# block 1

Block 1, the metal 1 layer:
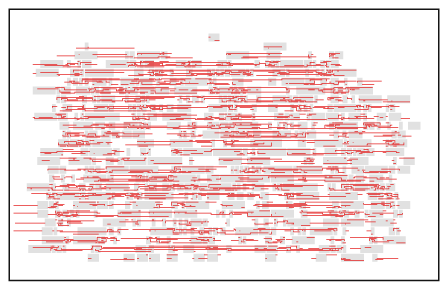
Block 1, signal wires on met2:
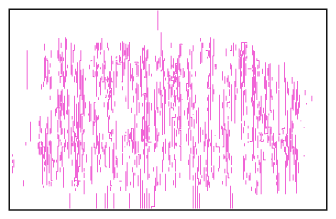
`src/rtl/uart_pkg.sv`:
```
// -----------------------------------------------------------------------------
// uart_pkg
// Shared UART definitions: parameter defaults for the baud tick generator, the
// state encoding of the divisor load handshake, and the reset-default divisor
// rounding function (also used by testbenches to derive expected periods).
// -----------------------------------------------------------------------------
package uart_pkg;

   localparam int unsigned CLOCK_RATE_DEF = 25000000;
   localparam int unsigned BAUD_RATE_DEF  = 9600;
   localparam int unsigned OVERSAMPLE_DEF = 16;
   localparam int unsigned INT_BITS_DEF   = 16;
   localparam int unsigned FRAC_BITS_DEF  = 4;

   // Divisor load handshake: a validated divisor waits in the shadow register
   // until the next apply point.
   typedef enum logic [0:0] {
      LdIdle,
      LdPending
   } ld_state_e;

   // Fixed-point clocks per sample tick, rounded to nearest:
   //   round(clock_rate * 2^frac_bits / (baud_rate * oversample))
   // Upper bits are the integer part, low frac_bits bits the fraction.
   function automatic longint unsigned baud_def_div(
      input longint unsigned clock_rate,
      input longint unsigned baud_rate,
      input longint unsigned oversample,
      input longint unsigned frac_bits
   );
      longint unsigned num;
      longint unsigned den;
      num = clock_rate << frac_bits;
      den = baud_rate * oversample;
      return (num + (den >> 1)) / den;
   endfunction

endpackage

```
`src/rtl/baud_divisor_shadow.sv`:
```
// -----------------------------------------------------------------------------
// baud_divisor_shadow
// Runtime divisor reload handshake for the baud tick generator. A load request
// is validated (integer part must be >= 2), captured into a shadow register and
// held pending until the generator signals an apply point, at which time the
// shadow becomes the active divisor.
//
// Ports:
//   i_clock        clock
//   i_reset        synchronous active-high reset; restores the default divisor
//   i_div_int      requested integer divisor
//   i_div_frac     requested fractional divisor
//   i_div_load     one-cycle load request
//   i_apply_point  generator is at a point where a new divisor may be applied
//   o_act_int      active integer divisor
//   o_act_frac     active fractional divisor
//   o_div_ack      high in the cycle a pending divisor is applied
//   o_div_err      one-cycle pulse the cycle after a rejected load
// -----------------------------------------------------------------------------
module baud_divisor_shadow
   import uart_pkg::*;
#(
   parameter int unsigned          INT_BITS  = INT_BITS_DEF,
   parameter int unsigned          FRAC_BITS = FRAC_BITS_DEF,
   parameter logic [INT_BITS-1:0]  DEF_INT   = INT_BITS'(2),
   parameter logic [FRAC_BITS-1:0] DEF_FRAC  = '0
) (
   input  logic                 i_clock,
   input  logic                 i_reset,
   input  logic [INT_BITS-1:0]  i_div_int,
   input  logic [FRAC_BITS-1:0] i_div_frac,
   input  logic                 i_div_load,
   input  logic                 i_apply_point,
   output logic [INT_BITS-1:0]  o_act_int,
   output logic [FRAC_BITS-1:0] o_act_frac,
   output logic                 o_div_ack,
   output logic                 o_div_err
);

   localparam logic [INT_BITS-1:0] MinInt = INT_BITS'(2);

   ld_state_e             state_q, state_d;
   logic [INT_BITS-1:0]   shadow_int_q, shadow_int_d;
   logic [FRAC_BITS-1:0]  shadow_frac_q, shadow_frac_d;
   logic [INT_BITS-1:0]   act_int_q, act_int_d;
   logic [FRAC_BITS-1:0]  act_frac_q, act_frac_d;
   logic                  err_q, err_d;
   logic                  load_ok;
   logic                  apply;

   // Divisors below 2 would allow back-to-back sample ticks.
   assign load_ok = i_div_load & (i_div_int >= MinInt);
   assign err_d   = i_div_load & (i_div_int < MinInt);

   always_comb begin
      state_d = state_q;
      apply   = 1'b0;
      unique case (state_q)
         LdIdle: begin
            if (load_ok) begin
               state_d = LdPending;
            end
         end
         LdPending: begin
            apply = i_apply_point;
            // A load coinciding with the apply refills the shadow and stays
            // pending for the following apply point.
            if (apply && !load_ok) begin
               state_d = LdIdle;
            end
         end
         default: state_d = LdIdle;
      endcase
   end

   always_comb begin
      shadow_int_d  = shadow_int_q;
      shadow_frac_d = shadow_frac_q;
      act_int_d     = act_int_q;
      act_frac_d    = act_frac_q;
      if (apply) begin
         act_int_d  = shadow_int_q;
         act_frac_d = shadow_frac_q;
      end
      if (load_ok) begin
         shadow_int_d  = i_div_int;
         shadow_frac_d = i_div_frac;
      end
   end

   always_ff @(posedge i_clock) begin
      if (i_reset) begin
         state_q       <= LdIdle;
         shadow_int_q  <= DEF_INT;
         shadow_frac_q <= DEF_FRAC;
         act_int_q     <= DEF_INT;
         act_frac_q    <= DEF_FRAC;
         err_q         <= 1'b0;
      end else begin
         state_q       <= state_d;
         shadow_int_q  <= shadow_int_d;
         shadow_frac_q <= shadow_frac_d;
         act_int_q     <= act_int_d;
         act_frac_q    <= act_frac_d;
         err_q         <= err_d;
      end
   end

   assign o_act_int  = act_int_q;
   assign o_act_frac = act_frac_q;
   assign o_div_ack  = apply & ~i_reset;
   assign o_div_err  = err_q & ~i_reset;

endmodule

```
`src/rtl/uart_baud_tick_gen.sv`:
```
// -----------------------------------------------------------------------------
// uart_baud_tick_gen
// Fractional baud tick generator. A cycle counter runs to the active period
// P = div_int + carry, where carry comes from a FRAC_BITS accumulator that adds
// div_frac on every sample tick. A sample index counts ticks within a bit and
// decodes the mid-bit and bit-boundary strobes. The divisor is reloadable at
// runtime through baud_divisor_shadow; i_resync realigns the bit phase.
//
// Ports:
//   i_clock        clock
//   i_reset        synchronous active-high reset; forces all outputs low
//   i_enable       clock enable; when low, counter state holds, no strobes
//   i_div_int      integer clocks per sample tick (load value)
//   i_div_frac     fractional clocks per sample tick, units of 2^-FRAC_BITS
//   i_div_load     one-cycle divisor load request
//   o_div_ack      high in the cycle a loaded divisor takes effect
//   o_div_err      one-cycle pulse after a rejected load (div_int < 2)
//   i_resync       restart the bit phase; suppresses a coincident tick
//   o_sample_tick  oversample strobe
//   o_mid_tick     mid-bit strobe
//   o_bit_tick     bit-boundary strobe
// -----------------------------------------------------------------------------
module uart_baud_tick_gen
   import uart_pkg::*;
#(
   parameter int unsigned CLOCK_RATE = CLOCK_RATE_DEF,
   parameter int unsigned BAUD_RATE  = BAUD_RATE_DEF,
   parameter int unsigned OVERSAMPLE = OVERSAMPLE_DEF,  // power of two, >= 4
   parameter int unsigned INT_BITS   = INT_BITS_DEF,
   parameter int unsigned FRAC_BITS  = FRAC_BITS_DEF
) (
   input  logic                 i_clock,
   input  logic                 i_reset,
   input  logic                 i_enable,
   input  logic [INT_BITS-1:0]  i_div_int,
   input  logic [FRAC_BITS-1:0] i_div_frac,
   input  logic                 i_div_load,
   output logic                 o_div_ack,
   output logic                 o_div_err,
   input  logic                 i_resync,
   output logic                 o_sample_tick,
   output logic                 o_mid_tick,
   output logic                 o_bit_tick
);

   localparam int unsigned IDX_BITS = $clog2(OVERSAMPLE);

   localparam longint unsigned DefDiv = baud_def_div(64'(CLOCK_RATE), 64'(BAUD_RATE),
                                                     64'(OVERSAMPLE), 64'(FRAC_BITS));
   localparam logic [INT_BITS-1:0]  DefInt  = INT_BITS'(DefDiv >> FRAC_BITS);
   localparam logic [FRAC_BITS-1:0] DefFrac = FRAC_BITS'(DefDiv);

   localparam logic [IDX_BITS-1:0] MidIdx  = IDX_BITS'(OVERSAMPLE / 2 - 1);
   localparam logic [IDX_BITS-1:0] LastIdx = IDX_BITS'(OVERSAMPLE - 1);

   logic [INT_BITS-1:0]  cnt_q, cnt_d;
   logic [FRAC_BITS-1:0] acc_q, acc_d;
   logic                 carry_q, carry_d;
   logic [IDX_BITS-1:0]  idx_q, idx_d;

   logic [INT_BITS-1:0]  act_int;
   logic [FRAC_BITS-1:0] act_frac;
   logic [INT_BITS:0]    period_m1;
   logic [FRAC_BITS:0]   acc_sum;
   logic                 at_end;
   logic                 tick;
   logic                 apply_point;
   logic                 div_ack;

   // Divisor shadow / apply handshake.
   baud_divisor_shadow #(
      .INT_BITS  (INT_BITS),
      .FRAC_BITS (FRAC_BITS),
      .DEF_INT   (DefInt),
      .DEF_FRAC  (DefFrac)
   ) u_shadow (
      .i_clock       (i_clock),
      .i_reset       (i_reset),
      .i_div_int     (i_div_int),
      .i_div_frac    (i_div_frac),
      .i_div_load    (i_div_load),
      .i_apply_point (apply_point),
      .o_act_int     (act_int),
      .o_act_frac    (act_frac),
      .o_div_ack     (div_ack),
      .o_div_err     (o_div_err)
   );

   // act_int >= 2 is guaranteed, so P - 1 never underflows.
   assign period_m1 = {1'b0, act_int} + {{INT_BITS{1'b0}}, carry_q}
                    - {{INT_BITS{1'b0}}, 1'b1};
   assign acc_sum   = {1'b0, acc_q} + {1'b0, act_frac};

   // '>=' rather than '==' so an apply that shortens the period while the
   // counter is held (enable low) still ends the period instead of wrapping.
   assign at_end = ({1'b0, cnt_q} >= period_m1);

   assign tick        = i_enable & ~i_resync & ~i_reset & at_end;
   assign apply_point = ~i_enable | i_resync | tick;

   always_comb begin
      cnt_d   = cnt_q;
      acc_d   = acc_q;
      carry_d = carry_q;
      idx_d   = idx_q;
      if (i_enable) begin
         if (i_resync) begin
            cnt_d   = '0;
            acc_d   = '0;
            carry_d = 1'b0;
            idx_d   = '0;
         end else if (tick) begin
            cnt_d            = '0;
            {carry_d, acc_d} = acc_sum;
            idx_d            = idx_q + IDX_BITS'(1);  // wraps at OVERSAMPLE
         end else begin
            cnt_d = cnt_q + INT_BITS'(1);
         end
      end
      // A newly applied divisor starts with a clean fractional phase.
      if (div_ack) begin
         acc_d   = '0;
         carry_d = 1'b0;
      end
   end

   always_ff @(posedge i_clock) begin
      if (i_reset) begin
         cnt_q   <= '0;
         acc_q   <= '0;
         carry_q <= 1'b0;
         idx_q   <= '0;
      end else begin
         cnt_q   <= cnt_d;
         acc_q   <= acc_d;
         carry_q <= carry_d;
         idx_q   <= idx_d;
      end
   end

   assign o_sample_tick = tick;
   assign o_mid_tick    = tick & (idx_q == MidIdx);
   assign o_bit_tick    = tick & (idx_q == LastIdx);
   assign o_div_ack     = div_ack;

endmodule

```
`config.mk`:
```
export PLATFORM = sky130hd
export DESIGN_NAME = uart_baud_tick_gen
export DESIGN_NICKNAME = d
export VERILOG_FILES = /design/src/rtl/uart_pkg.sv /design/src/rtl/baud_divisor_shadow.sv /design/src/rtl/uart_baud_tick_gen.sv
export SDC_FILE = /design/constraint.sdc
export NUM_CORES = 1
export LEC_CHECK = 0
export ABC_AREA = 1
export CAP_MARGIN = 20
export CORE_ASPECT_RATIO = 0.6
export CORE_MARGIN = 5
export CORE_UTILIZATION = 40
export DETAILED_ROUTE_END_ITERATION = 10
export GPL_TIMING_DRIVEN = 0
export PLACE_DENSITY = 0.59
export SLEW_MARGIN = 20
export SYNTH_ARGS = -nofsm -noshare
export SYNTH_HDL_FRONTEND = slang
export SYNTH_SLANG_ARGS = --single-unit
```
`constraint.sdc`:
```
create_clock -name i_clock -period 3.2 [get_ports i_clock]
set_input_delay 0.64 -clock i_clock [delete_from_list [all_inputs] [get_ports i_clock]]
set_output_delay 0.64 -clock i_clock [all_outputs]
set_load 0.02 [all_outputs]
```
==> GITHUB_STEP_SUMMARY <==
## Synthesis and layout report

| Metric | Value |
|---|---|
| Status | finished, violations left |
| Violated checks | negative setup slack |
| Max-cap violations | 0 |
| Crit path to | o_div_ack |
| Dominant Register Cell | dfxtp_1 |
| F_max | 263 MHz |
| Post-place setup slack | -1030 ps |
| Most used logic cell in the final layout | nand2_1 |
| Initial antenna violation count | 0 |
| Clk power | 1.16 mW |
| Critical R2R Capture | u_shadow.o_act_int[5]$_SDFFE_PP1P_ |
| Sequential Power Share | 0.386 |
| Measured slew at the worst slew-check pin | 585 ps |
| Top cells by area | dfxtp_1 (37%), nand2_1 (10%), nor2_1 (8.5%) |
| Reg2reg setup slack | 50 ps |
| CTS Buf Count | 9 |
| Flop area | 1340 µm² |
| Setup bufs post-CTS | 11 |
| Ys async rst share | 0 |
| Fillers | 795 |
| Resized cells post-CTS | 45 |
| Final core occ | 0.561 |
| Core box area | 8620 µm² |
| Setup Viol. Count Final | 4 |
| Design Power | 2.31 mW |
| Remaining DRCs | 0 |
| CP startpoint | carry_q$_SDFFE_PP0P_ |
| Ports | 30 |
| Top cells excl fill/tap | nand2_1 (86), nor2_1 (73), dfxtp_1 (66), nand3_1 (54), inv_1 (35) |
| Final Max Slew Viols | 0 |
| Non-filler cells, final | 674 |
| Smallest setup slack after layout | -607 ps |
| Register area share after synthesis | 0.374 |
| Comb area | 2220 µm² |
| Via/cell ratio | 5.16 |
| Area of the mapped netlist | 3580 µm² |
| Clock group share of total power | 0.503 |
| CTS Sinks | 67 |
| Comb. pwr | 0.255 mW |
| Min-Delay Path Depth | 2 |
| Worst vdd ir | 0.000311 V |
Notes on 'the metal 1 layer' of block 1 above:
longest straight run: 73.6 µm
nets with wire on the layer: 570
share of all routed wire: 53%
wire length on this layer: 5110 µm
main direction: horizontal
routing usage on met1: 0.263
Via Count: 3480
Detailed Route WL: 9670 µm

Notes on 'signal wires on met2' of block 1 above:
longest straight run: 34.7 µm
wire length on this layer: 3950 µm
share of all routed wire: 41%
nets with wire on the layer: 492

area by class of cell:
cell class	count	area share
inverter	39	0.0329
timing repair buffer	50	0.104
tap	112	0.0290
buffer	20	0.0241
sequential	67	0.278
multi-input combinational	370	0.460
clock inverter	6	0.0233
clock buffer	10	0.0495
per-layer routing:
metal	share of wire	track usage	vias to the layer above
met5	0	0	-
met4	0.0065	0.0416	0
met3	0.056	0.0501	6
met2	0.41	0.246	76
met1	0.53	0.263	1630
li1	-	-	1768

# block 2

## src/rtl/float_minmax_reduce.sv

```systemverilog
// -----------------------------------------------------------------------------
// float_minmax_reduce
//
// Streaming min/max reduction for the GPU setup path. A packet of floats
// arrives one beat at a time; the unit tracks the minimum and maximum values,
// the zero-based index of each, and the element count (modulo 2^IDX_W).
// A single greater-than float comparator is time-shared between the max test
// (CMPHI) and the min test (CMPLO).
//
// Optional build macro:
//   FLOAT_MINMAX_REDUCE_DUAL_CMP_EN - instantiate a second comparator so that
//   the max and min updates both happen in CMPHI (2 cycles per non-first beat
//   instead of 3). CMPLO is never entered. Results are identical.
//
// Handshakes: a beat moves on in_valid && in_ready; a result moves on
// out_valid && out_ready. A valid source holds its payload stable until the
// handshake cycle, and ready never depends on the same-cycle valid.
//
// Ports:
//   clk, reset           clock, synchronous active-high reset
//   in_valid/in_ready    input beat handshake
//   in_data, in_last     float word (sign in MSB) and end-of-packet flag
//   out_valid/out_ready  result handshake
//   out_min, out_max     reduced values
//   out_min_idx/_max_idx index of each reduced value within the packet
//   out_count            number of elements in the packet, modulo 2^IDX_W
// -----------------------------------------------------------------------------
module float_minmax_reduce #(
   parameter int EXPONENT = 6,
   parameter int MANTISSA = 11,
   parameter int IDX_W    = 8,
   localparam int W       = EXPONENT + MANTISSA + 1
) (
   input  logic             clk,
   input  logic             reset,
   input  logic             in_valid,
   output logic             in_ready,
   input  logic [W-1:0]     in_data,
   input  logic             in_last,
   output logic             out_valid,
   input  logic             out_ready,
   output logic [W-1:0]     out_min,
   output logic [W-1:0]     out_max,
   output logic [IDX_W-1:0] out_min_idx,
   output logic [IDX_W-1:0] out_max_idx,
   output logic [IDX_W-1:0] out_count
);

   typedef enum logic [2:0] {
      S_FIRST = 3'd0,
      S_NEXT  = 3'd1,
      S_CMPHI = 3'd2,
      S_CMPLO = 3'd3,
      S_OUT   = 3'd4
   } state_t;

   state_t           state_q, state_d;
   logic [W-1:0]     min_q, min_d;
   logic [W-1:0]     max_q, max_d;
   logic [IDX_W-1:0] min_idx_q, min_idx_d;
   logic [IDX_W-1:0] max_idx_q, max_idx_d;
   logic [IDX_W-1:0] count_q, count_d;
   logic [W-1:0]     hold_q, hold_d;
   logic             last_q, last_d;
   logic             out_valid_q, out_valid_d;

   logic             in_fire;
   logic [W-1:0]     cmp_a, cmp_b;
   logic             cmp_gt;

   // Float ordering: sign decides first; among negatives the smaller
   // magnitude is greater, and equal negatives report true so that a later
   // equal negative value takes over the stored index.
   function automatic logic gt(input logic [W-1:0] a, input logic [W-1:0] b);
      logic mag_gt;
      mag_gt = (a[W-2:0] > b[W-2:0]);
      if ((a == '0) && (b == '0)) begin
         gt = 1'b0;
      end else if (a[W-1] != b[W-1]) begin
         gt = ~a[W-1];
      end else if (!a[W-1]) begin
         gt = mag_gt;
      end else begin
         gt = ~mag_gt;
      end
   endfunction

   assign in_ready = (state_q == S_FIRST) || (state_q == S_NEXT);
   assign in_fire  = in_valid && in_ready;

`ifdef FLOAT_MINMAX_REDUCE_DUAL_CMP_EN
   logic cmp_lo_gt;

   assign cmp_a     = hold_q;
   assign cmp_b     = max_q;
   assign cmp_gt    = gt(cmp_a, cmp_b);
   assign cmp_lo_gt = gt(min_q, hold_q);
`else
   // The one comparator sees (hold, max) in CMPHI and (min, hold) otherwise.
   always_comb begin
      cmp_a = min_q;
      cmp_b = hold_q;
      if (state_q == S_CMPHI) begin
         cmp_a = hold_q;
         cmp_b = max_q;
      end
   end

   assign cmp_gt = gt(cmp_a, cmp_b);
`endif

   always_comb begin
      state_d     = state_q;
      min_d       = min_q;
      max_d       = max_q;
      min_idx_d   = min_idx_q;
      max_idx_d   = max_idx_q;
      count_d     = count_q;
      hold_d      = hold_q;
      last_d      = last_q;
      out_valid_d = out_valid_q;

      case (state_q)
         S_FIRST: begin
            if (in_fire) begin
               min_d     = in_data;
               max_d     = in_data;
               min_idx_d = '0;
               max_idx_d = '0;
               count_d   = IDX_W'(1);
               if (in_last) begin
                  state_d     = S_OUT;
                  out_valid_d = 1'b1;
               end else begin
                  state_d = S_NEXT;
               end
            end
         end

         S_NEXT: begin
            if (in_fire) begin
               hold_d  = in_data;
               last_d  = in_last;
               state_d = S_CMPHI;
            end
         end

         S_CMPHI: begin
            // count_q is the index of the beat currently in hold_q.
            if (cmp_gt) begin
               max_d     = hold_q;
               max_idx_d = count_q;
            end
`ifdef FLOAT_MINMAX_REDUCE_DUAL_CMP_EN
            if (cmp_lo_gt) begin
               min_d     = hold_q;
               min_idx_d = count_q;
            end
            count_d = count_q + IDX_W'(1);
            if (last_q) begin
               state_d     = S_OUT;
               out_valid_d = 1'b1;
            end else begin
               state_d = S_NEXT;
            end
`else
            state_d = S_CMPLO;
`endif
         end

         S_CMPLO: begin
`ifdef FLOAT_MINMAX_REDUCE_DUAL_CMP_EN
            state_d = S_NEXT;
`else
            if (cmp_gt) begin
               min_d     = hold_q;
               min_idx_d = count_q;
            end
            count_d = count_q + IDX_W'(1);
            if (last_q) begin
               state_d     = S_OUT;
               out_valid_d = 1'b1;
            end else begin
               state_d = S_NEXT;
            end
`endif
         end

         S_OUT: begin
            if (out_ready) begin
               out_valid_d = 1'b0;
               state_d     = S_FIRST;
            end
         end

         default: begin
            state_d     = S_FIRST;
            out_valid_d = 1'b0;
         end
      endcase
   end

   always_ff @(posedge clk) begin
      if (reset) begin
         state_q     <= S_FIRST;
         min_q       <= '0;
         max_q       <= '0;
         min_idx_q   <= '0;
         max_idx_q   <= '0;
         count_q     <= '0;
         hold_q      <= '0;
         last_q      <= 1'b0;
         out_valid_q <= 1'b0;
      end else begin
         state_q     <= state_d;
         min_q       <= min_d;
         max_q       <= max_d;
         min_idx_q   <= min_idx_d;
         max_idx_q   <= max_idx_d;
         count_q     <= count_d;
         hold_q      <= hold_d;
         last_q      <= last_d;
         out_valid_q <= out_valid_d;
      end
   end

   assign out_valid   = out_valid_q;
   assign out_min     = min_q;
   assign out_max     = max_q;
   assign out_min_idx = min_idx_q;
   assign out_max_idx = max_idx_q;
   assign out_count   = count_q;

endmodule

```

## config.mk

```make
export PLATFORM = sky130hd
export DESIGN_NAME = float_minmax_reduce
export DESIGN_NICKNAME = d
export VERILOG_FILES = /design/src/rtl/float_minmax_reduce.sv
export SDC_FILE = /design/constraint.sdc
export NUM_CORES = 1
export LEC_CHECK = 0
export ABC_AREA = 1
export ABC_CLOCK_PERIOD_IN_PS = 2800
export CAP_MARGIN = 20
export CORE_MARGIN = 1.5
export CORE_UTILIZATION = 25
export CTS_CLUSTER_SIZE = 40
export DETAILED_ROUTE_END_ITERATION = 7
export GPL_ROUTABILITY_DRIVEN = 1
export PLACE_DENSITY_LB_ADDON = 0.12
export SLEW_MARGIN = 0
export SYNTH_ARGS = -nofsm -noshare
export SYNTH_HDL_FRONTEND = slang
export SYNTH_SLANG_ARGS = --single-unit
```

## constraint.sdc

```tcl
create_clock -name clk -period 2.8 [get_ports clk]
set_input_delay 0.56 -clock clk [delete_from_list [all_inputs] [get_ports clk]]
set_output_delay 0.56 -clock clk [all_outputs]
set_load 0.01 [all_outputs]
```

==> GITHUB_STEP_SUMMARY <==
## Synthesis and layout report

| Metric | Value |
|---|---|
| Comb gates | 569 |
| Placed instance area | 6050 µm² |
| CTS tree | yes |
| Synthesized area per cell | 6.26 µm² |
| FP Util | 0.257 |
| Resized cells post-CTS | 4 |
| Syn. warnings | 0 |
| Root buf cell | clkbuf_16 |
| GR peak layer | met2 |
| Ys async rst share | 0 |
| Setup Viol. Count Final | 1 |
| Std cell rows | 50 |
| Pwr/cell area | 608 nW/µm² |
| Violated checks | negative setup slack |
| Setup TNS | -0.379 ps |
| Worst vdd ir | 0.000299 V |
| Pwr top | combinational cells |
| Status | finished, violations left |
| Synthesized instance count | 774 |
| Clock Latency Late Sink | 350 ps |
| Wirelength per Cell | 15.2 µm |
| Smallest setup slack after layout | -0.379 ps |
| Tool warnings | 27 |
| Dominant Register Cell | dfxtp_1 |
| Non-filler cells, final | 1136 |
| CP max FO | 8 |
| N_taps | 260 |
| Bufs and invs on worst path | 3 |
| Comb. pwr | 1.53 mW |
| Met1 wire length | 8090 µm |
path summary, 6_finish.rpt:
check	from	to	slack, ps	depth (start not counted)
min	out_max_idx[3]$_SDFFE_PP0P_	out_max_idx[3]$_SDFFE_PP0P_	480	2
min reg2reg	out_max_idx[3]$_SDFFE_PP0P_	out_max_idx[3]$_SDFFE_PP0P_	480	2
max reg2reg	state_q[0]$_SDFFE_PP0P_	out_min[15]$_SDFFE_PP0P_	-0.4	21
max	state_q[0]$_SDFFE_PP0P_	out_min[15]$_SDFFE_PP0P_	-0.4	21
Block 2, the metal 1 layer:
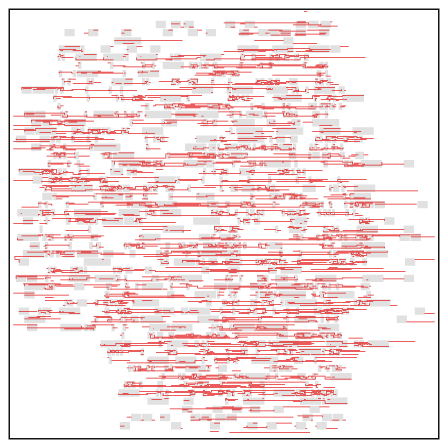
main direction: horizontal
wire length on this layer: 8090 µm

Block 2, signal wires on met2:
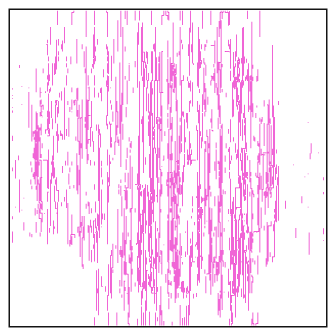
main direction: vertical
wire length on this layer: 8200 µm
longest straight run: 59.2 µm
share of all routed wire: 47%
Via Count: 5052
Detailed Route WL: 17300 µm
M2 GR Usage: 0.269

Block 2, metal 3:
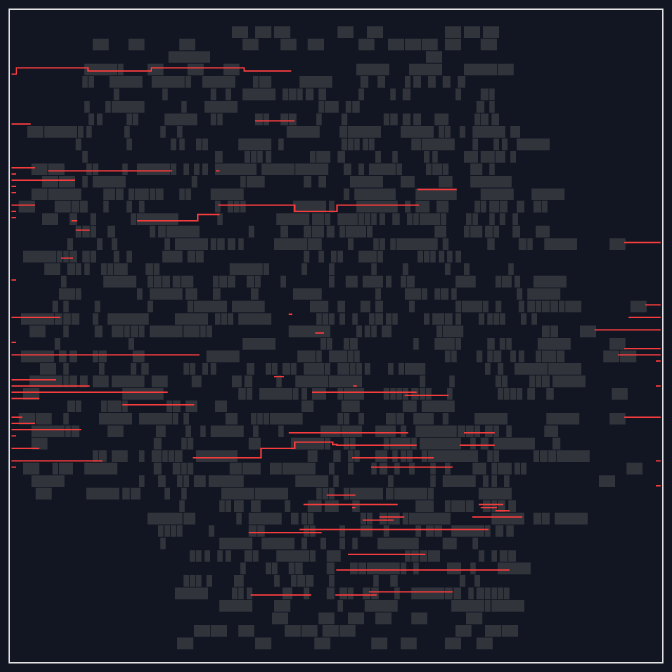
nets with wire on the layer: 63
share of all routed wire: 4.8%
main direction: horizontal


# block 3

Block 3, track usage over the die:
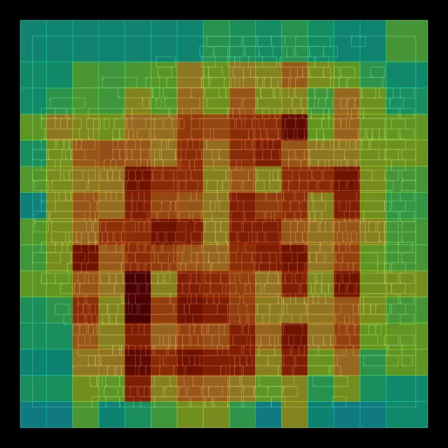
Block 3, metal 3:
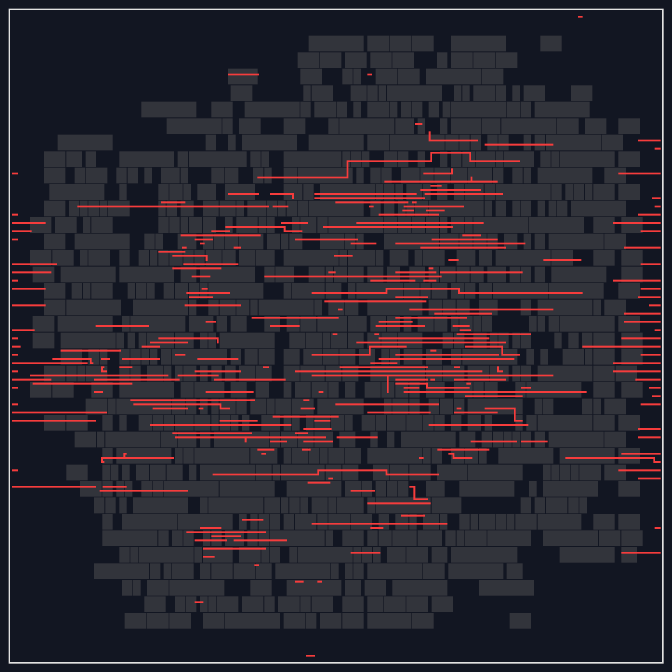
===== config.mk =====
export PLATFORM = sky130hd
export DESIGN_NAME = pc_ctrl
export DESIGN_NICKNAME = d
export VERILOG_FILES = /design/src/rtl/pc_ctrl.sv
export SDC_FILE = /design/constraint.sdc
export NUM_CORES = 1
export LEC_CHECK = 0
export CAP_MARGIN = 25
export CORE_MARGIN = 3
export CORE_UTILIZATION = 54
export CTS_BUF_LIST = sky130_fd_sc_hd__clkbuf_8
export DETAILED_ROUTE_END_ITERATION = 8
export GPL_ROUTABILITY_DRIVEN = 0
export PLACE_DENSITY = 0.93
export SLEW_MARGIN = 20
export SYNTH_ARGS = -nofsm -noshare
export SYNTH_HDL_FRONTEND = slang
export SYNTH_SLANG_ARGS = --single-unit

===== constraint.sdc =====
create_clock -name clk -period 2.2 [get_ports clk]
set_input_delay 0.55 -clock clk [delete_from_list [all_inputs] [get_ports clk]]
set_output_delay 0.55 -clock clk [all_outputs]
set_load 0.01 [all_outputs]

===== src/rtl/pc_ctrl.sv =====
// Program-counter controller: sequential fetch, branch redirect with stall buffering,
// exception entry/return, and trapping of misaligned redirect targets.
module pc_ctrl #(
   parameter int               WIDTH        = 32,
   parameter logic [WIDTH-1:0] RESET_VECTOR = 'h0000_3000,
   parameter logic [WIDTH-1:0] EXC_VECTOR   = 'h0000_4180,
   parameter int               STEP         = 4
) (
   input  logic             clk,
   input  logic             reset_n,
   input  logic             enable,
   input  logic             redir_valid,
   input  logic [WIDTH-1:0] redir_target,
   input  logic             exc_valid,
   input  logic             eret_valid,
   output logic [WIDTH-1:0] curr_pc,
   output logic [WIDTH-1:0] epc,
   output logic             pending,
   output logic             misalign
);

   // With STEP a power of two, STEP-1 covers exactly the bits that must be zero.
   localparam logic [WIDTH-1:0] ALIGN_MASK = WIDTH'(STEP - 1);
   localparam logic [WIDTH-1:0] STEP_INC   = WIDTH'(STEP);

   function automatic logic f_misaligned(input logic [WIDTH-1:0] addr);
      return |(addr & ALIGN_MASK);
   endfunction

   logic [WIDTH-1:0] r_pc;
   logic [WIDTH-1:0] r_epc;
   logic [WIDTH-1:0] r_buf_target;
   logic             r_pending;
   logic             r_misalign;

   logic [WIDTH-1:0] w_pc_nxt;
   logic [WIDTH-1:0] w_epc_nxt;
   logic [WIDTH-1:0] w_buf_nxt;
   logic             w_pending_nxt;
   logic             w_misalign_nxt;
   logic [WIDTH-1:0] w_target;

   assign w_target = redir_valid ? redir_target : r_buf_target;

   always_comb begin
      w_pc_nxt       = r_pc;
      w_epc_nxt      = r_epc;
      w_buf_nxt      = r_buf_target;
      w_pending_nxt  = r_pending;
      w_misalign_nxt = 1'b0;

      if (exc_valid) begin
         w_epc_nxt     = r_pc;
         w_pc_nxt      = EXC_VECTOR;
         w_pending_nxt = 1'b0;
      end else if (enable && eret_valid) begin
         w_pc_nxt      = r_epc;
         w_pending_nxt = 1'b0;
      end else if (enable && (redir_valid || r_pending)) begin
         w_pending_nxt = 1'b0;
         // A misaligned target never reaches curr_pc; it is reported through epc.
         if (f_misaligned(w_target)) begin
            w_epc_nxt      = w_target;
            w_pc_nxt       = EXC_VECTOR;
            w_misalign_nxt = 1'b1;
         end else begin
            w_pc_nxt = w_target;
         end
      end else if (enable) begin
         w_pc_nxt = r_pc + STEP_INC;
      end else if (redir_valid) begin
         // Stalled: keep only the newest redirect; a stalled eret is dropped.
         w_buf_nxt     = redir_target;
         w_pending_nxt = 1'b1;
      end
   end

   always_ff @(posedge clk or negedge reset_n) begin
      if (!reset_n) begin
         r_pc         <= RESET_VECTOR;
         r_epc        <= '0;
         r_buf_target <= '0;
         r_pending    <= 1'b0;
         r_misalign   <= 1'b0;
      end else begin
         r_pc         <= w_pc_nxt;
         r_epc        <= w_epc_nxt;
         r_buf_target <= w_buf_nxt;
         r_pending    <= w_pending_nxt;
         r_misalign   <= w_misalign_nxt;
      end
   end

   assign curr_pc  = r_pc;
   assign epc      = r_epc;
   assign pending  = r_pending;
   assign misalign = r_misalign;

endmodule


==> GITHUB_STEP_SUMMARY <==
## Synthesis and layout report

| Metric | Value |
|---|---|
| Status | complete, no violations |
| XOR Share, Synth | 0.00944 |
| Met3 WL | 1750 µm |
| Final Cycle Share | 0.951 |
| # Cells Yosys | 652 |
| Post-place setup slack | -224 ps |
| CP Launch Type | register |
| Non-filler cells, final | 911 |
| Top cell family by delay on the critical path | flip-flops |
| Std cell rows | 36 |
| Top sig layer | met4 |
| Cell Type Count | 64 |
| Syn. warnings | 0 |
| Final Max Slew Viols | 0 |
| Dpl hpwl | 12400 µm |
| Arr. time, crit path | 1540 ps |
| Routed wl met2 | 8200 µm |
| Synth flops | 98 |
| Slew HR | 0.607 |
| Die X | 108 µm |
| Cell type with the largest total area | dfrtp_1 |
| Flop area | 2450 µm² |
| Hold slack final | 162 ps |
| Vias in the first global route | 5627 |
| Die Y | 108 µm |
| Area added between synthesis and finish | 29.1% |
| Crit path to | curr_pc[13] |
| Design Power | 4.40 mW |
| Cell area after layout | 7190 µm² |
| CP startpoint | curr_pc[13]$_DFFE_PN1N_ |
| Clk_skew | 14.3 ps |
| Post-CTS Hold Buffers | 0 |
| Pwr/cell area | 612 nW/µm² |
| Unrepaired setup endpoints after global routing | no |
| Antenna Violating Nets Remaining | 0 |
| Setup TNS | 0 ps |
| Ys async rst share | 1.00 |
| Most used logic cell in the final layout | o21ai_0 |
About 'track usage over the die' of block 3:
Global Route Usage Sum: 0.303
routing usage on met1: 0.380

About 'metal 3' of block 3:
longest straight run: 39.6 µm
main direction: horizontal
share of all routed wire: 10%
nets with wire on the layer: 161
Detailed Route WL: 17100 µm
met3 Use GR: 0.0702
Via Count: 5768

-- power by group --
part | internal [mW] | leakage [nW] | switching, mW
registers | 2.01 | 1.21 | 0.190
logic | 0.520 | 1.64 | 0.560
clock network | 0.504 | 0.111 | 0.623
total | 3.03 | 2.96 | 1.37
-- area by class of cell --
cell class,count,area share
multi-input combinational,496,0.398
sequential,98,0.342
timing repair buffer,160,0.208
tap,133,0.0232
clock buffer,9,0.0172
clock inverter,7,0.00731
inverter,8,0.00418
-- state kept, by name, indices dropped and copies added (netlist names) --
register,cells
curr_pc,32
epc,32
misalign,1
pending,1
r_buf_target,32

# block 4

Block 4, the metal 1 layer:
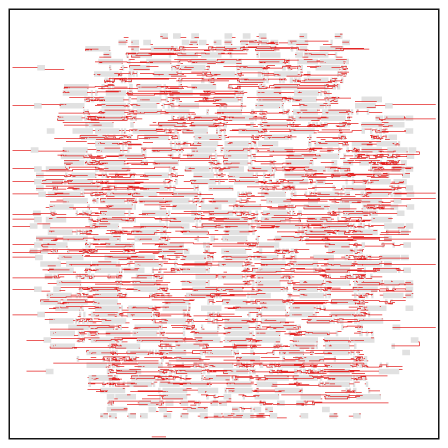
Block 4, signal wires on met2:
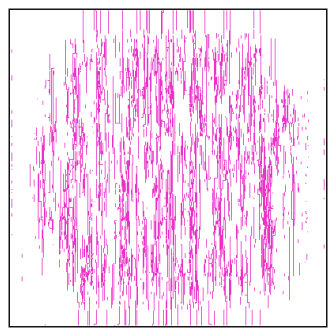
### src/rtl/fft_merge_out_buffer.sv
// -----------------------------------------------------------------------------
// fft_merge_out_buffer
//
// Output stage behind the two-half FFT merge (butterfly) stage. Each accepted
// input cycle carries the pair X[k] / X[k+NFFT/2] for k = 0..NFFT/2-1 in order.
// The pair is stored in a low bank and a high bank. Once a full frame has been
// captured, the block streams X[0..NFFT-1] in natural order over a valid/ready
// handshake, and it raises a one-cycle frame-done pulse toward the merge stage.
//
// Ports
//   i_clk                      clock, all logic on the rising edge
//   i_reset_n                  asynchronous active-low reset
//   i_clear                    synchronous abort: flush frame, return to IDLE,
//                              clear o_overflow
//   i_valid                    input pair valid this cycle
//   i_data_lo_i / i_data_lo_q  X[k] I/Q
//   i_data_hi_i / i_data_hi_q  X[k+NFFT/2] I/Q
//   o_mutDone                  1-cycle pulse: frame fully captured
//   o_busy                     1 while draining; inputs are dropped
//   o_valid / i_ready          output handshake
//   o_data_i / o_data_q        output sample X[o_index]
//   o_index                    bin index of the output sample
//   o_last                     marks o_index == NFFT-1
//   o_overflow                 sticky: an input arrived while busy and was dropped
// -----------------------------------------------------------------------------
module fft_merge_out_buffer #(
  parameter int SIZE_BUFFER   = 3,
  parameter int SIZE_OUT_DATA = 16
) (
  input  logic                     i_clk,
  input  logic                     i_reset_n,
  input  logic                     i_clear,
  input  logic                     i_valid,
  input  logic [SIZE_OUT_DATA-1:0] i_data_lo_i,
  input  logic [SIZE_OUT_DATA-1:0] i_data_lo_q,
  input  logic [SIZE_OUT_DATA-1:0] i_data_hi_i,
  input  logic [SIZE_OUT_DATA-1:0] i_data_hi_q,
  output logic                     o_mutDone,
  output logic                     o_busy,
  output logic                     o_valid,
  input  logic                     i_ready,
  output logic [SIZE_OUT_DATA-1:0] o_data_i,
  output logic [SIZE_OUT_DATA-1:0] o_data_q,
  output logic [SIZE_BUFFER-1:0]   o_index,
  output logic                     o_last,
  output logic                     o_overflow
);

  localparam int NFFT = 1 << SIZE_BUFFER;
  localparam int HALF = NFFT / 2;
  // Bank address width; kept at least 1 bit so a one-entry bank still has a port.
  localparam int AW   = (SIZE_BUFFER > 1) ? (SIZE_BUFFER - 1) : 1;

  localparam logic [AW-1:0]          LAST_WR   = AW'(HALF - 1);
  localparam logic [SIZE_BUFFER-1:0] LAST_IDX  = SIZE_BUFFER'(NFFT - 1);
  localparam logic [SIZE_BUFFER-1:0] HALF_MASK = SIZE_BUFFER'(HALF - 1);

  typedef enum logic [1:0] {
    ST_IDLE  = 2'd0,
    ST_FILL  = 2'd1,
    ST_DRAIN = 2'd2
  } state_t;

  state_t                   state_r;
  logic [AW-1:0]            wr_cnt_r;
  logic [SIZE_BUFFER-1:0]   rd_idx_r;

  logic [SIZE_OUT_DATA-1:0] lo_i_mem_r [HALF];
  logic [SIZE_OUT_DATA-1:0] lo_q_mem_r [HALF];
  logic [SIZE_OUT_DATA-1:0] hi_i_mem_r [HALF];
  logic [SIZE_OUT_DATA-1:0] hi_q_mem_r [HALF];

  logic                     accept_s;
  logic                     last_wr_s;
  logic                     handshake_s;
  logic                     final_hs_s;
  logic                     load_s;
  logic [SIZE_BUFFER-1:0]   rd_masked_s;
  logic [AW-1:0]            rd_addr_s;
  logic                     rd_hi_s;
  logic [SIZE_OUT_DATA-1:0] rd_data_i_s;
  logic [SIZE_OUT_DATA-1:0] rd_data_q_s;

  // Control decode: write acceptance, drain handshake and next-sample load.
  always_comb begin
    accept_s    = i_valid && (state_r != ST_DRAIN) && !i_clear;
    last_wr_s   = (wr_cnt_r == LAST_WR);
    handshake_s = o_valid && i_ready;
    final_hs_s  = handshake_s && o_last;
    // Load a sample when the output register is empty (first drain cycle)
    // or being consumed, except on the handshake that retires the last one.
    load_s      = (state_r == ST_DRAIN) && (!o_valid || i_ready) && !final_hs_s;
  end

  // Read-side addressing: the top index bit selects the bank, the rest is the address.
  always_comb begin
    rd_masked_s = rd_idx_r & HALF_MASK;
    rd_addr_s   = rd_masked_s[AW-1:0];
    rd_hi_s     = rd_idx_r[SIZE_BUFFER-1];
    if (rd_hi_s) begin
      rd_data_i_s = hi_i_mem_r[rd_addr_s];
      rd_data_q_s = hi_q_mem_r[rd_addr_s];
    end else begin
      rd_data_i_s = lo_i_mem_r[rd_addr_s];
      rd_data_q_s = lo_q_mem_r[rd_addr_s];
    end
  end

  // Bank write port; contents need no reset since they are always rewritten before being read.
  always_ff @(posedge i_clk) begin
    if (accept_s) begin
      lo_i_mem_r[wr_cnt_r] <= i_data_lo_i;
      lo_q_mem_r[wr_cnt_r] <= i_data_lo_q;
      hi_i_mem_r[wr_cnt_r] <= i_data_hi_i;
      hi_q_mem_r[wr_cnt_r] <= i_data_hi_q;
    end
  end

  // Frame FSM with registered outputs: capture, frame-done pulse, drain and overflow flag.
  always_ff @(posedge i_clk or negedge i_reset_n) begin
    if (!i_reset_n) begin
      state_r    <= ST_IDLE;
      wr_cnt_r   <= '0;
      rd_idx_r   <= '0;
      o_mutDone  <= 1'b0;
      o_busy     <= 1'b0;
      o_valid    <= 1'b0;
      o_data_i   <= '0;
      o_data_q   <= '0;
      o_index    <= '0;
      o_last     <= 1'b0;
      o_overflow <= 1'b0;
    end else if (i_clear) begin
      // Abort: any input presented together with the clear is discarded.
      state_r    <= ST_IDLE;
      wr_cnt_r   <= '0;
      rd_idx_r   <= '0;
      o_mutDone  <= 1'b0;
      o_busy     <= 1'b0;
      o_valid    <= 1'b0;
      o_data_i   <= '0;
      o_data_q   <= '0;
      o_index    <= '0;
      o_last     <= 1'b0;
      o_overflow <= 1'b0;
    end else begin
      o_mutDone <= 1'b0;
      // Inputs are never taken while draining, including the final handshake cycle.
      if (i_valid && (state_r == ST_DRAIN)) begin
        o_overflow <= 1'b1;
      end
      case (state_r)
        ST_IDLE, ST_FILL: begin
          if (i_valid) begin
            // wr_cnt is 0 in IDLE, so a one-entry bank completes on the first pair.
            if (last_wr_s) begin
              state_r   <= ST_DRAIN;
              wr_cnt_r  <= '0;
              o_mutDone <= 1'b1;
              o_busy    <= 1'b1;
            end else begin
              state_r  <= ST_FILL;
              wr_cnt_r <= wr_cnt_r + AW'(1);
            end
          end
        end
        ST_DRAIN: begin
          if (final_hs_s) begin
            state_r  <= ST_IDLE;
            rd_idx_r <= '0;
            o_valid  <= 1'b0;
            o_last   <= 1'b0;
            o_busy   <= 1'b0;
          end else if (load_s) begin
            o_valid  <= 1'b1;
            o_data_i <= rd_data_i_s;
            o_data_q <= rd_data_q_s;
            o_index  <= rd_idx_r;
            o_last   <= (rd_idx_r == LAST_IDX);
            rd_idx_r <= rd_idx_r + SIZE_BUFFER'(1);
          end
        end
        default: begin
          state_r  <= ST_IDLE;
          wr_cnt_r <= '0;
          rd_idx_r <= '0;
          o_valid  <= 1'b0;
          o_last   <= 1'b0;
          o_busy   <= 1'b0;
        end
      endcase
    end
  end

endmodule

### config.mk
export PLATFORM = sky130hd
export DESIGN_NAME = fft_merge_out_buffer
export DESIGN_NICKNAME = d
export VERILOG_FILES = /design/src/rtl/fft_merge_out_buffer.sv
export SDC_FILE = /design/constraint.sdc
export NUM_CORES = 1
export LEC_CHECK = 0
export ABC_AREA = 1
export CORE_MARGIN = 8
export CORE_UTILIZATION = 45
export DETAILED_ROUTE_END_ITERATION = 8
export REMOVE_ABC_BUFFERS = 1
export SLEW_MARGIN = 20
export SYNTH_ARGS = -nofsm -noshare
export SYNTH_HDL_FRONTEND = slang
export SYNTH_SLANG_ARGS = --single-unit
export TNS_END_PERCENT = 5
### constraint.sdc
create_clock -name i_clk -period 4.43 [get_ports i_clk]
set_clock_uncertainty 0.1 [all_clocks]
set_input_delay 0.443 -clock i_clk [delete_from_list [all_inputs] [get_ports i_clk]]
set_output_delay 0.443 -clock i_clk [all_outputs]
set_load 0.005 [all_outputs]
==> GITHUB_STEP_SUMMARY <==
## Synthesis and layout report

| Metric | Value |
|---|---|
| Critical R2R Capture | o_data_i[5]$_DFFE_PN0P_ |
| Bufs and invs on worst path | 2 |
| Max-area cell share | 0.606 |
| Hold slack final | 310 ps |
| Leak | 6.46 nW |
| Gr ovfl total | 0 |
| Wirelength per Cell | 16.0 µm |
| Sequential Power Share | 0.543 |
| Setup bufs post-CTS | 0 |
| Crit path cell chain | inv_4, buf_4, nand2_1, nand3_1, nand3_1, nand3_1, nand2_1 |
| Ant. Diodes | 0 |
| Top cell category | registers |
| Crit path to | o_data_i[5]$_DFFE_PN0P_ |
| Met1 wire length | 11900 µm |
| Status | complete, no violations |
| NonClk Buf Share | 0.0795 |
| Seq cells | 303 |
| Reg-to-Reg Start | rd_idx_r[0]$_DFFE_PN0P_ |
| NetSw | 1.28 mW |
| Top cell family by delay on the critical path | buffers and inverters |
| Antenna Violating Nets Remaining | 0 |
| Top sig layer | met4 |
| Measured slew at the worst slew-check pin | 963 ps |
| Setup TNS | 0 ps |
| Pwr/cell area | 400 nW/µm² |
| Drt first pass iters | 5 |
| Arr. time, crit path | 2930 ps |
## Picture notes: 'the metal 1 layer' of block 4
main direction: horizontal
share of all routed wire: 44%
nets with wire on the layer: 1258

## Picture notes: 'signal wires on met2' of block 4
wire length on this layer: 13500 µm
longest straight run: 69.4 µm
main direction: vertical
share of all routed wire: 50%
nets with wire on the layer: 940

==> logic make-up (layout without fill, tap and decap cells) <==
logic type,Yosys count,after routing,share of synthesized area
DFF,303,303,0.698
adders and majority gates,6,6,0.00592
AOI/OAI and AO/OA,10,10,0.00602
and+or+nand+nor,619,619,0.204
buffers and inverters,264,386,0.0859
==> power by group through the flow <==
stage                     Clock, mW  Sequential (mW)  Combinational, mW
after floorplan                   0             3.33              0.176
after global placement            0             3.32              0.368
after detailed placement          0             3.33              0.373
after CTS                      2.44             3.27              0.377
after global routing           2.56             3.28              0.416
final                          2.38             3.27              0.367

# block 5

--- src/rtl/nvme_cq_pkg.sv ---
// Shared types and constants for the NVMe completion-queue scheduler.
//   cq_state_e : posting FSM state (idle / write in flight)
//   CQE_BYTES  : size of one completion queue entry in host memory
//   PHASE_BIT  : bit position of the phase tag inside a 128-bit entry (DW3 bit 16)
//   cq_ptr_t   : head/tail pointer type, wide enough for any doorbell value
//   ptr_inc    : modulo-depth pointer increment
package nvme_cq_pkg;

    typedef enum logic [0:0] {
        StIdle,
        StWrite
    } cq_state_e;

    localparam int unsigned CQE_BYTES = 16;
    localparam int unsigned PHASE_BIT = 112;

    typedef logic [31:0] cq_ptr_t;

    function automatic cq_ptr_t ptr_inc(input cq_ptr_t p, input int unsigned depth);
        return (p == cq_ptr_t'(depth - 1)) ? '0 : p + 32'd1;
    endfunction

endpackage

--- src/rtl/nvme_rr_arbiter.sv ---
// Round-robin arbiter with one-hot grant.
//   req       : request vector
//   last      : index of the previous winner; search starts at last+1 and wraps
//   grant     : one-hot grant (all zero when no request)
//   grant_idx : binary index of the granted requester
//   any       : at least one request is granted
module nvme_rr_arbiter #(
    parameter int unsigned N = 4,
    localparam int unsigned IDX_W = (N > 1) ? $clog2(N) : 1
) (
    input  logic [N-1:0]     req,
    input  logic [IDX_W-1:0] last,
    output logic [N-1:0]     grant,
    output logic [IDX_W-1:0] grant_idx,
    output logic             any
);

    // k is the distance from the previous winner; the first requester found at the
    // smallest distance wins. Matching i against last+k or last+k-N covers the wrap.
    always_comb begin
        grant     = '0;
        grant_idx = '0;
        any       = 1'b0;
        for (int unsigned k = 1; k <= N; k++) begin
            for (int unsigned i = 0; i < N; i++) begin
                if (!any && req[i] && ((32'(last) + k == i) || (32'(last) + k == i + N))) begin
                    grant[i]  = 1'b1;
                    grant_idx = IDX_W'(i);
                    any       = 1'b1;
                end
            end
        end
    end

endmodule

--- src/rtl/nvme_cq_scheduler.sv ---
// Completion-queue posting scheduler.
// Arbitrates per-queue completion requesters round-robin, posts one 16-byte entry at a time
// to the PCIe posted-write path, and owns each queue's tail pointer and phase tag. Head
// pointers come from host doorbells.
//   clk, reset                  : clock, asynchronous active-high reset
//   cq_enable                   : per-queue enable; disabling clears the queue
//   cq_base_addr                : per-queue host base address (64 bits each)
//   req_valid/req_entry         : per-queue completion request and 128-bit entry
//   req_ready                   : one-hot pulse, entry captured this cycle
//   cq_write_req/ack/data/addr/id : PCIe write handshake, held stable until ack
//   cq_dbell_valid/id/ptr       : head doorbell; cq_dbell_ack / dbell_err one cycle later
//   cq_full, cq_empty           : per-queue status from registered pointers
//   cq_irq                      : per-queue pulse the cycle after an entry is written
module nvme_cq_scheduler
    import nvme_cq_pkg::*;
#(
    parameter int unsigned CQ_COUNT = 4,
    parameter int unsigned CQ_DEPTH = 64
) (
    input  logic                    clk,
    input  logic                    reset,
    input  logic [CQ_COUNT-1:0]     cq_enable,
    input  logic [64*CQ_COUNT-1:0]  cq_base_addr,
    input  logic [CQ_COUNT-1:0]     req_valid,
    input  logic [128*CQ_COUNT-1:0] req_entry,
    output logic [CQ_COUNT-1:0]     req_ready,
    output logic                    cq_write_req,
    input  logic                    cq_write_ack,
    output logic [127:0]            cq_write_data,
    output logic [63:0]             cq_write_addr,
    output logic [31:0]             cq_write_id,
    input  logic                    cq_dbell_valid,
    input  logic [31:0]             cq_dbell_id,
    input  logic [31:0]             cq_dbell_ptr,
    output logic                    cq_dbell_ack,
    output logic                    dbell_err,
    output logic [CQ_COUNT-1:0]     cq_full,
    output logic [CQ_COUNT-1:0]     cq_empty,
    output logic [CQ_COUNT-1:0]     cq_irq
);

    localparam int unsigned IDX_W = (CQ_COUNT > 1) ? $clog2(CQ_COUNT) : 1;

    cq_state_e           state_q;
    cq_ptr_t             tail_q [CQ_COUNT];
    cq_ptr_t             head_q [CQ_COUNT];
    logic [CQ_COUNT-1:0] phase_q;
    logic [CQ_COUNT-1:0] gnt_oh_q;
    logic [CQ_COUNT-1:0] irq_q;
    logic [IDX_W-1:0]    rr_q;
    logic [IDX_W-1:0]    gnt_idx_q;
    logic                aborted_q;
    logic                dbell_ack_q;
    logic                dbell_err_q;
    logic [127:0]        data_q;
    logic [63:0]         addr_q;

    logic [CQ_COUNT-1:0] eligible;
    logic [CQ_COUNT-1:0] grant;
    logic [CQ_COUNT-1:0] dbell_hit;
    logic [IDX_W-1:0]    grant_idx;
    logic                grant_any;
    logic [127:0]        sel_entry;
    logic [63:0]         sel_addr;
    logic                gnt_en;

    always_comb begin
        cq_full   = '0;
        cq_empty  = '0;
        eligible  = '0;
        dbell_hit = '0;
        for (int unsigned i = 0; i < CQ_COUNT; i++) begin
            cq_full[i]   = (ptr_inc(tail_q[i], CQ_DEPTH) == head_q[i]);
            cq_empty[i]  = (tail_q[i] == head_q[i]);
            eligible[i]  = cq_enable[i] & req_valid[i] & ~cq_full[i];
            dbell_hit[i] = cq_dbell_valid && (cq_dbell_id == 32'(i)) &&
                           (cq_dbell_ptr < CQ_DEPTH) && cq_enable[i];
        end
    end

    nvme_rr_arbiter #(
        .N (CQ_COUNT)
    ) u_arb (
        .req       (eligible),
        .last      (rr_q),
        .grant     (grant),
        .grant_idx (grant_idx),
        .any       (grant_any)
    );

    assign req_ready = (state_q == StIdle) ? grant : '0;

    // Entry and address of the current winner; the phase tag is stamped at capture time.
    always_comb begin
        sel_entry = '0;
        sel_addr  = '0;
        for (int unsigned i = 0; i < CQ_COUNT; i++) begin
            if (grant[i]) begin
                sel_entry            = req_entry[128*i +: 128];
                sel_entry[PHASE_BIT] = phase_q[i];
                sel_addr             = cq_base_addr[64*i +: 64] +
                                       64'(tail_q[i]) * 64'(CQE_BYTES);
            end
        end
    end

    assign gnt_en = |(cq_enable & gnt_oh_q);

    always_ff @(posedge clk or posedge reset) begin
        if (reset) begin
            state_q     <= StIdle;
            for (int unsigned i = 0; i < CQ_COUNT; i++) begin
                tail_q[i] <= '0;
                head_q[i] <= '0;
            end
            phase_q     <= '1;
            gnt_oh_q    <= '0;
            irq_q       <= '0;
            // Previous winner = last queue, so the first grant after reset goes to queue 0.
            rr_q        <= IDX_W'(CQ_COUNT - 1);
            gnt_idx_q   <= '0;
            aborted_q   <= 1'b0;
            dbell_ack_q <= 1'b0;
            dbell_err_q <= 1'b0;
            data_q      <= '0;
            addr_q      <= '0;
        end else begin
            irq_q       <= '0;
            dbell_ack_q <= cq_dbell_valid;
            dbell_err_q <= cq_dbell_valid & ~(|dbell_hit);
            for (int unsigned i = 0; i < CQ_COUNT; i++) begin
                if (dbell_hit[i]) begin
                    head_q[i] <= cq_dbell_ptr;
                end
            end

            case (state_q)
                StIdle: begin
                    if (grant_any) begin
                        state_q   <= StWrite;
                        gnt_oh_q  <= grant;
                        gnt_idx_q <= grant_idx;
                        rr_q      <= grant_idx;
                        aborted_q <= 1'b0;
                        data_q    <= sel_entry;
                        addr_q    <= sel_addr;
                    end
                end
                StWrite: begin
                    // A queue disabled at any point while its write is in flight loses
                    // the tail advance and interrupt, even if re-enabled before the ack.
                    if (!gnt_en) begin
                        aborted_q <= 1'b1;
                    end
                    if (cq_write_ack) begin
                        state_q <= StIdle;
                        if (gnt_en && !aborted_q) begin
                            irq_q <= gnt_oh_q;
                            for (int unsigned i = 0; i < CQ_COUNT; i++) begin
                                if (gnt_oh_q[i]) begin
                                    tail_q[i] <= ptr_inc(tail_q[i], CQ_DEPTH);
                                    if (tail_q[i] == cq_ptr_t'(CQ_DEPTH - 1)) begin
                                        phase_q[i] <= ~phase_q[i];
                                    end
                                end
                            end
                        end
                    end
                end
                default: state_q <= StIdle;
            endcase

            // Disabled queues are held cleared, except the one whose write is still in flight.
            for (int unsigned i = 0; i < CQ_COUNT; i++) begin
                if (!cq_enable[i] && !((state_q == StWrite) && gnt_oh_q[i])) begin
                    tail_q[i]  <= '0;
                    head_q[i]  <= '0;
                    phase_q[i] <= 1'b1;
                end
            end
        end
    end

    assign cq_write_req  = (state_q == StWrite);
    assign cq_write_data = data_q;
    assign cq_write_addr = addr_q;
    assign cq_write_id   = 32'(gnt_idx_q);
    assign cq_dbell_ack  = dbell_ack_q;
    assign dbell_err     = dbell_err_q;
    assign cq_irq        = irq_q;

endmodule

--- config.mk ---
export PLATFORM = sky130hd
export DESIGN_NAME = nvme_cq_scheduler
export DESIGN_NICKNAME = d
export VERILOG_FILES = /design/src/rtl/nvme_cq_pkg.sv /design/src/rtl/nvme_rr_arbiter.sv /design/src/rtl/nvme_cq_scheduler.sv
export SDC_FILE = /design/constraint.sdc
export NUM_CORES = 2
export LEC_CHECK = 0
export ABC_AREA = 1
export CELL_PAD_IN_SITES_DETAIL_PLACEMENT = 0
export CELL_PAD_IN_SITES_GLOBAL_PLACEMENT = 1
export CORE_AREA = 2 2 421 423
export CTS_BUF_LIST = sky130_fd_sc_hd__clkbuf_4
export DETAILED_ROUTE_END_ITERATION = 8
export DIE_AREA = 0 0 423 425
export PLACE_DENSITY = 0.57
export SYNTH_ARGS = -nofsm -noshare
export SYNTH_HDL_FRONTEND = slang
export SYNTH_SLANG_ARGS = --single-unit
--- constraint.sdc ---
create_clock -name clk -period 25.4 [get_ports clk]
set_input_delay 2.54 -clock clk [delete_from_list [all_inputs] [get_ports clk]]
set_output_delay 2.54 -clock clk [all_outputs]
set_load 0.02 [all_outputs]
Block 5, the metal 1 layer:
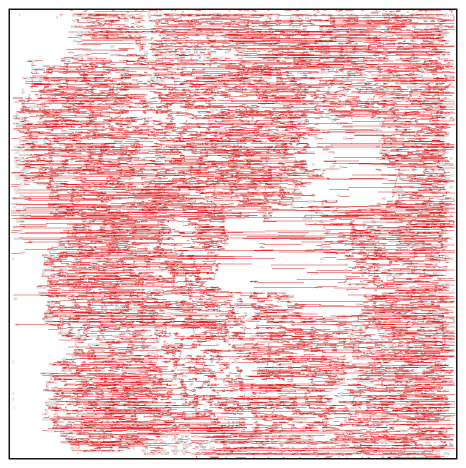
share of all routed wire: 41%
wire length on this layer: 110 mm
nets with wire on the layer: 8143

Block 5, signal wires on met2:
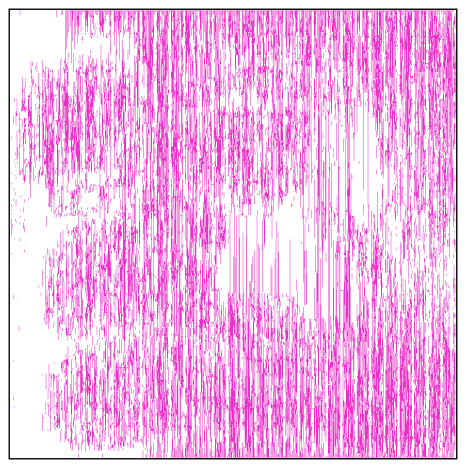
share of all routed wire: 48%
longest straight run: 256 µm
main direction: vertical
wire length on this layer: 130 mm

Block 5, track usage over the die:
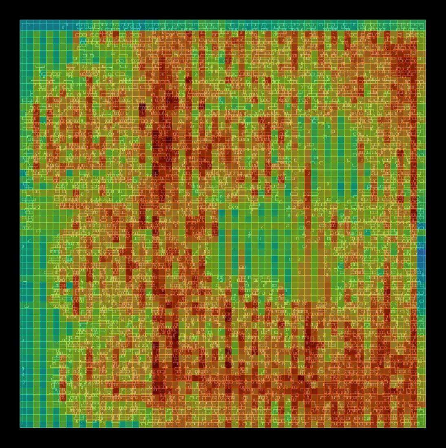
met3 Use GR: 0.0605
routing usage on met1: 0.344

==> GITHUB_STEP_SUMMARY <==
## Synthesis and layout report

| Metric | Value |
|---|---|
| Status | complete, no violations |
| Max incr delay on CP | 920 ps |
| Reg2reg setup slack | 17550 ps |
| Leak | 26.5 nW |
| Drt first pass iters | 6 |
| Max-cap violations | 0 |
| Core box area | 175000 µm² |
| Pwr top | combinational cells |
| Die X | 423 µm |
| Crit path to | req_ready[1] |
| Met3 WL | 15800 µm |
| Critical R2R Capture | cq_write_addr[20]$_DFFE_PP0P_ |
| Register area share after synthesis | 0.284 |
| CP max FO | 34 |
| Vias in the first global route | 48.4k |
| # Cells Yosys | 6665 |
| Clock-pin slew on the worst setup and hold paths | 60 ps |
| Post-CTS Hold Buffers | 0 |
| Iter 0 DRT Violations | 3655 |
| Root buf cell | clkbuf_4 |
| Crit path cell chain | ha_1, inv_1, nor2_2, nand2_1, nor2_1, nand3_1, nand3_1, nand3_1, nor2_1, nand3_1, nor2_1, nand3_1, nand3_1, inv_1, nor2_1, nand4_1, nor2_2, nand4_1, nor2_1, nand3_2, a21oi_1, clkdlybuf4s50_1 |
| Maximum buffer depth of the clock tree | 3 |
| WP data required | 22860 ps |
| Chip area in the Yosys report | 41300 µm² |
| Detailed Route WL | 271000 µm |
| Clock Latency Late Sink | 1280 ps |
| Fin nets | 8682 |
| Initial antenna violation count | 116 |
| Total die size | 180000 µm² |
| Top cells by count | nand2_1 (2196), nor2_1 (907), inv_1 (735) |
| Synthesized instance count | 6665 |
| First-pass GRT wire length | 371000 µm |
[cells by family (layout without fill, tap and decap cells)]
logic type,count (synthesis),after routing,synth area share
XOR/XNOR,286,286,0.0613
adder cells (fa/ha/maj),136,136,0.0419
AND/OR/NAND/NOR,4149,4149,0.426
flip-flops,468,468,0.284
other,1,88,0.0000908
buffers and inverters,990,2118,0.0981
multiplexers,1,1,0.000273
AND-OR/OR-AND,634,634,0.0887
[per-stage QoR]
stage / hold slack [ps] / std cells
floorplan: 467 / 6694
global placement: 462 / 9875
detailed placement: 465 / 9875
CTS: 480 / 10162
global route: 497 / 10204
finish: 477 / 10220

# block 6

Block 6, the metal 1 layer:
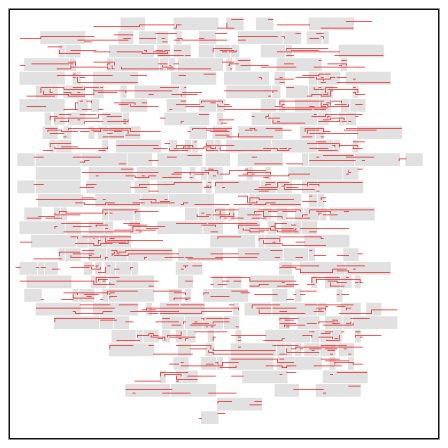
<file path="config.mk">
export PLATFORM = sky130hd
export DESIGN_NAME = mux_select_ctrl_flat
export DESIGN_NICKNAME = d
export VERILOG_FILES = /design/src/rtl/mux_select_ctrl_if.sv /design/src/rtl/mux_select_ctrl.sv /design/src/flat_wrapper.sv
export SDC_FILE = /design/constraint.sdc
export NUM_CORES = 1
export LEC_CHECK = 0
export CAP_MARGIN = 10
export CORE_UTILIZATION = 45
export DETAILED_ROUTE_END_ITERATION = 6
export PLACE_DENSITY = 0.71
export SYNTH_ARGS = -nofsm -noshare
export SYNTH_HDL_FRONTEND = slang
export SYNTH_SLANG_ARGS = --single-unit
</file>
<file path="constraint.sdc">
create_clock -name clock -period 7.9 [get_ports clock]
set_input_delay 1.975 -clock clock [delete_from_list [all_inputs] [get_ports clock]]
set_output_delay 1.975 -clock clock [all_outputs]
set_load 0.005 [all_outputs]
</file>
<file path="src/rtl/mux_select_ctrl_if.sv">
// Pin-side bundle for mux_select_ctrl: raw buttons/switch in, select and status out.
interface mux_select_ctrl_if #(
    parameter int NUM_BUTTONS = 5,
    parameter int SEL_W       = 3
);
    logic [NUM_BUTTONS-1:0] buttons;
    logic                   switch;
    logic [SEL_W-1:0]       out;
    logic                   held;
    logic                   sel_valid;
    logic                   sel_changed;

    modport master (
        output buttons, switch,
        input  out, held, sel_valid, sel_changed
    );

    modport slave (
        input  buttons, switch,
        output out, held, sel_valid, sel_changed
    );
endinterface

</file>
<file path="src/rtl/mux_select_ctrl.sv">
// Debounced push-button to mux select encoder with a hold switch.
// Optional MUX_SEL_STICKY_EN: in LIVE, keep the last nonzero select when no button is down.
module mux_select_ctrl #(
    parameter int NUM_BUTTONS     = 5,
    parameter int SEL_W           = 3,
    parameter int DEBOUNCE_CYCLES = 4,
    parameter int CNT_W           = 8
) (
    input logic              clock,
    input logic              reset,
    mux_select_ctrl_if.slave bus
);

    localparam int NI = NUM_BUTTONS + 1;
    localparam logic [CNT_W-1:0] CNT_LAST = CNT_W'(DEBOUNCE_CYCLES - 1);
    localparam logic [0:0] LIVE = 1'b0;
    localparam logic [0:0] HOLD = 1'b1;

    if (NUM_BUTTONS < 1 || NUM_BUTTONS > 15) begin : g_bad_nb
        $error("mux_select_ctrl: NUM_BUTTONS out of range");
    end
    if ((2 ** SEL_W) < NUM_BUTTONS + 1) begin : g_bad_sel
        $error("mux_select_ctrl: SEL_W too small");
    end
    if (DEBOUNCE_CYCLES < 1) begin : g_bad_db
        $error("mux_select_ctrl: DEBOUNCE_CYCLES must be >= 1");
    end
    if (DEBOUNCE_CYCLES >= (2 ** CNT_W)) begin : g_bad_cnt
        $error("mux_select_ctrl: CNT_W too small");
    end

    // Switch rides along as the top input so it shares the sync/debounce path.
    logic [NI-1:0]    raw;
    logic [NI-1:0]    sync1_q, sync1_d;
    logic [NI-1:0]    sync2_q, sync2_d;
    logic [NI-1:0]    db_q, db_d;
    logic [CNT_W-1:0] cnt_q [NI];
    logic [CNT_W-1:0] cnt_d [NI];

    logic [0:0]       state_q, state_d;
    logic             sw_prev_q, sw_prev_d;
    logic [SEL_W-1:0] held_sel_q, held_sel_d;
    logic [SEL_W-1:0] out_q, out_d;
    logic             held_q, held_d;
    logic             valid_q, valid_d;
    logic             chg_q, chg_d;

    logic             sw_db;
    logic             sw_rise;
    logic             sw_fall;
    logic [SEL_W-1:0] live_sel;
    logic [SEL_W-1:0] live_out;

    assign raw     = {bus.switch, bus.buttons};
    assign sync1_d = raw;
    assign sync2_d = sync1_q;

    always_comb begin
        db_d = db_q;
        for (int i = 0; i < NI; i++) begin
            cnt_d[i] = '0;
            if (sync2_q[i] != db_q[i]) begin
                if (cnt_q[i] == CNT_LAST) begin
                    db_d[i] = ~db_q[i];
                end else begin
                    cnt_d[i] = cnt_q[i] + 1'b1;
                end
            end
        end
    end

    always_comb begin
        live_sel = '0;
        for (int i = 0; i < NUM_BUTTONS; i++) begin
            if (db_q[i]) begin
                live_sel = SEL_W'(i + 1);
            end
        end
    end

`ifdef MUX_SEL_STICKY_EN
    assign live_out = (live_sel != '0) ? live_sel : out_q;
`else
    assign live_out = live_sel;
`endif

    assign sw_db     = db_q[NUM_BUTTONS];
    assign sw_prev_d = sw_db;
    assign sw_rise   = sw_db & ~sw_prev_q;
    assign sw_fall   = ~sw_db & sw_prev_q;

    always_comb begin
        state_d    = state_q;
        held_sel_d = held_sel_q;
        out_d      = out_q;
        unique case (state_q)
            LIVE: begin
                out_d = live_out;
                if (sw_rise) begin
                    state_d    = HOLD;
                    held_sel_d = live_out;
                end
            end
            HOLD: begin
                out_d = held_sel_q;
                if (sw_fall) begin
                    state_d = LIVE;
                    out_d   = live_out;
                end
            end
            default: state_d = LIVE;
        endcase
    end

    assign held_d  = (state_d == HOLD);
    assign valid_d = (out_d != '0);
    assign chg_d   = (out_d != out_q);

    always_ff @(posedge clock or posedge reset) begin
        if (reset) begin
            sync1_q    <= '0;
            sync2_q    <= '0;
            db_q       <= '0;
            for (int i = 0; i < NI; i++) begin
                cnt_q[i] <= '0;
            end
            state_q    <= LIVE;
            sw_prev_q  <= 1'b0;
            held_sel_q <= '0;
            out_q      <= '0;
            held_q     <= 1'b0;
            valid_q    <= 1'b0;
            chg_q      <= 1'b0;
        end else begin
            sync1_q    <= sync1_d;
            sync2_q    <= sync2_d;
            db_q       <= db_d;
            for (int i = 0; i < NI; i++) begin
                cnt_q[i] <= cnt_d[i];
            end
            state_q    <= state_d;
            sw_prev_q  <= sw_prev_d;
            held_sel_q <= held_sel_d;
            out_q      <= out_d;
            held_q     <= held_d;
            valid_q    <= valid_d;
            chg_q      <= chg_d;
        end
    end

    assign bus.out         = out_q;
    assign bus.held        = held_q;
    assign bus.sel_valid   = valid_q;
    assign bus.sel_changed = chg_q;

endmodule

</file>
<file path="src/flat_wrapper.sv">
// flat-port wrapper written by rule: the top's interface ports become plain ports
module mux_select_ctrl_flat 
#(
    parameter int NUM_BUTTONS     = 5,
    parameter int SEL_W           = 3,
    parameter int DEBOUNCE_CYCLES = 4,
    parameter int CNT_W           = 8
)
  (clock, reset, bus_buttons, bus_switch, bus_out, bus_held, bus_sel_valid, bus_sel_changed);
  mux_select_ctrl_if #(.NUM_BUTTONS(NUM_BUTTONS), .SEL_W(SEL_W)) bus_i ();
  input logic clock;
  input logic reset;
  input wire logic [$bits(bus_i.buttons)-1:0] bus_buttons;
  input wire logic [$bits(bus_i.switch)-1:0] bus_switch;
  output wire logic [$bits(bus_i.out)-1:0] bus_out;
  output wire logic [$bits(bus_i.held)-1:0] bus_held;
  output wire logic [$bits(bus_i.sel_valid)-1:0] bus_sel_valid;
  output wire logic [$bits(bus_i.sel_changed)-1:0] bus_sel_changed;
  assign bus_i.buttons = bus_buttons;
  assign bus_i.switch = bus_switch;
  assign bus_out = bus_i.out;
  assign bus_held = bus_i.held;
  assign bus_sel_valid = bus_i.sel_valid;
  assign bus_sel_changed = bus_i.sel_changed;
  mux_select_ctrl #(.NUM_BUTTONS(NUM_BUTTONS), .SEL_W(SEL_W), .DEBOUNCE_CYCLES(DEBOUNCE_CYCLES), .CNT_W(CNT_W)) u_core (.clock(clock), .reset(reset), .bus(bus_i));
endmodule
</file>
==> GITHUB_STEP_SUMMARY <==
## Synthesis and layout report

| Metric | Value |
|---|---|
| Status | complete, no violations |
| Fillers | 610 |
| Via Count | 1878 |
| Clk power | 0.285 mW |
| Comb area | 1220 µm² |
| NonClk Buf Share | 0.0382 |
| Post-place setup slack | 4650 ps |
| Seq power | 0.531 mW |
| Ys async rst share | 1.00 |
| Detailed Route WL | 4570 µm |
| F_max | 314 MHz |
| Initial antenna violation count | 0 |
| CP max stage cell | clkdlybuf4s50_1 |
| Syn. warnings | 0 |
| Comb pwr share | 0.246 |
| GR peak layer | met2 |
| Inverter count | 8 |
| # Cells Yosys | 267 |
| Seq cells | 76 |
| FA/HA/MAJ Cells, Area Fraction | 0.0238 |
| Tool warnings | 26 |
| Via/cell ratio | 4.78 |
| Non-filler cells, final | 393 |
About 'the metal 1 layer' of block 6:
nets with wire on the layer: 293
main direction: horizontal
longest straight run: 18.4 µm
wire length on this layer: 2310 µm

## worst reg2reg max path, cell delays in order (launching register included)
cell     delay, ps
dfrtp_1        400
ha_1           220
or4b_1         430
or4_4          440
mux2_4         310
## registers in the layout, summed over array words and instances, names as in the netlist
signal	cells
u_core.cnt_q	48
u_core.bus.sel_changed	1
u_core.state_q	1
u_core.bus.sel_valid	1
u_core.sw_prev_q	1
u_core.db_q	6
u_core.bus.out	3
u_core.sync1_q	6
u_core.sync2_q	6
u_core.held_sel_q	3

# block 7

Block 7, register map, names as in the netlist:
The bar under the picture is 20 µm long. Other sequential cells in the stronger grey, the rest of the logic in the fainter grey.
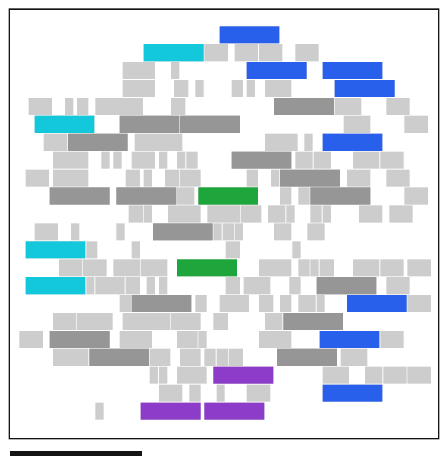
<file path="src/rtl/div_pkg.sv">
// div_pkg: shared types and widths for the 8-by-4 restoring divider.
// Holds FSM encodings, operand widths and the iteration count.
package div_pkg;

  localparam int DVD_W  = 8;
  localparam int DVS_W  = 4;
  localparam int PREM_W = 5;
  localparam int ITER   = 8;
  localparam int CNT_W  = 3;

  typedef enum logic [1:0] {
    IDLE = 2'd0,
    RUN  = 2'd1,
    DONE = 2'd2
  } state_t;

endpackage

</file>
<file path="src/rtl/full_adder.sv">
// full_adder: single-bit full adder cell.
// Used as the ripple element of the trial subtractor.
module full_adder (
  input  logic a,
  input  logic b,
  input  logic ci,
  output logic s,
  output logic co
);

  assign s  = a ^ b ^ ci;
  assign co = (a & b) | (ci & (a ^ b));

endmodule

</file>
<file path="src/rtl/trial_sub_5.sv">
// trial_sub_5: 5-bit a - b as a ripple of full adders.
// b is inverted with carry-in 1; borrow is the inverted carry-out.
module trial_sub_5
  import div_pkg::*;
(
  input  logic [PREM_W-1:0] a,
  input  logic [PREM_W-1:0] b,
  output logic [PREM_W-1:0] diff,
  output logic              borrow
);

  logic [PREM_W:0] c;

  assign c[0] = 1'b1;

  for (genvar i = 0; i < PREM_W; i++) begin : g_fa
    full_adder u_fa (
      .a  (a[i]),
      .b  (~b[i]),
      .ci (c[i]),
      .s  (diff[i]),
      .co (c[i+1])
    );
  end

  assign borrow = ~c[PREM_W];

endmodule

</file>
<file path="src/rtl/divide_8by4.sv">
// divide_8by4: 8/4 unsigned restoring divider, one quotient bit per clock.
// DIVIDE_8BY4_ZERO_CHECK_EN: a zero divisor skips RUN and raises div_by_zero.
module divide_8by4
  import div_pkg::*;
(
  input  logic             clk,
  input  logic             rst_n,
  input  logic             start,
  input  logic [DVD_W-1:0] Dividend,
  input  logic [DVS_W-1:0] Divisor,
  output logic [DVD_W-1:0] Quot,
  output logic [DVS_W-1:0] Rem,
  output logic             busy,
  output logic             done,
  output logic             div_by_zero
);

  state_t state;
  state_t nxt;

  logic [DVD_W-1:0]  q;
  logic [DVD_W-1:0]  q_nx;
  logic [DVS_W-1:0]  d;
  logic [PREM_W-1:0] p;
  logic [PREM_W-1:0] p_nx;
  logic [PREM_W-1:0] a_t;
  logic [PREM_W-1:0] b_t;
  logic [PREM_W-1:0] diff;
  logic              borrow;
  logic [CNT_W-1:0]  cnt;
  logic              accept;
  logic              last;
  logic              skip;

  assign accept = (state == IDLE) && start;
  assign last   = (cnt == '0);

`ifdef DIVIDE_8BY4_ZERO_CHECK_EN
  assign skip = accept && (Divisor == '0);
`else
  assign skip = 1'b0;
`endif

  assign a_t = {p[DVS_W-1:0], q[DVD_W-1]};
  assign b_t = {1'b0, d};

  trial_sub_5 u_sub (
    .a      (a_t),
    .b      (b_t),
    .diff   (diff),
    .borrow (borrow)
  );

  assign p_nx = borrow ? a_t : diff;
  assign q_nx = {q[DVD_W-2:0], ~borrow};

  // state register
  always_ff @(posedge clk or negedge rst_n) begin
    if (!rst_n) state <= IDLE;
    else        state <= nxt;
  end

  // next-state logic
  always_comb begin
    nxt = state;
    unique case (state)
      IDLE: if (start) nxt = skip ? DONE : RUN;
      RUN:  if (last)  nxt = DONE;
      DONE: nxt = IDLE;
      default: nxt = IDLE;
    endcase
  end

  // status outputs decoded from state
  always_comb begin
    busy = 1'b0;
    done = 1'b0;
    unique case (1'b1)
      (state == RUN):  busy = 1'b1;
      (state == DONE): done = 1'b1;
      default: ;
    endcase
  end

  // operand capture, iteration and result registers
  always_ff @(posedge clk or negedge rst_n) begin
    if (!rst_n) begin
      q    <= '0;
      d    <= '0;
      p    <= '0;
      cnt  <= '0;
      Quot <= '0;
      Rem  <= '0;
    end else if (accept) begin
      q   <= Dividend;
      d   <= Divisor;
      p   <= '0;
      cnt <= CNT_W'(ITER - 1);
      if (skip) begin
        Quot <= '1;
        Rem  <= Dividend[DVS_W-1:0];
      end
    end else if (state == RUN) begin
      q <= q_nx;
      p <= p_nx;
      if (!last) cnt <= cnt - 1'b1;
      if (last) begin
        Quot <= q_nx;
        Rem  <= p_nx[DVS_W-1:0];
      end
    end
  end

`ifdef DIVIDE_8BY4_ZERO_CHECK_EN
  logic dbz;

  // zero-divisor flag, refreshed on every accepted start
  always_ff @(posedge clk or negedge rst_n) begin
    if (!rst_n)      dbz <= 1'b0;
    else if (accept) dbz <= skip;
  end

  assign div_by_zero = dbz;
`else
  assign div_by_zero = 1'b0;
`endif

endmodule
</file>
<file path="config.mk">
export PLATFORM = sky130hd
export DESIGN_NAME = divide_8by4
export DESIGN_NICKNAME = d
export VERILOG_FILES = /design/src/rtl/div_pkg.sv /design/src/rtl/full_adder.sv /design/src/rtl/trial_sub_5.sv /design/src/rtl/divide_8by4.sv
export SDC_FILE = /design/constraint.sdc
export NUM_CORES = 1
export LEC_CHECK = 0
export CORE_UTILIZATION = 40
export CTS_CLUSTER_DIAMETER = 100
export DETAILED_ROUTE_END_ITERATION = 8
export HOLD_SLACK_MARGIN = 0.12
export PLACE_DENSITY = 0.6
export SETUP_SLACK_MARGIN = 0.15
export SKIP_LAST_GASP = 1
export SLEW_MARGIN = 20
export SYNTH_ARGS = -nofsm -noshare
export SYNTH_HDL_FRONTEND = slang
export SYNTH_SLANG_ARGS = --single-unit
</file>
<file path="constraint.sdc">
create_clock -name clk -period 5.9 [get_ports clk]
set_input_delay 1.18 -clock clk [delete_from_list [all_inputs] [get_ports clk]]
set_output_delay 1.18 -clock clk [all_outputs]
set_load 0.1 [all_outputs]
</file>
==> GITHUB_STEP_SUMMARY <==
## Synthesis and layout report

| Metric | Value |
|---|---|
| MUX area fraction | 0.114 |
| Final hold vios | 0 |
| Clk_skew | 4.77 ps |
| Post-Synth AOI/OAI Area | 0.130 |
| Routed wl met2 | 1380 µm |
| Status | complete, no violations |
| Post-CTS Hold Buffers | 0 |
| Chip area in the Yosys report | 1590 µm² |
| Fillers | 363 |
| Post-Syn Nets | 158 |
| Top cell category | registers |
| Inst Count DP | 205 |
| Global Route Usage Sum | 0.168 |
| Final core occ | 0.524 |
| # H-tree levels | 2 |
| Cell type with the largest total area | dfrtp_1 |
| Count of non-CTS buffers in the layout | 29 |
| Final Cycle Share | 0.627 |
| Met1 wire length | 1370 µm |
| Inverter count | 11 |
| Number of enable flip-flop cells | 0 |
| CTS Sinks | 33 |
| Resized cells post-CTS | 0 |
| Min-Delay Path Depth | 1 |
| Count leader, synth | dfrtp_1 |
| XOR Share, Synth | 0 |
| IO Port Bufs | 28 |
| Die Y | 65.0 µm |
| Placed instance area | 1860 µm² |
| Most used logic cell in the final layout | dfrtp_1 |
| Largest net degree at the start of global routing | 34 |
| Post-layout min period | 3700 ps |
| First-pass GRT wire length | 5240 µm |
| Sequential fraction of total cell area | 0.421 |
Notes on 'register map, names as in the netlist' of block 7 above:
[purple] cnt | sequential cells: 3
[cyan] Rem | sequential cells: 4
[blue] Quot | sequential cells: 8
[green] state | sequential cells: 2
not coloured: 16

[worst max-delay path: cells and delay by family, from the launching register on]
family	cells	cell delay [ps]
and+or+nand+nor	1	360
DFF	1	580
buffers and inverters	2	1290
[flip-flops by register name (all words and copies together) (netlist names)]
| signal | flops |
|---|---|
| Rem | 4 |
| cnt | 3 |
| p | 4 |
| q | 8 |
| Quot | 8 |
| d | 4 |
| state | 2 |

# block 8

File: config.mk
export PLATFORM = sky130hd
export DESIGN_NAME = multi_cycle_controller_flat
export DESIGN_NICKNAME = d
export VERILOG_FILES = /design/src/rtl/multi_cycle_controller_if.sv /design/src/rtl/multi_cycle_controller.sv /design/src/flat_wrapper.sv
export SDC_FILE = /design/constraint.sdc
export NUM_CORES = 1
export LEC_CHECK = 0
export CORE_UTILIZATION = 45
export DETAILED_ROUTE_END_ITERATION = 8
export PLACE_DENSITY = 0.84
export REMOVE_ABC_BUFFERS = 1
export SETUP_SLACK_MARGIN = 0.2
export SLEW_MARGIN = 15
export SYNTH_ARGS = -nofsm -noshare
export SYNTH_HDL_FRONTEND = slang
export SYNTH_SLANG_ARGS = --single-unit
File: constraint.sdc
create_clock -name clk -period 3 [get_ports clk]
set_input_delay 0.6 -clock clk [delete_from_list [all_inputs] [get_ports clk]]
set_output_delay 0.6 -clock clk [all_outputs]
set_load 0.01 [all_outputs]
File: src/rtl/multi_cycle_controller_if.sv
// Control bundle between the multi-cycle MIPS main controller and its datapath.
// master: the controller (drives the control word, reads IR fields and status).
// slave:  the datapath (supplies IR fields, Zero and mem_ready, consumes controls).
//
// Signals:
//   opcode/funct  IR[31:26] / IR[5:0]
//   Zero          ALU zero flag
//   mem_ready     memory completes the current access this cycle
//   PCWrite .. ALU_Operation  datapath control word
//   illegal_op    one-cycle pulse on an unsupported instruction
//   mem_timeout   sticky memory-wait timeout flag
interface multi_cycle_controller_if #(
  parameter int OPW = 6
);
  logic [OPW-1:0] opcode;
  logic [OPW-1:0] funct;
  logic           Zero;
  logic           mem_ready;

  logic           PCWrite;
  logic           IorD;
  logic           MemRead;
  logic           MemWrite;
  logic           IRWrite;
  logic           RegDst;
  logic           MemtoReg;
  logic           RegWrite;
  logic           ALUSrcA;
  logic [1:0]     ALUSrcB;
  logic [1:0]     PCSrc;
  logic [2:0]     ALU_Operation;
  logic           illegal_op;
  logic           mem_timeout;

  modport master (
    input  opcode, funct, Zero, mem_ready,
    output PCWrite, IorD, MemRead, MemWrite, IRWrite, RegDst, MemtoReg,
           RegWrite, ALUSrcA, ALUSrcB, PCSrc, ALU_Operation, illegal_op,
           mem_timeout
  );

  modport slave (
    output opcode, funct, Zero, mem_ready,
    input  PCWrite, IorD, MemRead, MemWrite, IRWrite, RegDst, MemtoReg,
           RegWrite, ALUSrcA, ALUSrcB, PCSrc, ALU_Operation, illegal_op,
           mem_timeout
  );
endinterface

File: src/rtl/multi_cycle_controller.sv
// Main control FSM of the multi-cycle MIPS datapath (fetch/decode/exec/mem/wb).
// Latency FETCH->FETCH: beq/j 3, R/addi/slti/sw 4, lw 5, illegal 2 (plus memory stalls).
// Stalls in FETCH/MEM_READ/MEM_WRITE until mem_ready; sticky mem_timeout after MAX_WAIT stalls.
//
// Ports:
//   clk   rising-edge system clock
//   rst   asynchronous active-high reset; all control outputs read 0 while high
//   bus   multi_cycle_controller_if.master (IR fields, Zero, mem_ready in;
//         datapath control word, illegal_op, mem_timeout out)
module multi_cycle_controller #(
  parameter int OPW      = 6,
  parameter int MAX_WAIT = 15
) (
  input  logic                      clk,
  input  logic                      rst,
  multi_cycle_controller_if.master  bus
);

  localparam int CW = $clog2(MAX_WAIT + 1);

  localparam logic [OPW-1:0] OP_RTYPE = OPW'(6'b000000);
  localparam logic [OPW-1:0] OP_LW    = OPW'(6'b100011);
  localparam logic [OPW-1:0] OP_SW    = OPW'(6'b101011);
  localparam logic [OPW-1:0] OP_BEQ   = OPW'(6'b000100);
  localparam logic [OPW-1:0] OP_J     = OPW'(6'b000010);
  localparam logic [OPW-1:0] OP_ADDI  = OPW'(6'b001000);
  localparam logic [OPW-1:0] OP_SLTI  = OPW'(6'b001010);

  localparam logic [OPW-1:0] FN_ADD = OPW'(6'b100000);
  localparam logic [OPW-1:0] FN_SUB = OPW'(6'b100010);
  localparam logic [OPW-1:0] FN_AND = OPW'(6'b100100);
  localparam logic [OPW-1:0] FN_OR  = OPW'(6'b100101);
  localparam logic [OPW-1:0] FN_SLT = OPW'(6'b101010);

  localparam logic [2:0] ALU_AND = 3'b000;
  localparam logic [2:0] ALU_OR  = 3'b001;
  localparam logic [2:0] ALU_ADD = 3'b010;
  localparam logic [2:0] ALU_SUB = 3'b011;
  localparam logic [2:0] ALU_SLT = 3'b111;

  typedef enum logic [3:0] {
    S_FETCH     = 4'd0,
    S_DECODE    = 4'd1,
    S_MEM_ADDR  = 4'd2,
    S_MEM_READ  = 4'd3,
    S_MEM_WB    = 4'd4,
    S_MEM_WRITE = 4'd5,
    S_R_EXEC    = 4'd6,
    S_R_WB      = 4'd7,
    S_BRANCH    = 4'd8,
    S_JUMP      = 4'd9,
    S_I_EXEC    = 4'd10,
    S_I_WB      = 4'd11
  } state_t;

  state_t        state_q, state_d;
  logic [CW-1:0] wait_cnt_q, wait_cnt_d;
  logic          mem_timeout_q, mem_timeout_d;
  // lw/sw choice is captured in DECODE so MEM_ADDR does not depend on the IR.
  logic          is_lw_q, is_lw_d;

  logic          funct_ok;
  logic          op_legal;
  logic          mem_wait_state;
  logic          stalled;
  logic [2:0]    r_alu_op;

  // R-type funct decode: legality and ALU code.
  always_comb begin
    funct_ok = 1'b1;
    r_alu_op = ALU_ADD;
    case (bus.funct)
      FN_ADD:  r_alu_op = ALU_ADD;
      FN_SUB:  r_alu_op = ALU_SUB;
      FN_AND:  r_alu_op = ALU_AND;
      FN_OR:   r_alu_op = ALU_OR;
      FN_SLT:  r_alu_op = ALU_SLT;
      default: funct_ok = 1'b0;
    endcase
  end

  always_comb begin
    op_legal = 1'b0;
    case (bus.opcode)
      OP_RTYPE:                               op_legal = funct_ok;
      OP_LW, OP_SW, OP_BEQ, OP_J,
      OP_ADDI, OP_SLTI:                       op_legal = 1'b1;
      default:                                op_legal = 1'b0;
    endcase
  end

  // Memory-wait bookkeeping: count stalled cycles in a waiting state,
  // saturate at MAX_WAIT, clear as soon as the access completes.
  assign mem_wait_state = (state_q == S_FETCH) || (state_q == S_MEM_READ) ||
                          (state_q == S_MEM_WRITE);
  assign stalled        = mem_wait_state && !bus.mem_ready;

  always_comb begin
    wait_cnt_d = '0;
    if (stalled) begin
      wait_cnt_d = (wait_cnt_q == CW'(MAX_WAIT)) ? wait_cnt_q : wait_cnt_q + 1'b1;
    end
    mem_timeout_d = mem_timeout_q || (stalled && (wait_cnt_d == CW'(MAX_WAIT)));
  end

  // Next-state logic.
  always_comb begin
    state_d = state_q;
    is_lw_d = is_lw_q;
    case (state_q)
      S_FETCH: begin
        if (bus.mem_ready) state_d = S_DECODE;
      end
      S_DECODE: begin
        is_lw_d = (bus.opcode == OP_LW);
        state_d = S_FETCH;
        if (op_legal) begin
          case (bus.opcode)
            OP_LW, OP_SW:    state_d = S_MEM_ADDR;
            OP_RTYPE:        state_d = S_R_EXEC;
            OP_BEQ:          state_d = S_BRANCH;
            OP_J:            state_d = S_JUMP;
            OP_ADDI, OP_SLTI: state_d = S_I_EXEC;
            default:         state_d = S_FETCH;
          endcase
        end
      end
      S_MEM_ADDR:  state_d = is_lw_q ? S_MEM_READ : S_MEM_WRITE;
      S_MEM_READ:  if (bus.mem_ready) state_d = S_MEM_WB;
      S_MEM_WB:    state_d = S_FETCH;
      S_MEM_WRITE: if (bus.mem_ready) state_d = S_FETCH;
      S_R_EXEC:    state_d = S_R_WB;
      S_R_WB:      state_d = S_FETCH;
      S_BRANCH:    state_d = S_FETCH;
      S_JUMP:      state_d = S_FETCH;
      S_I_EXEC:    state_d = S_I_WB;
      S_I_WB:      state_d = S_FETCH;
      default:     state_d = S_FETCH;   // unreachable encodings recover
    endcase
  end

  always_ff @(posedge clk or posedge rst) begin
    if (rst) begin
      state_q       <= S_FETCH;
      wait_cnt_q    <= '0;
      mem_timeout_q <= 1'b0;
      is_lw_q       <= 1'b0;
    end else begin
      state_q       <= state_d;
      wait_cnt_q    <= wait_cnt_d;
      mem_timeout_q <= mem_timeout_d;
      is_lw_q       <= is_lw_d;
    end
  end

  // Control word. Decoded from the registered state; only the FETCH
  // handshake, the branch Zero and the opcode/funct-dependent ALU codes look
  // at inputs. Gated by rst so a reset mid-instruction kills writes at once.
  always_comb begin
    bus.PCWrite       = 1'b0;
    bus.IorD          = 1'b0;
    bus.MemRead       = 1'b0;
    bus.MemWrite      = 1'b0;
    bus.IRWrite       = 1'b0;
    bus.RegDst        = 1'b0;
    bus.MemtoReg      = 1'b0;
    bus.RegWrite      = 1'b0;
    bus.ALUSrcA       = 1'b0;
    bus.ALUSrcB       = 2'b00;
    bus.PCSrc         = 2'b00;
    bus.ALU_Operation = 3'b000;
    bus.illegal_op    = 1'b0;
    if (!rst) begin
      case (state_q)
        S_FETCH: begin
          bus.MemRead       = 1'b1;
          bus.ALUSrcB       = 2'b01;
          bus.ALU_Operation = ALU_ADD;
          bus.IRWrite       = bus.mem_ready;
          bus.PCWrite       = bus.mem_ready;
        end
        S_DECODE: begin
          bus.ALUSrcB       = 2'b11;
          bus.ALU_Operation = ALU_ADD;
          bus.illegal_op    = !op_legal;
        end
        S_MEM_ADDR: begin
          bus.ALUSrcA       = 1'b1;
          bus.ALUSrcB       = 2'b10;
          bus.ALU_Operation = ALU_ADD;
        end
        S_MEM_READ: begin
          bus.MemRead = 1'b1;
          bus.IorD    = 1'b1;
        end
        S_MEM_WB: begin
          bus.RegWrite = 1'b1;
          bus.MemtoReg = 1'b1;
        end
        S_MEM_WRITE: begin
          bus.MemWrite = 1'b1;
          bus.IorD     = 1'b1;
        end
        S_R_EXEC: begin
          bus.ALUSrcA       = 1'b1;
          bus.ALU_Operation = r_alu_op;
        end
        S_R_WB: begin
          bus.RegWrite = 1'b1;
          bus.RegDst   = 1'b1;
        end
        S_BRANCH: begin
          bus.ALUSrcA       = 1'b1;
          bus.ALU_Operation = ALU_SUB;
          bus.PCSrc         = 2'b01;
          bus.PCWrite       = bus.Zero;
        end
        S_JUMP: begin
          bus.PCWrite = 1'b1;
          bus.PCSrc   = 2'b10;
        end
        S_I_EXEC: begin
          bus.ALUSrcA       = 1'b1;
          bus.ALUSrcB       = 2'b10;
          bus.ALU_Operation = (bus.opcode == OP_SLTI) ? ALU_SLT : ALU_ADD;
        end
        S_I_WB: begin
          bus.RegWrite = 1'b1;
        end
        default: ;
      endcase
    end
  end

  assign bus.mem_timeout = mem_timeout_q;

endmodule

File: src/flat_wrapper.sv
// flat-port wrapper written by rule: the top's interface ports become plain ports
module multi_cycle_controller_flat 
#(
  parameter int OPW      = 6,
  parameter int MAX_WAIT = 15
)
  (clk, rst, bus_opcode, bus_funct, bus_Zero, bus_mem_ready, bus_PCWrite, bus_IorD, bus_MemRead, bus_MemWrite, bus_IRWrite, bus_RegDst, bus_MemtoReg, bus_RegWrite, bus_ALUSrcA, bus_ALUSrcB, bus_PCSrc, bus_ALU_Operation, bus_illegal_op, bus_mem_timeout);
  multi_cycle_controller_if #(.OPW(OPW)) bus_i ();
  input  logic clk;
  input  logic rst;
  input wire logic [$bits(bus_i.opcode)-1:0] bus_opcode;
  input wire logic [$bits(bus_i.funct)-1:0] bus_funct;
  input wire logic [$bits(bus_i.Zero)-1:0] bus_Zero;
  input wire logic [$bits(bus_i.mem_ready)-1:0] bus_mem_ready;
  output wire logic [$bits(bus_i.PCWrite)-1:0] bus_PCWrite;
  output wire logic [$bits(bus_i.IorD)-1:0] bus_IorD;
  output wire logic [$bits(bus_i.MemRead)-1:0] bus_MemRead;
  output wire logic [$bits(bus_i.MemWrite)-1:0] bus_MemWrite;
  output wire logic [$bits(bus_i.IRWrite)-1:0] bus_IRWrite;
  output wire logic [$bits(bus_i.RegDst)-1:0] bus_RegDst;
  output wire logic [$bits(bus_i.MemtoReg)-1:0] bus_MemtoReg;
  output wire logic [$bits(bus_i.RegWrite)-1:0] bus_RegWrite;
  output wire logic [$bits(bus_i.ALUSrcA)-1:0] bus_ALUSrcA;
  output wire logic [$bits(bus_i.ALUSrcB)-1:0] bus_ALUSrcB;
  output wire logic [$bits(bus_i.PCSrc)-1:0] bus_PCSrc;
  output wire logic [$bits(bus_i.ALU_Operation)-1:0] bus_ALU_Operation;
  output wire logic [$bits(bus_i.illegal_op)-1:0] bus_illegal_op;
  output wire logic [$bits(bus_i.mem_timeout)-1:0] bus_mem_timeout;
  assign bus_i.opcode = bus_opcode;
  assign bus_i.funct = bus_funct;
  assign bus_i.Zero = bus_Zero;
  assign bus_i.mem_ready = bus_mem_ready;
  assign bus_PCWrite = bus_i.PCWrite;
  assign bus_IorD = bus_i.IorD;
  assign bus_MemRead = bus_i.MemRead;
  assign bus_MemWrite = bus_i.MemWrite;
  assign bus_IRWrite = bus_i.IRWrite;
  assign bus_RegDst = bus_i.RegDst;
  assign bus_MemtoReg = bus_i.MemtoReg;
  assign bus_RegWrite = bus_i.RegWrite;
  assign bus_ALUSrcA = bus_i.ALUSrcA;
  assign bus_ALUSrcB = bus_i.ALUSrcB;
  assign bus_PCSrc = bus_i.PCSrc;
  assign bus_ALU_Operation = bus_i.ALU_Operation;
  assign bus_illegal_op = bus_i.illegal_op;
  assign bus_mem_timeout = bus_i.mem_timeout;
  multi_cycle_controller #(.OPW(OPW), .MAX_WAIT(MAX_WAIT)) u_core (.clk(clk), .rst(rst), .bus(bus_i));
endmodule
Block 8, track usage over the die:
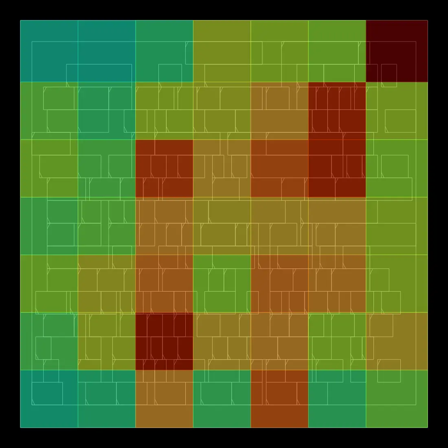
Global Route Usage Sum: 0.240
GR peak layer: met2
Wirelength per Cell: 14.3 µm
met3 Use GR: 0.0249
M2 GR Usage: 0.403

Block 8, I/O pins on the die edge:
Pins as bars across the die edge, other pins in grey.
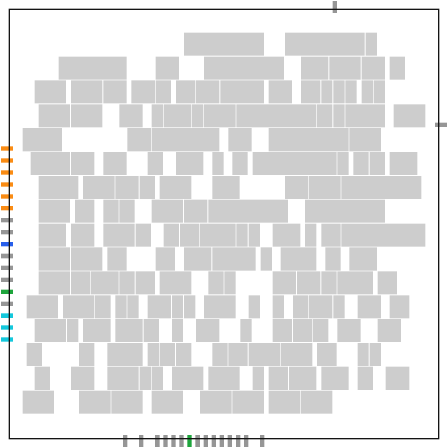
[blue] bus_illegal_op | pins: 1 | direction: output | edge: left
[orange] bus_opcode | pins: 6 | direction: input | edge: left
[green] bus_PCSrc | pins: 2 | direction: output | edge: 1 left, 1 bottom
[cyan] bus_ALU_Operation | pins: 3 | direction: output | edge: left
all pins by edge: 17 left, 15 bottom, 1 right, 1 top
Die Y: 48.8 µm
Die X: 48.8 µm
IO Port Bufs: 33

==> GITHUB_STEP_SUMMARY <==
## Synthesis and layout report

| Metric | Value |
|---|---|
| Status | complete, no violations |
| WP data required | 2400 ps |
| Pwr/cell area | 261 nW/µm² |
| Measured slew at the worst slew-check pin | 368 ps |
| CTS Buf Count | 3 |
| Post-layout min period | 2740 ps |
| Inst Count DP | 194 |
| Final hold vios | 0 |
| Met3 WL | 103 µm |
| Top cell family by delay on the critical path | buffers and inverters |
| Switch share | 0.282 |
| Routing usage on met1 | 0.326 |
| Ports | 34 |
| Logic family by area | simple AND/OR/NAND/NOR gates |
| Leak | 0.601 nW |
| Dpl hpwl | 2200 µm |
| Comb. pwr | 0.117 mW |
| Largest net degree at the start of global routing | 20 |
| Resized cells post-CTS | 3 |
| Chip area in the Yosys report | 985 µm² |
flip-flops by register name, indices dropped and copies added (netlist names):
name	count
u_core.bus.mem_timeout	1
u_core.is_lw_q	1
u_core.state_q	4
u_core.wait_cnt_q	4
logic make-up after synthesis:
group / after synthesis
adder cells (fa/ha/maj): 1
AND-OR/OR-AND: 30
multiplexers: 5
flip-flops: 10
AND/OR/NAND/NOR: 68
buffers and inverters: 12
XOR/XNOR: 3

# block 9

Block 9, the metal 1 layer:
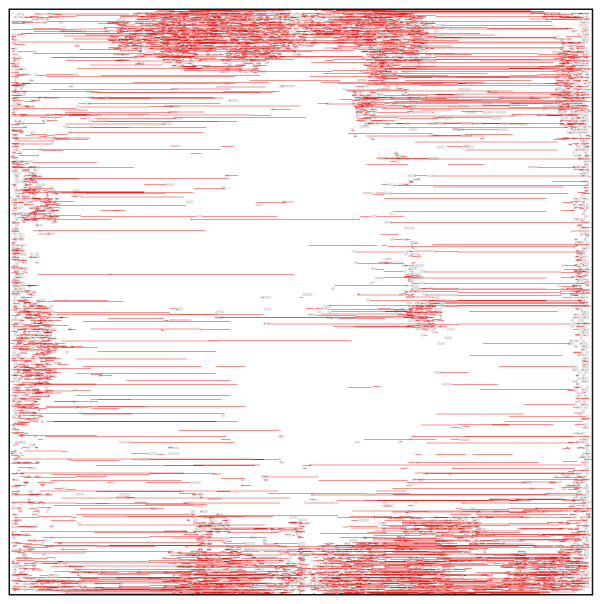
`src/rtl/pmem_arbiter.sv`:
```
`timescale 1ns/1ps
// pmem_arbiter
//   Shares the single physical-memory port between the instruction cache and
//   the data cache. Exactly one whole-line transaction is in flight at a time.
//   The winner's request is latched into the mem_* registers at grant and held
//   until mem_resp. One idle GAP cycle follows every transaction so the served
//   cache can drop its request before requests are sampled again.
//
//   Optional feature macro: PMEM_ARB_RR_EN
//     defined   : round-robin between I and D when both request in IDLE
//     undefined : fixed priority, dcache over icache
//
// Ports
//   clk, rst                         clock, synchronous active-high reset
//   i_pmem_read / i_pmem_address     icache line read request
//   i_pmem_rdata / i_pmem_resp       icache line data / transaction done
//   d_pmem_read / d_pmem_write       dcache line read / writeback request
//   d_pmem_address / d_pmem_wdata    dcache line address / writeback line
//   d_pmem_rdata / d_pmem_resp       dcache line data / transaction done
//   mem_read / mem_write             registered physical-memory op strobes
//   mem_address / mem_wdata          registered address / write line
//   mem_rdata / mem_resp             memory read line / 1-cycle done pulse
//   busy                             arbiter is not in IDLE
module pmem_arbiter #(
  parameter int s_line = 256,
  parameter int s_addr = 32
) (
  input  logic              clk,
  input  logic              rst,
  input  logic              i_pmem_read,
  input  logic [s_addr-1:0] i_pmem_address,
  output logic [s_line-1:0] i_pmem_rdata,
  output logic              i_pmem_resp,
  input  logic              d_pmem_read,
  input  logic              d_pmem_write,
  input  logic [s_addr-1:0] d_pmem_address,
  input  logic [s_line-1:0] d_pmem_wdata,
  output logic [s_line-1:0] d_pmem_rdata,
  output logic              d_pmem_resp,
  output logic              mem_read,
  output logic              mem_write,
  output logic [s_addr-1:0] mem_address,
  output logic [s_line-1:0] mem_wdata,
  input  logic [s_line-1:0] mem_rdata,
  input  logic              mem_resp,
  output logic              busy
);

  typedef enum logic [1:0] {IDLE, SERVE_I, SERVE_D, GAP} state_t;

  // Latched memory request; this is the entire registered memory-side view.
  typedef struct packed {
    logic              rd;
    logic              wr;
    logic [s_addr-1:0] addr;
    logic [s_line-1:0] wdata;
  } mreq_t;

  state_t state, state_nx;
  mreq_t  mreq, mreq_nx;

  logic d_req, i_req;
  logic grant_d, grant_i;

  assign d_req = d_pmem_read | d_pmem_write;
  assign i_req = i_pmem_read;

`ifdef PMEM_ARB_RR_EN
  typedef enum logic {CLI_I, CLI_D} cli_t;
  cli_t last_grant;

  // Contested grant goes to whoever was not served last.
  assign grant_d = (state == IDLE) & d_req & (~i_req | (last_grant == CLI_I));

  always_ff @(posedge clk) begin
    if (rst)          last_grant <= CLI_D;
    else if (grant_d) last_grant <= CLI_D;
    else if (grant_i) last_grant <= CLI_I;
  end
`else
  // Fixed priority: dcache always beats icache.
  assign grant_d = (state == IDLE) & d_req;
`endif

  assign grant_i = (state == IDLE) & i_req & ~grant_d;

  always_comb begin
    state_nx = state;
    mreq_nx  = mreq;
    case (state)
      IDLE: begin
        mreq_nx.rd = 1'b0;
        mreq_nx.wr = 1'b0;
        if (grant_d) begin
          state_nx      = SERVE_D;
          mreq_nx.addr  = d_pmem_address;
          mreq_nx.wdata = d_pmem_wdata;
          // Read+write together is illegal; the writeback wins.
          mreq_nx.wr    = d_pmem_write;
          mreq_nx.rd    = ~d_pmem_write;
        end else if (grant_i) begin
          state_nx     = SERVE_I;
          mreq_nx.addr = i_pmem_address;
          mreq_nx.rd   = 1'b1;
        end
      end
      SERVE_I, SERVE_D: begin
        // Client inputs are ignored here; only mem_resp ends the service.
        if (mem_resp) begin
          state_nx   = GAP;
          mreq_nx.rd = 1'b0;
          mreq_nx.wr = 1'b0;
        end
      end
      GAP:     state_nx = IDLE;
      default: state_nx = IDLE;
    endcase
  end

  always_ff @(posedge clk) begin
    if (rst) begin
      state <= IDLE;
      mreq  <= '0;
    end else begin
      state <= state_nx;
      mreq  <= mreq_nx;
    end
  end

  assign mem_read    = mreq.rd;
  assign mem_write   = mreq.wr;
  assign mem_address = mreq.addr;
  assign mem_wdata   = mreq.wdata;

  // Responses are gated by the serving state, so a stale or spurious mem_resp
  // in IDLE/GAP (or after a reset aborted a transaction) reaches nobody.
  assign i_pmem_resp  = mem_resp & (state == SERVE_I);
  assign d_pmem_resp  = mem_resp & (state == SERVE_D);
  assign i_pmem_rdata = mem_rdata;
  assign d_pmem_rdata = mem_rdata;
  assign busy         = (state != IDLE);

`ifndef SYNTHESIS
  // Protocol check on the dcache: read and write must never be raised together.
  always_ff @(posedge clk) begin
    if (!rst && state == IDLE)
      assert (!(d_pmem_read && d_pmem_write))
      else $warning("pmem_arbiter: dcache raised read and write together");
  end
`endif

endmodule
```
`config.mk`:
```
export PLATFORM = sky130hd
export DESIGN_NAME = pmem_arbiter
export DESIGN_NICKNAME = d
export VERILOG_FILES = /design/src/rtl/pmem_arbiter.sv
export SDC_FILE = /design/constraint.sdc
export NUM_CORES = 1
export LEC_CHECK = 0
export CAP_MARGIN = 40
export CORE_AREA = 2 2 545 547
export DETAILED_ROUTE_END_ITERATION = 7
export DIE_AREA = 0 0 547 549
export GPL_TIMING_DRIVEN = 0
export HOLD_SLACK_MARGIN = 0.12
export SLEW_MARGIN = 10
export SYNTH_ARGS = -nofsm -noshare
export SYNTH_HDL_FRONTEND = slang
export SYNTH_SLANG_ARGS = --single-unit
```
`constraint.sdc`:
```
create_clock -name clk -period 1.75 [get_ports clk]
set_clock_uncertainty 0.1 [all_clocks]
set_input_delay 0.35 -clock clk [delete_from_list [all_inputs] [get_ports clk]]
set_output_delay 0.35 -clock clk [all_outputs]
set_load 0.05 [all_outputs]
```
==> GITHUB_STEP_SUMMARY <==
## Synthesis and layout report

| Metric | Value |
|---|---|
| Violated checks | negative setup slack |
| Ports | 1387 |
| Routing usage on met1 | 0.153 |
| Max-area cell share | 0.403 |
| GR peak layer | met2 |
| Clock Latency Late Sink | 680 ps |
| Setup Viol. Count Final | 287 |
| Status | finished, violations left |
| Smallest setup slack after layout | -368 ps |
| Crit path kind | reg -> out |
| Inverter count | 3 |
| Area of the mapped netlist | 14500 µm² |
| Cell type with the largest total area | dfxtp_1 |
| Vias in the first global route | 19.1k |
| Top cell family by delay on the critical path | buffers and inverters |
| FP Util | 0.0492 |
| Simple share | 0.168 |
| Clk power | 9.38 mW |
| Via Count | 19.8k |
| NetSw | 27.5 mW |
| CTS Sinks | 292 |
About 'the metal 1 layer' of block 9:
share of all routed wire: 40%
nets with wire on the layer: 3554

worst min-delay path: stages:
cell and delay (ps):
clkdlybuf4s50_1 450, nand2_4 90, a21oi_2 50
metal layers:
layer | wire, µm | share of wire | up-vias
met3 | 27400 | 0.13 | 325
met4 | 9750 | 0.047 | 34
met1 | 82200 | 0.40 | 9318
met5 | 362 | 0.0017 | -
met2 | 88300 | 0.42 | 1477
li1 | - | - | 8644
sequential cells by signal, indices dropped and copies added (netlist names):
| register | cells |
|---|---|
| mem_wdata | 256 |
| mem_read | 1 |
| mem_address | 32 |
| state | 2 |
| mem_write | 1 |

# block 10

Block 10, the metal 1 layer:
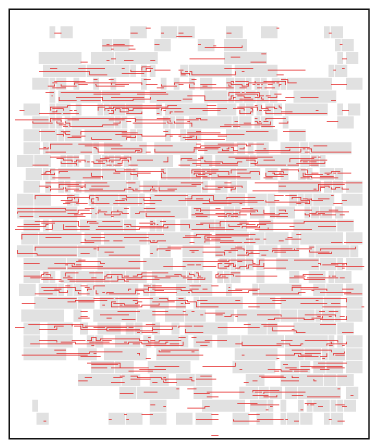
Block 10, signal wires on met2:
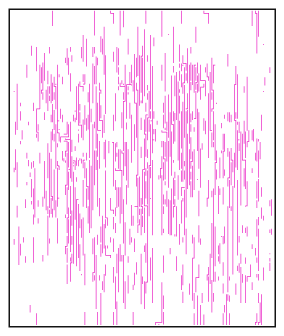
$ cat config.mk
export PLATFORM = sky130hd
export DESIGN_NAME = apb_exe_seq_master
export DESIGN_NICKNAME = d
export VERILOG_FILES = /design/src/rtl/apb_exe_seq_master.sv
export SDC_FILE = /design/constraint.sdc
export NUM_CORES = 1
export LEC_CHECK = 0
export CAP_MARGIN = 20
export CORE_ASPECT_RATIO = 1.2
export CORE_UTILIZATION = 50
export DETAILED_ROUTE_END_ITERATION = 12
export GPL_TIMING_DRIVEN = 0
export HOLD_SLACK_MARGIN = 0.1
export PLACE_DENSITY = 0.83
export SYNTH_ARGS = -nofsm -noshare
export SYNTH_HDL_FRONTEND = slang
export SYNTH_SLANG_ARGS = --single-unit
$ cat constraint.sdc
create_clock -name i_PCLK -period 2.4 [get_ports i_PCLK]
set_input_delay 0.6 -clock i_PCLK [delete_from_list [all_inputs] [get_ports i_PCLK]]
set_output_delay 0.6 -clock i_PCLK [all_outputs]
set_load 0.01 [all_outputs]
$ cat src/rtl/apb_exe_seq_master.sv
// APB master that runs one execution-unit operation: writes oper/argA/argB,
// waits a settle time, reads result and status, then returns a response.
module apb_exe_seq_master #(
  parameter int DATA_WIDTH  = 8,
  parameter int ADDR_WIDTH  = 16,
  parameter int EXE_LATENCY = 2,
  parameter int TIMEOUT     = 16
) (
  input  logic                  i_PCLK,
  input  logic                  i_PRESETn,
  input  logic                  i_req_valid,
  output logic                  o_req_ready,
  input  logic [DATA_WIDTH-1:0] i_oper,
  input  logic [DATA_WIDTH-1:0] i_argA,
  input  logic [DATA_WIDTH-1:0] i_argB,
  output logic                  o_rsp_valid,
  input  logic                  i_rsp_ready,
  output logic [DATA_WIDTH-1:0] o_result,
  output logic [3:0]            o_status,
  output logic                  o_err,
  output logic [ADDR_WIDTH-1:0] o_PADDR,
  output logic                  o_PSEL,
  output logic                  o_PENABLE,
  output logic                  o_PWRITE,
  output logic [DATA_WIDTH-1:0] o_PWDATA,
  input  logic                  i_PREADY,
  input  logic [DATA_WIDTH-1:0] i_PRDATA,
  input  logic                  i_PSLVERR
);

  typedef enum logic [2:0] {
    IDLE   = 3'd0,
    SETUP  = 3'd1,
    ACCESS = 3'd2,
    WAIT   = 3'd3,
    RESP   = 3'd4
  } state_t;

  localparam int TW = $clog2(TIMEOUT);
  localparam int WW = (EXE_LATENCY > 32'sd1) ? $clog2(EXE_LATENCY) : 32'sd1;
  localparam bit HAS_WAIT = (EXE_LATENCY != 32'sd0);
  localparam logic [TW-1:0] TMO_LAST  = TW'(TIMEOUT - 32'sd1);
  localparam logic [WW-1:0] WAIT_LAST = WW'(HAS_WAIT ? EXE_LATENCY - 32'sd1 : 32'sd0);

  state_t                state_r, state_s;
  logic [2:0]            step_r, step_s, setup_step_s;
  logic [TW-1:0]         tmo_r, tmo_s;
  logic [WW-1:0]         wait_r, wait_s;
  logic [DATA_WIDTH-1:0] oper_r, oper_s, arga_r, arga_s, argb_r, argb_s;
  logic [ADDR_WIDTH-1:0] paddr_r, paddr_s;
  logic                  psel_r, psel_s, penable_r, penable_s, pwrite_r, pwrite_s;
  logic [DATA_WIDTH-1:0] pwdata_r, pwdata_s;
  logic                  req_ready_r, req_ready_s, rsp_valid_r, rsp_valid_s;
  logic [DATA_WIDTH-1:0] result_r, result_s;
  logic [3:0]            status_r, status_s;
  logic                  err_r, err_s;
  logic                  setup_s, finish_s;

  // Steps 0..2 write addresses 0..2; steps 3..4 read addresses 0..1.
  function automatic logic [ADDR_WIDTH-1:0] step_addr(input logic [2:0] step);
    case (step)
      3'd1, 3'd4: step_addr = ADDR_WIDTH'(2'd1);
      3'd2:       step_addr = ADDR_WIDTH'(2'd2);
      default:    step_addr = {ADDR_WIDTH{1'b0}};
    endcase
  endfunction

  function automatic logic [DATA_WIDTH-1:0] step_wdata(input logic [2:0] step,
                                                       input logic [DATA_WIDTH-1:0] op,
                                                       input logic [DATA_WIDTH-1:0] a,
                                                       input logic [DATA_WIDTH-1:0] b);
    case (step)
      3'd0:    step_wdata = op;
      3'd1:    step_wdata = a;
      3'd2:    step_wdata = b;
      default: step_wdata = {DATA_WIDTH{1'b0}};
    endcase
  endfunction

  // Next-state and next-output decode; every output register is loaded from here.
  always_comb begin
    state_s      = state_r;
    step_s       = step_r;
    tmo_s        = tmo_r;
    wait_s       = wait_r;
    oper_s       = oper_r;
    arga_s       = arga_r;
    argb_s       = argb_r;
    paddr_s      = paddr_r;
    psel_s       = psel_r;
    penable_s    = penable_r;
    pwrite_s     = pwrite_r;
    pwdata_s     = pwdata_r;
    req_ready_s  = req_ready_r;
    rsp_valid_s  = rsp_valid_r;
    result_s     = result_r;
    status_s     = status_r;
    err_s        = err_r;
    setup_s      = 1'b0;
    finish_s     = 1'b0;
    setup_step_s = step_r;

    case (state_r)
      IDLE: begin
        if (i_req_valid) begin
          oper_s       = i_oper;
          arga_s       = i_argA;
          argb_s       = i_argB;
          result_s     = {DATA_WIDTH{1'b0}};
          status_s     = 4'd0;
          err_s        = 1'b0;
          setup_s      = 1'b1;
          setup_step_s = 3'd0;
        end else begin
          state_s = IDLE;
        end
      end
      SETUP: begin
        state_s   = ACCESS;
        penable_s = 1'b1;
        tmo_s     = {TW{1'b0}};
      end
      ACCESS: begin
        if (i_PREADY) begin
          if (i_PSLVERR) begin
            err_s    = 1'b1;
            finish_s = 1'b1;
          end else if (step_r == 3'd4) begin
            status_s = i_PRDATA[3:0];
            finish_s = 1'b1;
          end else if ((step_r == 3'd2) && HAS_WAIT) begin
            state_s   = WAIT;
            psel_s    = 1'b0;
            penable_s = 1'b0;
            wait_s    = {WW{1'b0}};
          end else begin
            if (step_r == 3'd3) begin
              result_s = i_PRDATA;
            end else begin
              result_s = result_r;
            end
            setup_s      = 1'b1;
            setup_step_s = step_r + 3'd1;
          end
        end else if (tmo_r == TMO_LAST) begin
          err_s    = 1'b1;
          finish_s = 1'b1;
        end else begin
          tmo_s = tmo_r + TW'(1'b1);
        end
      end
      WAIT: begin
        if (wait_r == WAIT_LAST) begin
          setup_s      = 1'b1;
          setup_step_s = 3'd3;
        end else begin
          wait_s = wait_r + WW'(1'b1);
        end
      end
      RESP: begin
        if (i_rsp_ready) begin
          rsp_valid_s = 1'b0;
          state_s     = IDLE;
        end else begin
          rsp_valid_s = 1'b1;
        end
      end
      default: begin
        state_s     = IDLE;
        psel_s      = 1'b0;
        penable_s   = 1'b0;
        rsp_valid_s = 1'b0;
      end
    endcase

    // Bus is released on the same edge that leaves ACCESS for RESP.
    if (finish_s) begin
      state_s     = RESP;
      psel_s      = 1'b0;
      penable_s   = 1'b0;
      rsp_valid_s = 1'b1;
      req_ready_s = 1'b0;
    end else if (setup_s) begin
      state_s     = SETUP;
      step_s      = setup_step_s;
      psel_s      = 1'b1;
      penable_s   = 1'b0;
      paddr_s     = step_addr(setup_step_s);
      pwrite_s    = (setup_step_s < 3'd3);
      pwdata_s    = step_wdata(setup_step_s, oper_s, arga_s, argb_s);
      req_ready_s = 1'b0;
    end else begin
      req_ready_s = (state_s == IDLE);
    end
  end

  // State, operand and output registers.
  always_ff @(posedge i_PCLK or negedge i_PRESETn) begin
    if (!i_PRESETn) begin
      state_r     <= IDLE;
      step_r      <= 3'd0;
      tmo_r       <= {TW{1'b0}};
      wait_r      <= {WW{1'b0}};
      oper_r      <= {DATA_WIDTH{1'b0}};
      arga_r      <= {DATA_WIDTH{1'b0}};
      argb_r      <= {DATA_WIDTH{1'b0}};
      paddr_r     <= {ADDR_WIDTH{1'b0}};
      psel_r      <= 1'b0;
      penable_r   <= 1'b0;
      pwrite_r    <= 1'b0;
      pwdata_r    <= {DATA_WIDTH{1'b0}};
      req_ready_r <= 1'b1;
      rsp_valid_r <= 1'b0;
      result_r    <= {DATA_WIDTH{1'b0}};
      status_r    <= 4'd0;
      err_r       <= 1'b0;
    end else begin
      state_r     <= state_s;
      step_r      <= step_s;
      tmo_r       <= tmo_s;
      wait_r      <= wait_s;
      oper_r      <= oper_s;
      arga_r      <= arga_s;
      argb_r      <= argb_s;
      paddr_r     <= paddr_s;
      psel_r      <= psel_s;
      penable_r   <= penable_s;
      pwrite_r    <= pwrite_s;
      pwdata_r    <= pwdata_s;
      req_ready_r <= req_ready_s;
      rsp_valid_r <= rsp_valid_s;
      result_r    <= result_s;
      status_r    <= status_s;
      err_r       <= err_s;
    end
  end

  assign o_req_ready = req_ready_r;
  assign o_rsp_valid = rsp_valid_r;
  assign o_result    = result_r;
  assign o_status    = status_r;
  assign o_err       = err_r;
  assign o_PADDR     = paddr_r;
  assign o_PSEL      = psel_r;
  assign o_PENABLE   = penable_r;
  assign o_PWRITE    = pwrite_r;
  assign o_PWDATA    = pwdata_r;

endmodule

==> GITHUB_STEP_SUMMARY <==
## Synthesis and layout report

| Metric | Value |
|---|---|
| Dpl hpwl | 5190 µm |
| Die X | 75.6 µm |
| Std cell rows | 31 |
| Tool warnings | 28 |
| Measured slew at the worst slew-check pin | 686 ps |
| Logic share of the area | 0.345 |
| CTS Sinks | 63 |
| Ports | 80 |
| FP Util | 0.528 |
| Reg-to-Reg Start | state_r[0]$_DFF_PN0_ |
| Chip area in the Yosys report | 3250 µm² |
| Top sig layer | met4 |
| Core box area | 6170 µm² |
| Syn. warnings | 0 |
| Sequential fraction of total cell area | 0.355 |
| CP startpoint | i_req_valid |
| Met3 Use GR | 0.0525 |
| WP data required | 2650 ps |
| Slew HR | 0.539 |
| N_taps | 82 |
| Flop area | 1580 µm² |
| Leak | 2.03 nW |
| Inverter count | 14 |
| Status | complete, no violations |
| Final core occ | 0.720 |
| Non-filler cells, final | 507 |
## Picture notes: 'the metal 1 layer' of block 10
main direction: horizontal
share of all routed wire: 43%
wire length on this layer: 3270 µm

## Picture notes: 'signal wires on met2' of block 10
main direction: vertical
longest straight run: 30.3 µm
wire length on this layer: 3700 µm
nets with wire on the layer: 396
Detailed Route WL: 7590 µm
M2 GR Usage: 0.377
Via Count: 2719

==> power breakdown <==
| part | total [mW] | switching [mW] | internal (mW) |
|---|---|---|---|
| clock | 0.925 | 0.401 | 0.525 |
| sequential | 1.76 | 0.234 | 1.53 |
| combinational | 3.20 | 1.63 | 1.58 |
==> worst max-delay path, stage by stage <==
cell,delay (ps)
clkdlybuf4s50_1,560
nor2_1,120
or4_4,440
o22ai_4,180
buf_4,190
mux2_2,350
o221ai_1,170
==> what timing repair did <==
item,CTS,global route
setup buffers,3,11
cloned,0,0
setup endpoints to repair,15,16
pin swaps,2,4
endpoints found under the hold margin,0,0
gates resized,6,6

# block 11

Block 11, track usage over the die:
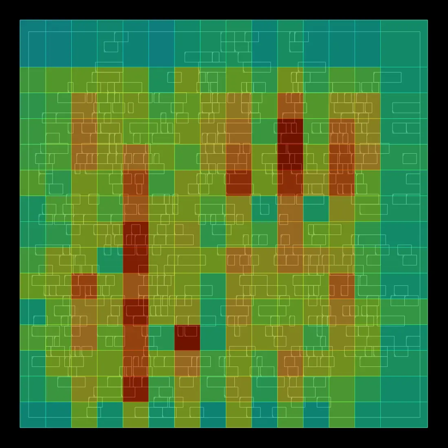
Block 11, signal wires on met2:
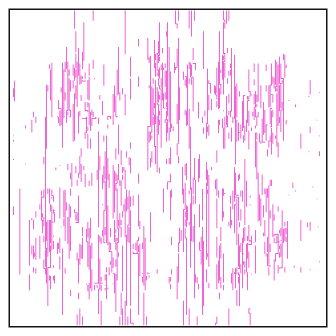
Block 11, M4 wires:
The bar under the picture is 20 µm long.
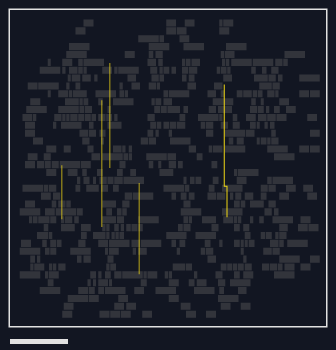
`config.mk`:
```
export PLATFORM = sky130hd
export DESIGN_NAME = simple_capture
export DESIGN_NICKNAME = d
export VERILOG_FILES = /design/src/rtl/simple_pkg.sv /design/src/rtl/sat_counter.sv /design/src/rtl/simple_capture.sv
export SDC_FILE = /design/constraint.sdc
export NUM_CORES = 1
export LEC_CHECK = 0
export CORE_MARGIN = 2
export CORE_UTILIZATION = 30
export DETAILED_ROUTE_END_ITERATION = 12
export PLACE_DENSITY = 0.47
export SLEW_MARGIN = 20
export SYNTH_ARGS = -nofsm -noshare
export SYNTH_HDL_FRONTEND = slang
export SYNTH_SLANG_ARGS = --single-unit
```
`constraint.sdc`:
```
create_clock -name clk -period 3.7 [get_ports clk]
set_input_delay 1.11 -clock clk [delete_from_list [all_inputs] [get_ports clk]]
set_output_delay 1.11 -clock clk [all_outputs]
set_load 0.01 [all_outputs]
```
`src/rtl/simple_pkg.sv`:
```
// Shared types and constants for simple_capture: FIFO states and sample layout.
package simple_pkg;

    localparam int unsigned SMP_W    = 3;
    localparam int unsigned OUT_IDX  = 0;
    localparam int unsigned OUT2_IDX = 1;
    localparam int unsigned OUT3_IDX = 2;

    typedef enum logic [1:0] {
        EMPTY = 2'd0,
        ONE   = 2'd1,
        TWO   = 2'd2
    } state_e;

endpackage

```
`src/rtl/sat_counter.sv`:
```
// Saturating up-counter with synchronous reset and clear; clear wins over increment.
module sat_counter #(
    parameter int unsigned W = 16
) (
    input  logic         clk,
    input  logic         rst,
    input  logic         inc_i,
    input  logic         clr_i,
    output logic [W-1:0] cnt_o
);

    logic [W-1:0] cnt_q;
    logic [W-1:0] cnt_d;

    always_comb begin
        cnt_d = cnt_q;
        if (clr_i) begin
            cnt_d = '0;
        end else if (inc_i && (cnt_q != {W{1'b1}})) begin
            cnt_d = cnt_q + W'(1);
        end
    end

    always_ff @(posedge clk) begin
        if (rst) begin
            cnt_q <= '0;
        end else begin
            cnt_q <= cnt_d;
        end
    end

    assign cnt_o = cnt_q;

endmodule

```
`src/rtl/simple_capture.sv`:
```
// Captures samples of the "simple" netlist outputs into a 2-entry FIFO and counts per-bit toggles.
// Optional out2/out3 consistency check enabled by defining SIMPLE_CAPTURE_CHECK_EN.
module simple_capture
    import simple_pkg::*;
#(
    parameter int unsigned CNT_W = 16
) (
    input  logic                clk,
    input  logic                rst,
    input  logic                in_valid,
    output logic                in_ready,
    input  logic                out_i,
    input  logic                out2_i,
    input  logic                out3_i,
    output logic                cap_valid,
    input  logic                cap_ready,
    output logic [SMP_W-1:0]    cap_data,
    input  logic                clr,
    output logic [CNT_W-1:0]    tog0,
    output logic [CNT_W-1:0]    tog1,
    output logic [CNT_W-1:0]    tog2,
    output logic                err
);

    state_e             state_q, state_d;
    logic [SMP_W-1:0]   head_q, head_d;
    logic [SMP_W-1:0]   tail_q, tail_d;
    logic [SMP_W-1:0]   last_q;
    logic               in_ready_q;
    logic               cap_valid_q;
    logic [SMP_W-1:0]   smp;
    logic [SMP_W-1:0]   tog_inc;
    logic               push;
    logic               pop;

    assign smp  = {out3_i, out2_i, out_i};
    assign push = in_valid & in_ready_q;
    assign pop  = cap_valid_q & cap_ready;

    // Next-state and FIFO storage update; head is always the oldest held sample.
    always_comb begin
        state_d = state_q;
        head_d  = head_q;
        tail_d  = tail_q;
        unique case (state_q)
            EMPTY: begin
                if (push) begin
                    state_d = ONE;
                    head_d  = smp;
                end
            end
            ONE: begin
                if (push && pop) begin
                    head_d = smp;
                end else if (push) begin
                    state_d = TWO;
                    tail_d  = smp;
                end else if (pop) begin
                    state_d = EMPTY;
                end
            end
            TWO: begin
                if (pop) begin
                    state_d = ONE;
                    head_d  = tail_q;
                end
            end
            default: state_d = EMPTY;
        endcase
    end

    always_ff @(posedge clk) begin
        if (rst) begin
            state_q     <= EMPTY;
            head_q      <= '0;
            tail_q      <= '0;
            last_q      <= '0;
            in_ready_q  <= 1'b1;
            cap_valid_q <= 1'b0;
        end else begin
            state_q     <= state_d;
            head_q      <= head_d;
            tail_q      <= tail_d;
            in_ready_q  <= (state_d != TWO);
            cap_valid_q <= (state_d != EMPTY);
            if (push) begin
                last_q <= smp;
            end
        end
    end

    assign in_ready  = in_ready_q;
    assign cap_valid = cap_valid_q;
    assign cap_data  = head_q;

    // A bit toggles when an accepted sample differs from the previously accepted one.
    assign tog_inc = {SMP_W{push}} & (smp ^ last_q);

    sat_counter #(.W(CNT_W)) u_tog0 (
        .clk   (clk),
        .rst   (rst),
        .inc_i (tog_inc[OUT_IDX]),
        .clr_i (clr),
        .cnt_o (tog0)
    );

    sat_counter #(.W(CNT_W)) u_tog1 (
        .clk   (clk),
        .rst   (rst),
        .inc_i (tog_inc[OUT2_IDX]),
        .clr_i (clr),
        .cnt_o (tog1)
    );

    sat_counter #(.W(CNT_W)) u_tog2 (
        .clk   (clk),
        .rst   (rst),
        .inc_i (tog_inc[OUT3_IDX]),
        .clr_i (clr),
        .cnt_o (tog2)
    );

`ifdef SIMPLE_CAPTURE_CHECK_EN
    // out2 and out3 invert the same net, so any disagreement is a sticky fault.
    logic err_q;

    always_ff @(posedge clk) begin
        if (rst) begin
            err_q <= 1'b0;
        end else if (push && (out2_i != out3_i)) begin
            err_q <= 1'b1;
        end
    end

    assign err = err_q;
`else
    assign err = 1'b0;
`endif

endmodule

```
==> GITHUB_STEP_SUMMARY <==
## Synthesis and layout report

| Metric | Value |
|---|---|
| Status | complete, no violations |
| Crit. path cell count | 5 |
| Resized cells post-CTS | 0 |
| F_max | 344 MHz |
| Sequential fraction of total cell area | 0.285 |
| Cell Type Count | 50 |
| Share of cells above drive strength 1 | 0.0629 |
| # H-tree levels | 3 |
| Iter 0 DRT Violations | 147 |
| Ports | 62 |
| Simple share | 0.313 |
| CP max stage cell | or4_1 |
| Synth flops | 61 |
| Leak | 1.40 nW |
| Top sig layer | met4 |
| Comb gates | 321 |
| Post-layout min period | 2910 ps |
| Ys async rst share | 0 |
| Maximum buffer depth of the clock tree | 2 |
| Slew HR | 0.520 |
| Hold Crit Class | reg -> reg |
| Antenna Violating Nets Remaining | 0 |
| Vias in the first global route | 3185 |
| Ant. Diodes | 0 |
| Min-delay src | last_q[1]$_SDFFE_PP0P_ |
| Hold path endpoint | last_q[1]$_SDFFE_PP0P_ |
| XOR Share, Synth | 0.0132 |
| MUX area fraction | 0.0392 |
About 'track usage over the die' of block 11:
GR peak layer: met2
Global Route Usage Sum: 0.172
Wirelength per Cell: 15.8 µm

About 'signal wires on met2' of block 11:
nets with wire on the layer: 403
longest straight run: 45.4 µm
share of all routed wire: 45%

About 'M4 wires' of block 11:
main direction: vertical
longest straight run: 43.5 µm
share of all routed wire: 1.8%

==> metrics by stage <==
| step | cell area [µm²] | cells | hold slack, ps |
|---|---|---|---|
| final | 4280 | 617 | 471 |
| after global routing | 4280 | 617 | 522 |
| after CTS | 4280 | 617 | 470 |
| after detailed placement | 4110 | 601 | 460 |
| after global placement | 4110 | 601 | 455 |
| after floorplan | 3320 | 410 | 448 |
==> power breakdown <==
group	total (mW)	switching [mW]	internal, mW
registers	0.688	0.0156	0.672
logic	0.138	0.0782	0.0598
clock network	0.550	0.269	0.280


==> gallery <==
Metal 3.
picture 1
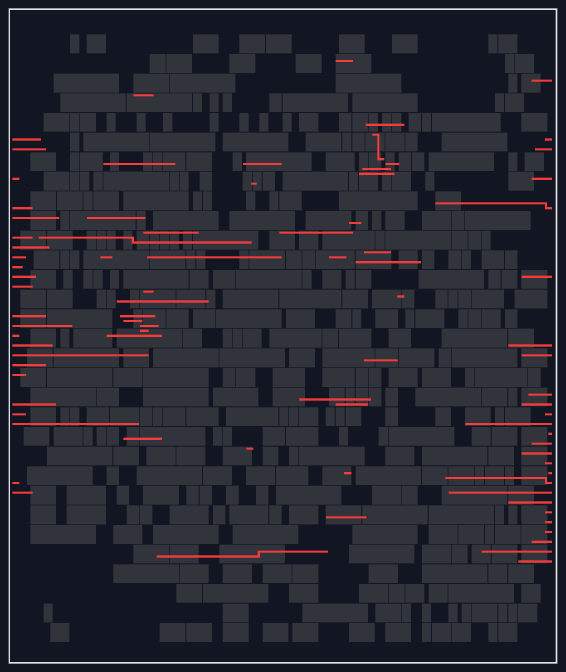
picture 2
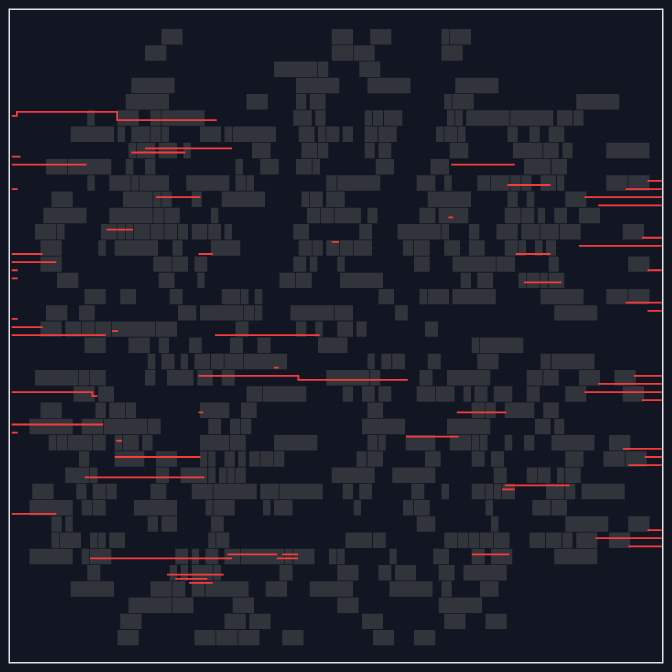
picture 3
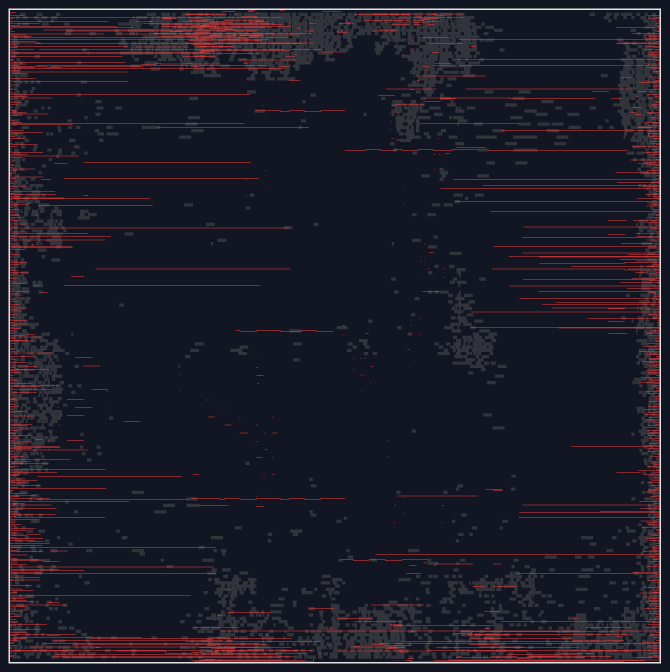
picture 4
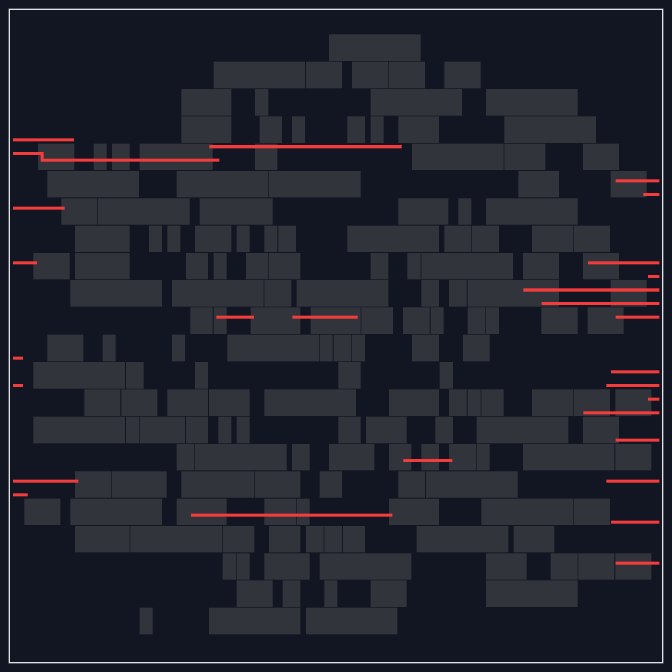
picture 5
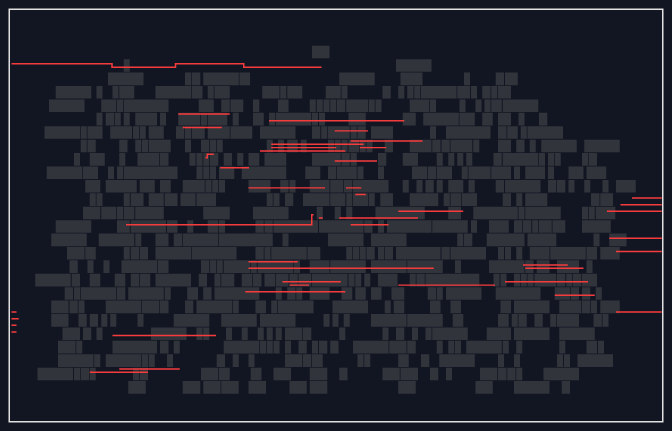
picture 6
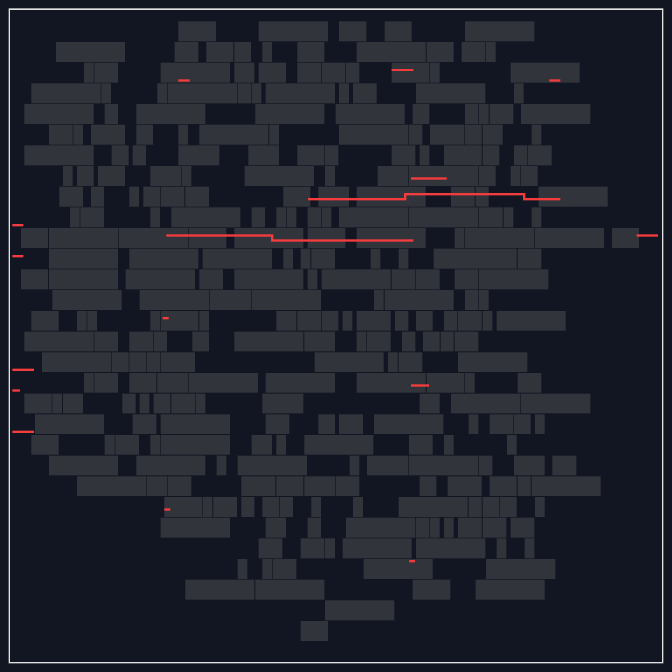
block 1 -> picture 5
block 9 -> picture 3
block 7 -> picture 4
block 11 -> picture 2
block 10 -> picture 1
block 6 -> picture 6


## Gallery

Signal wires on met2.
(a)
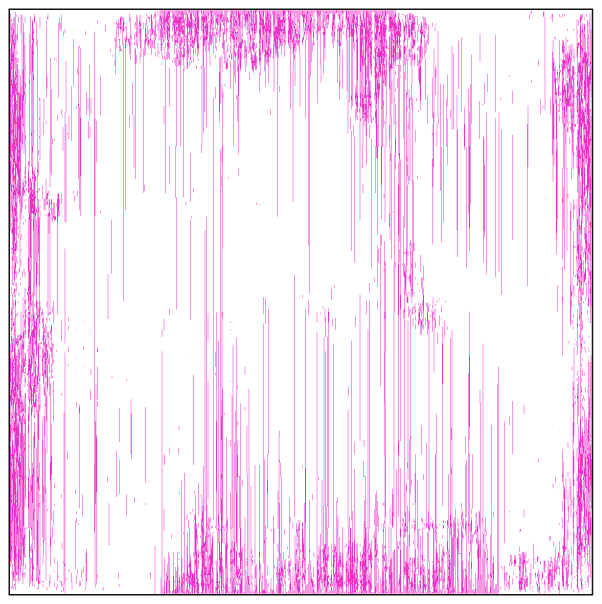
(b)
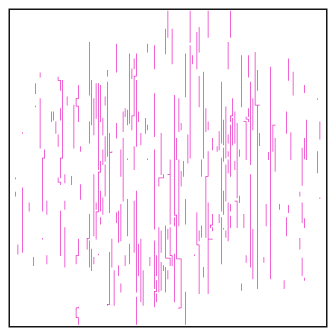
(c)
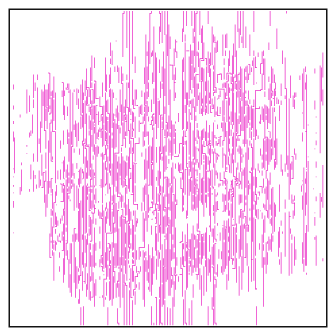
(d)
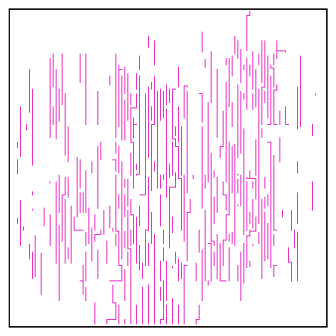
(e)
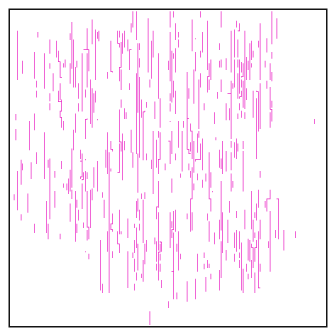
block 7 -> (b)
block 6 -> (e)
block 9 -> (a)
block 8 -> (d)
block 3 -> (c)

Key to (b):
wire length on this layer: 1380 µm
nets with wire on the layer: 159
main direction: vertical
share of all routed wire: 46%
longest straight run: 43.5 µm

No activity file was given, so power comes from the tool's default toggle rates.
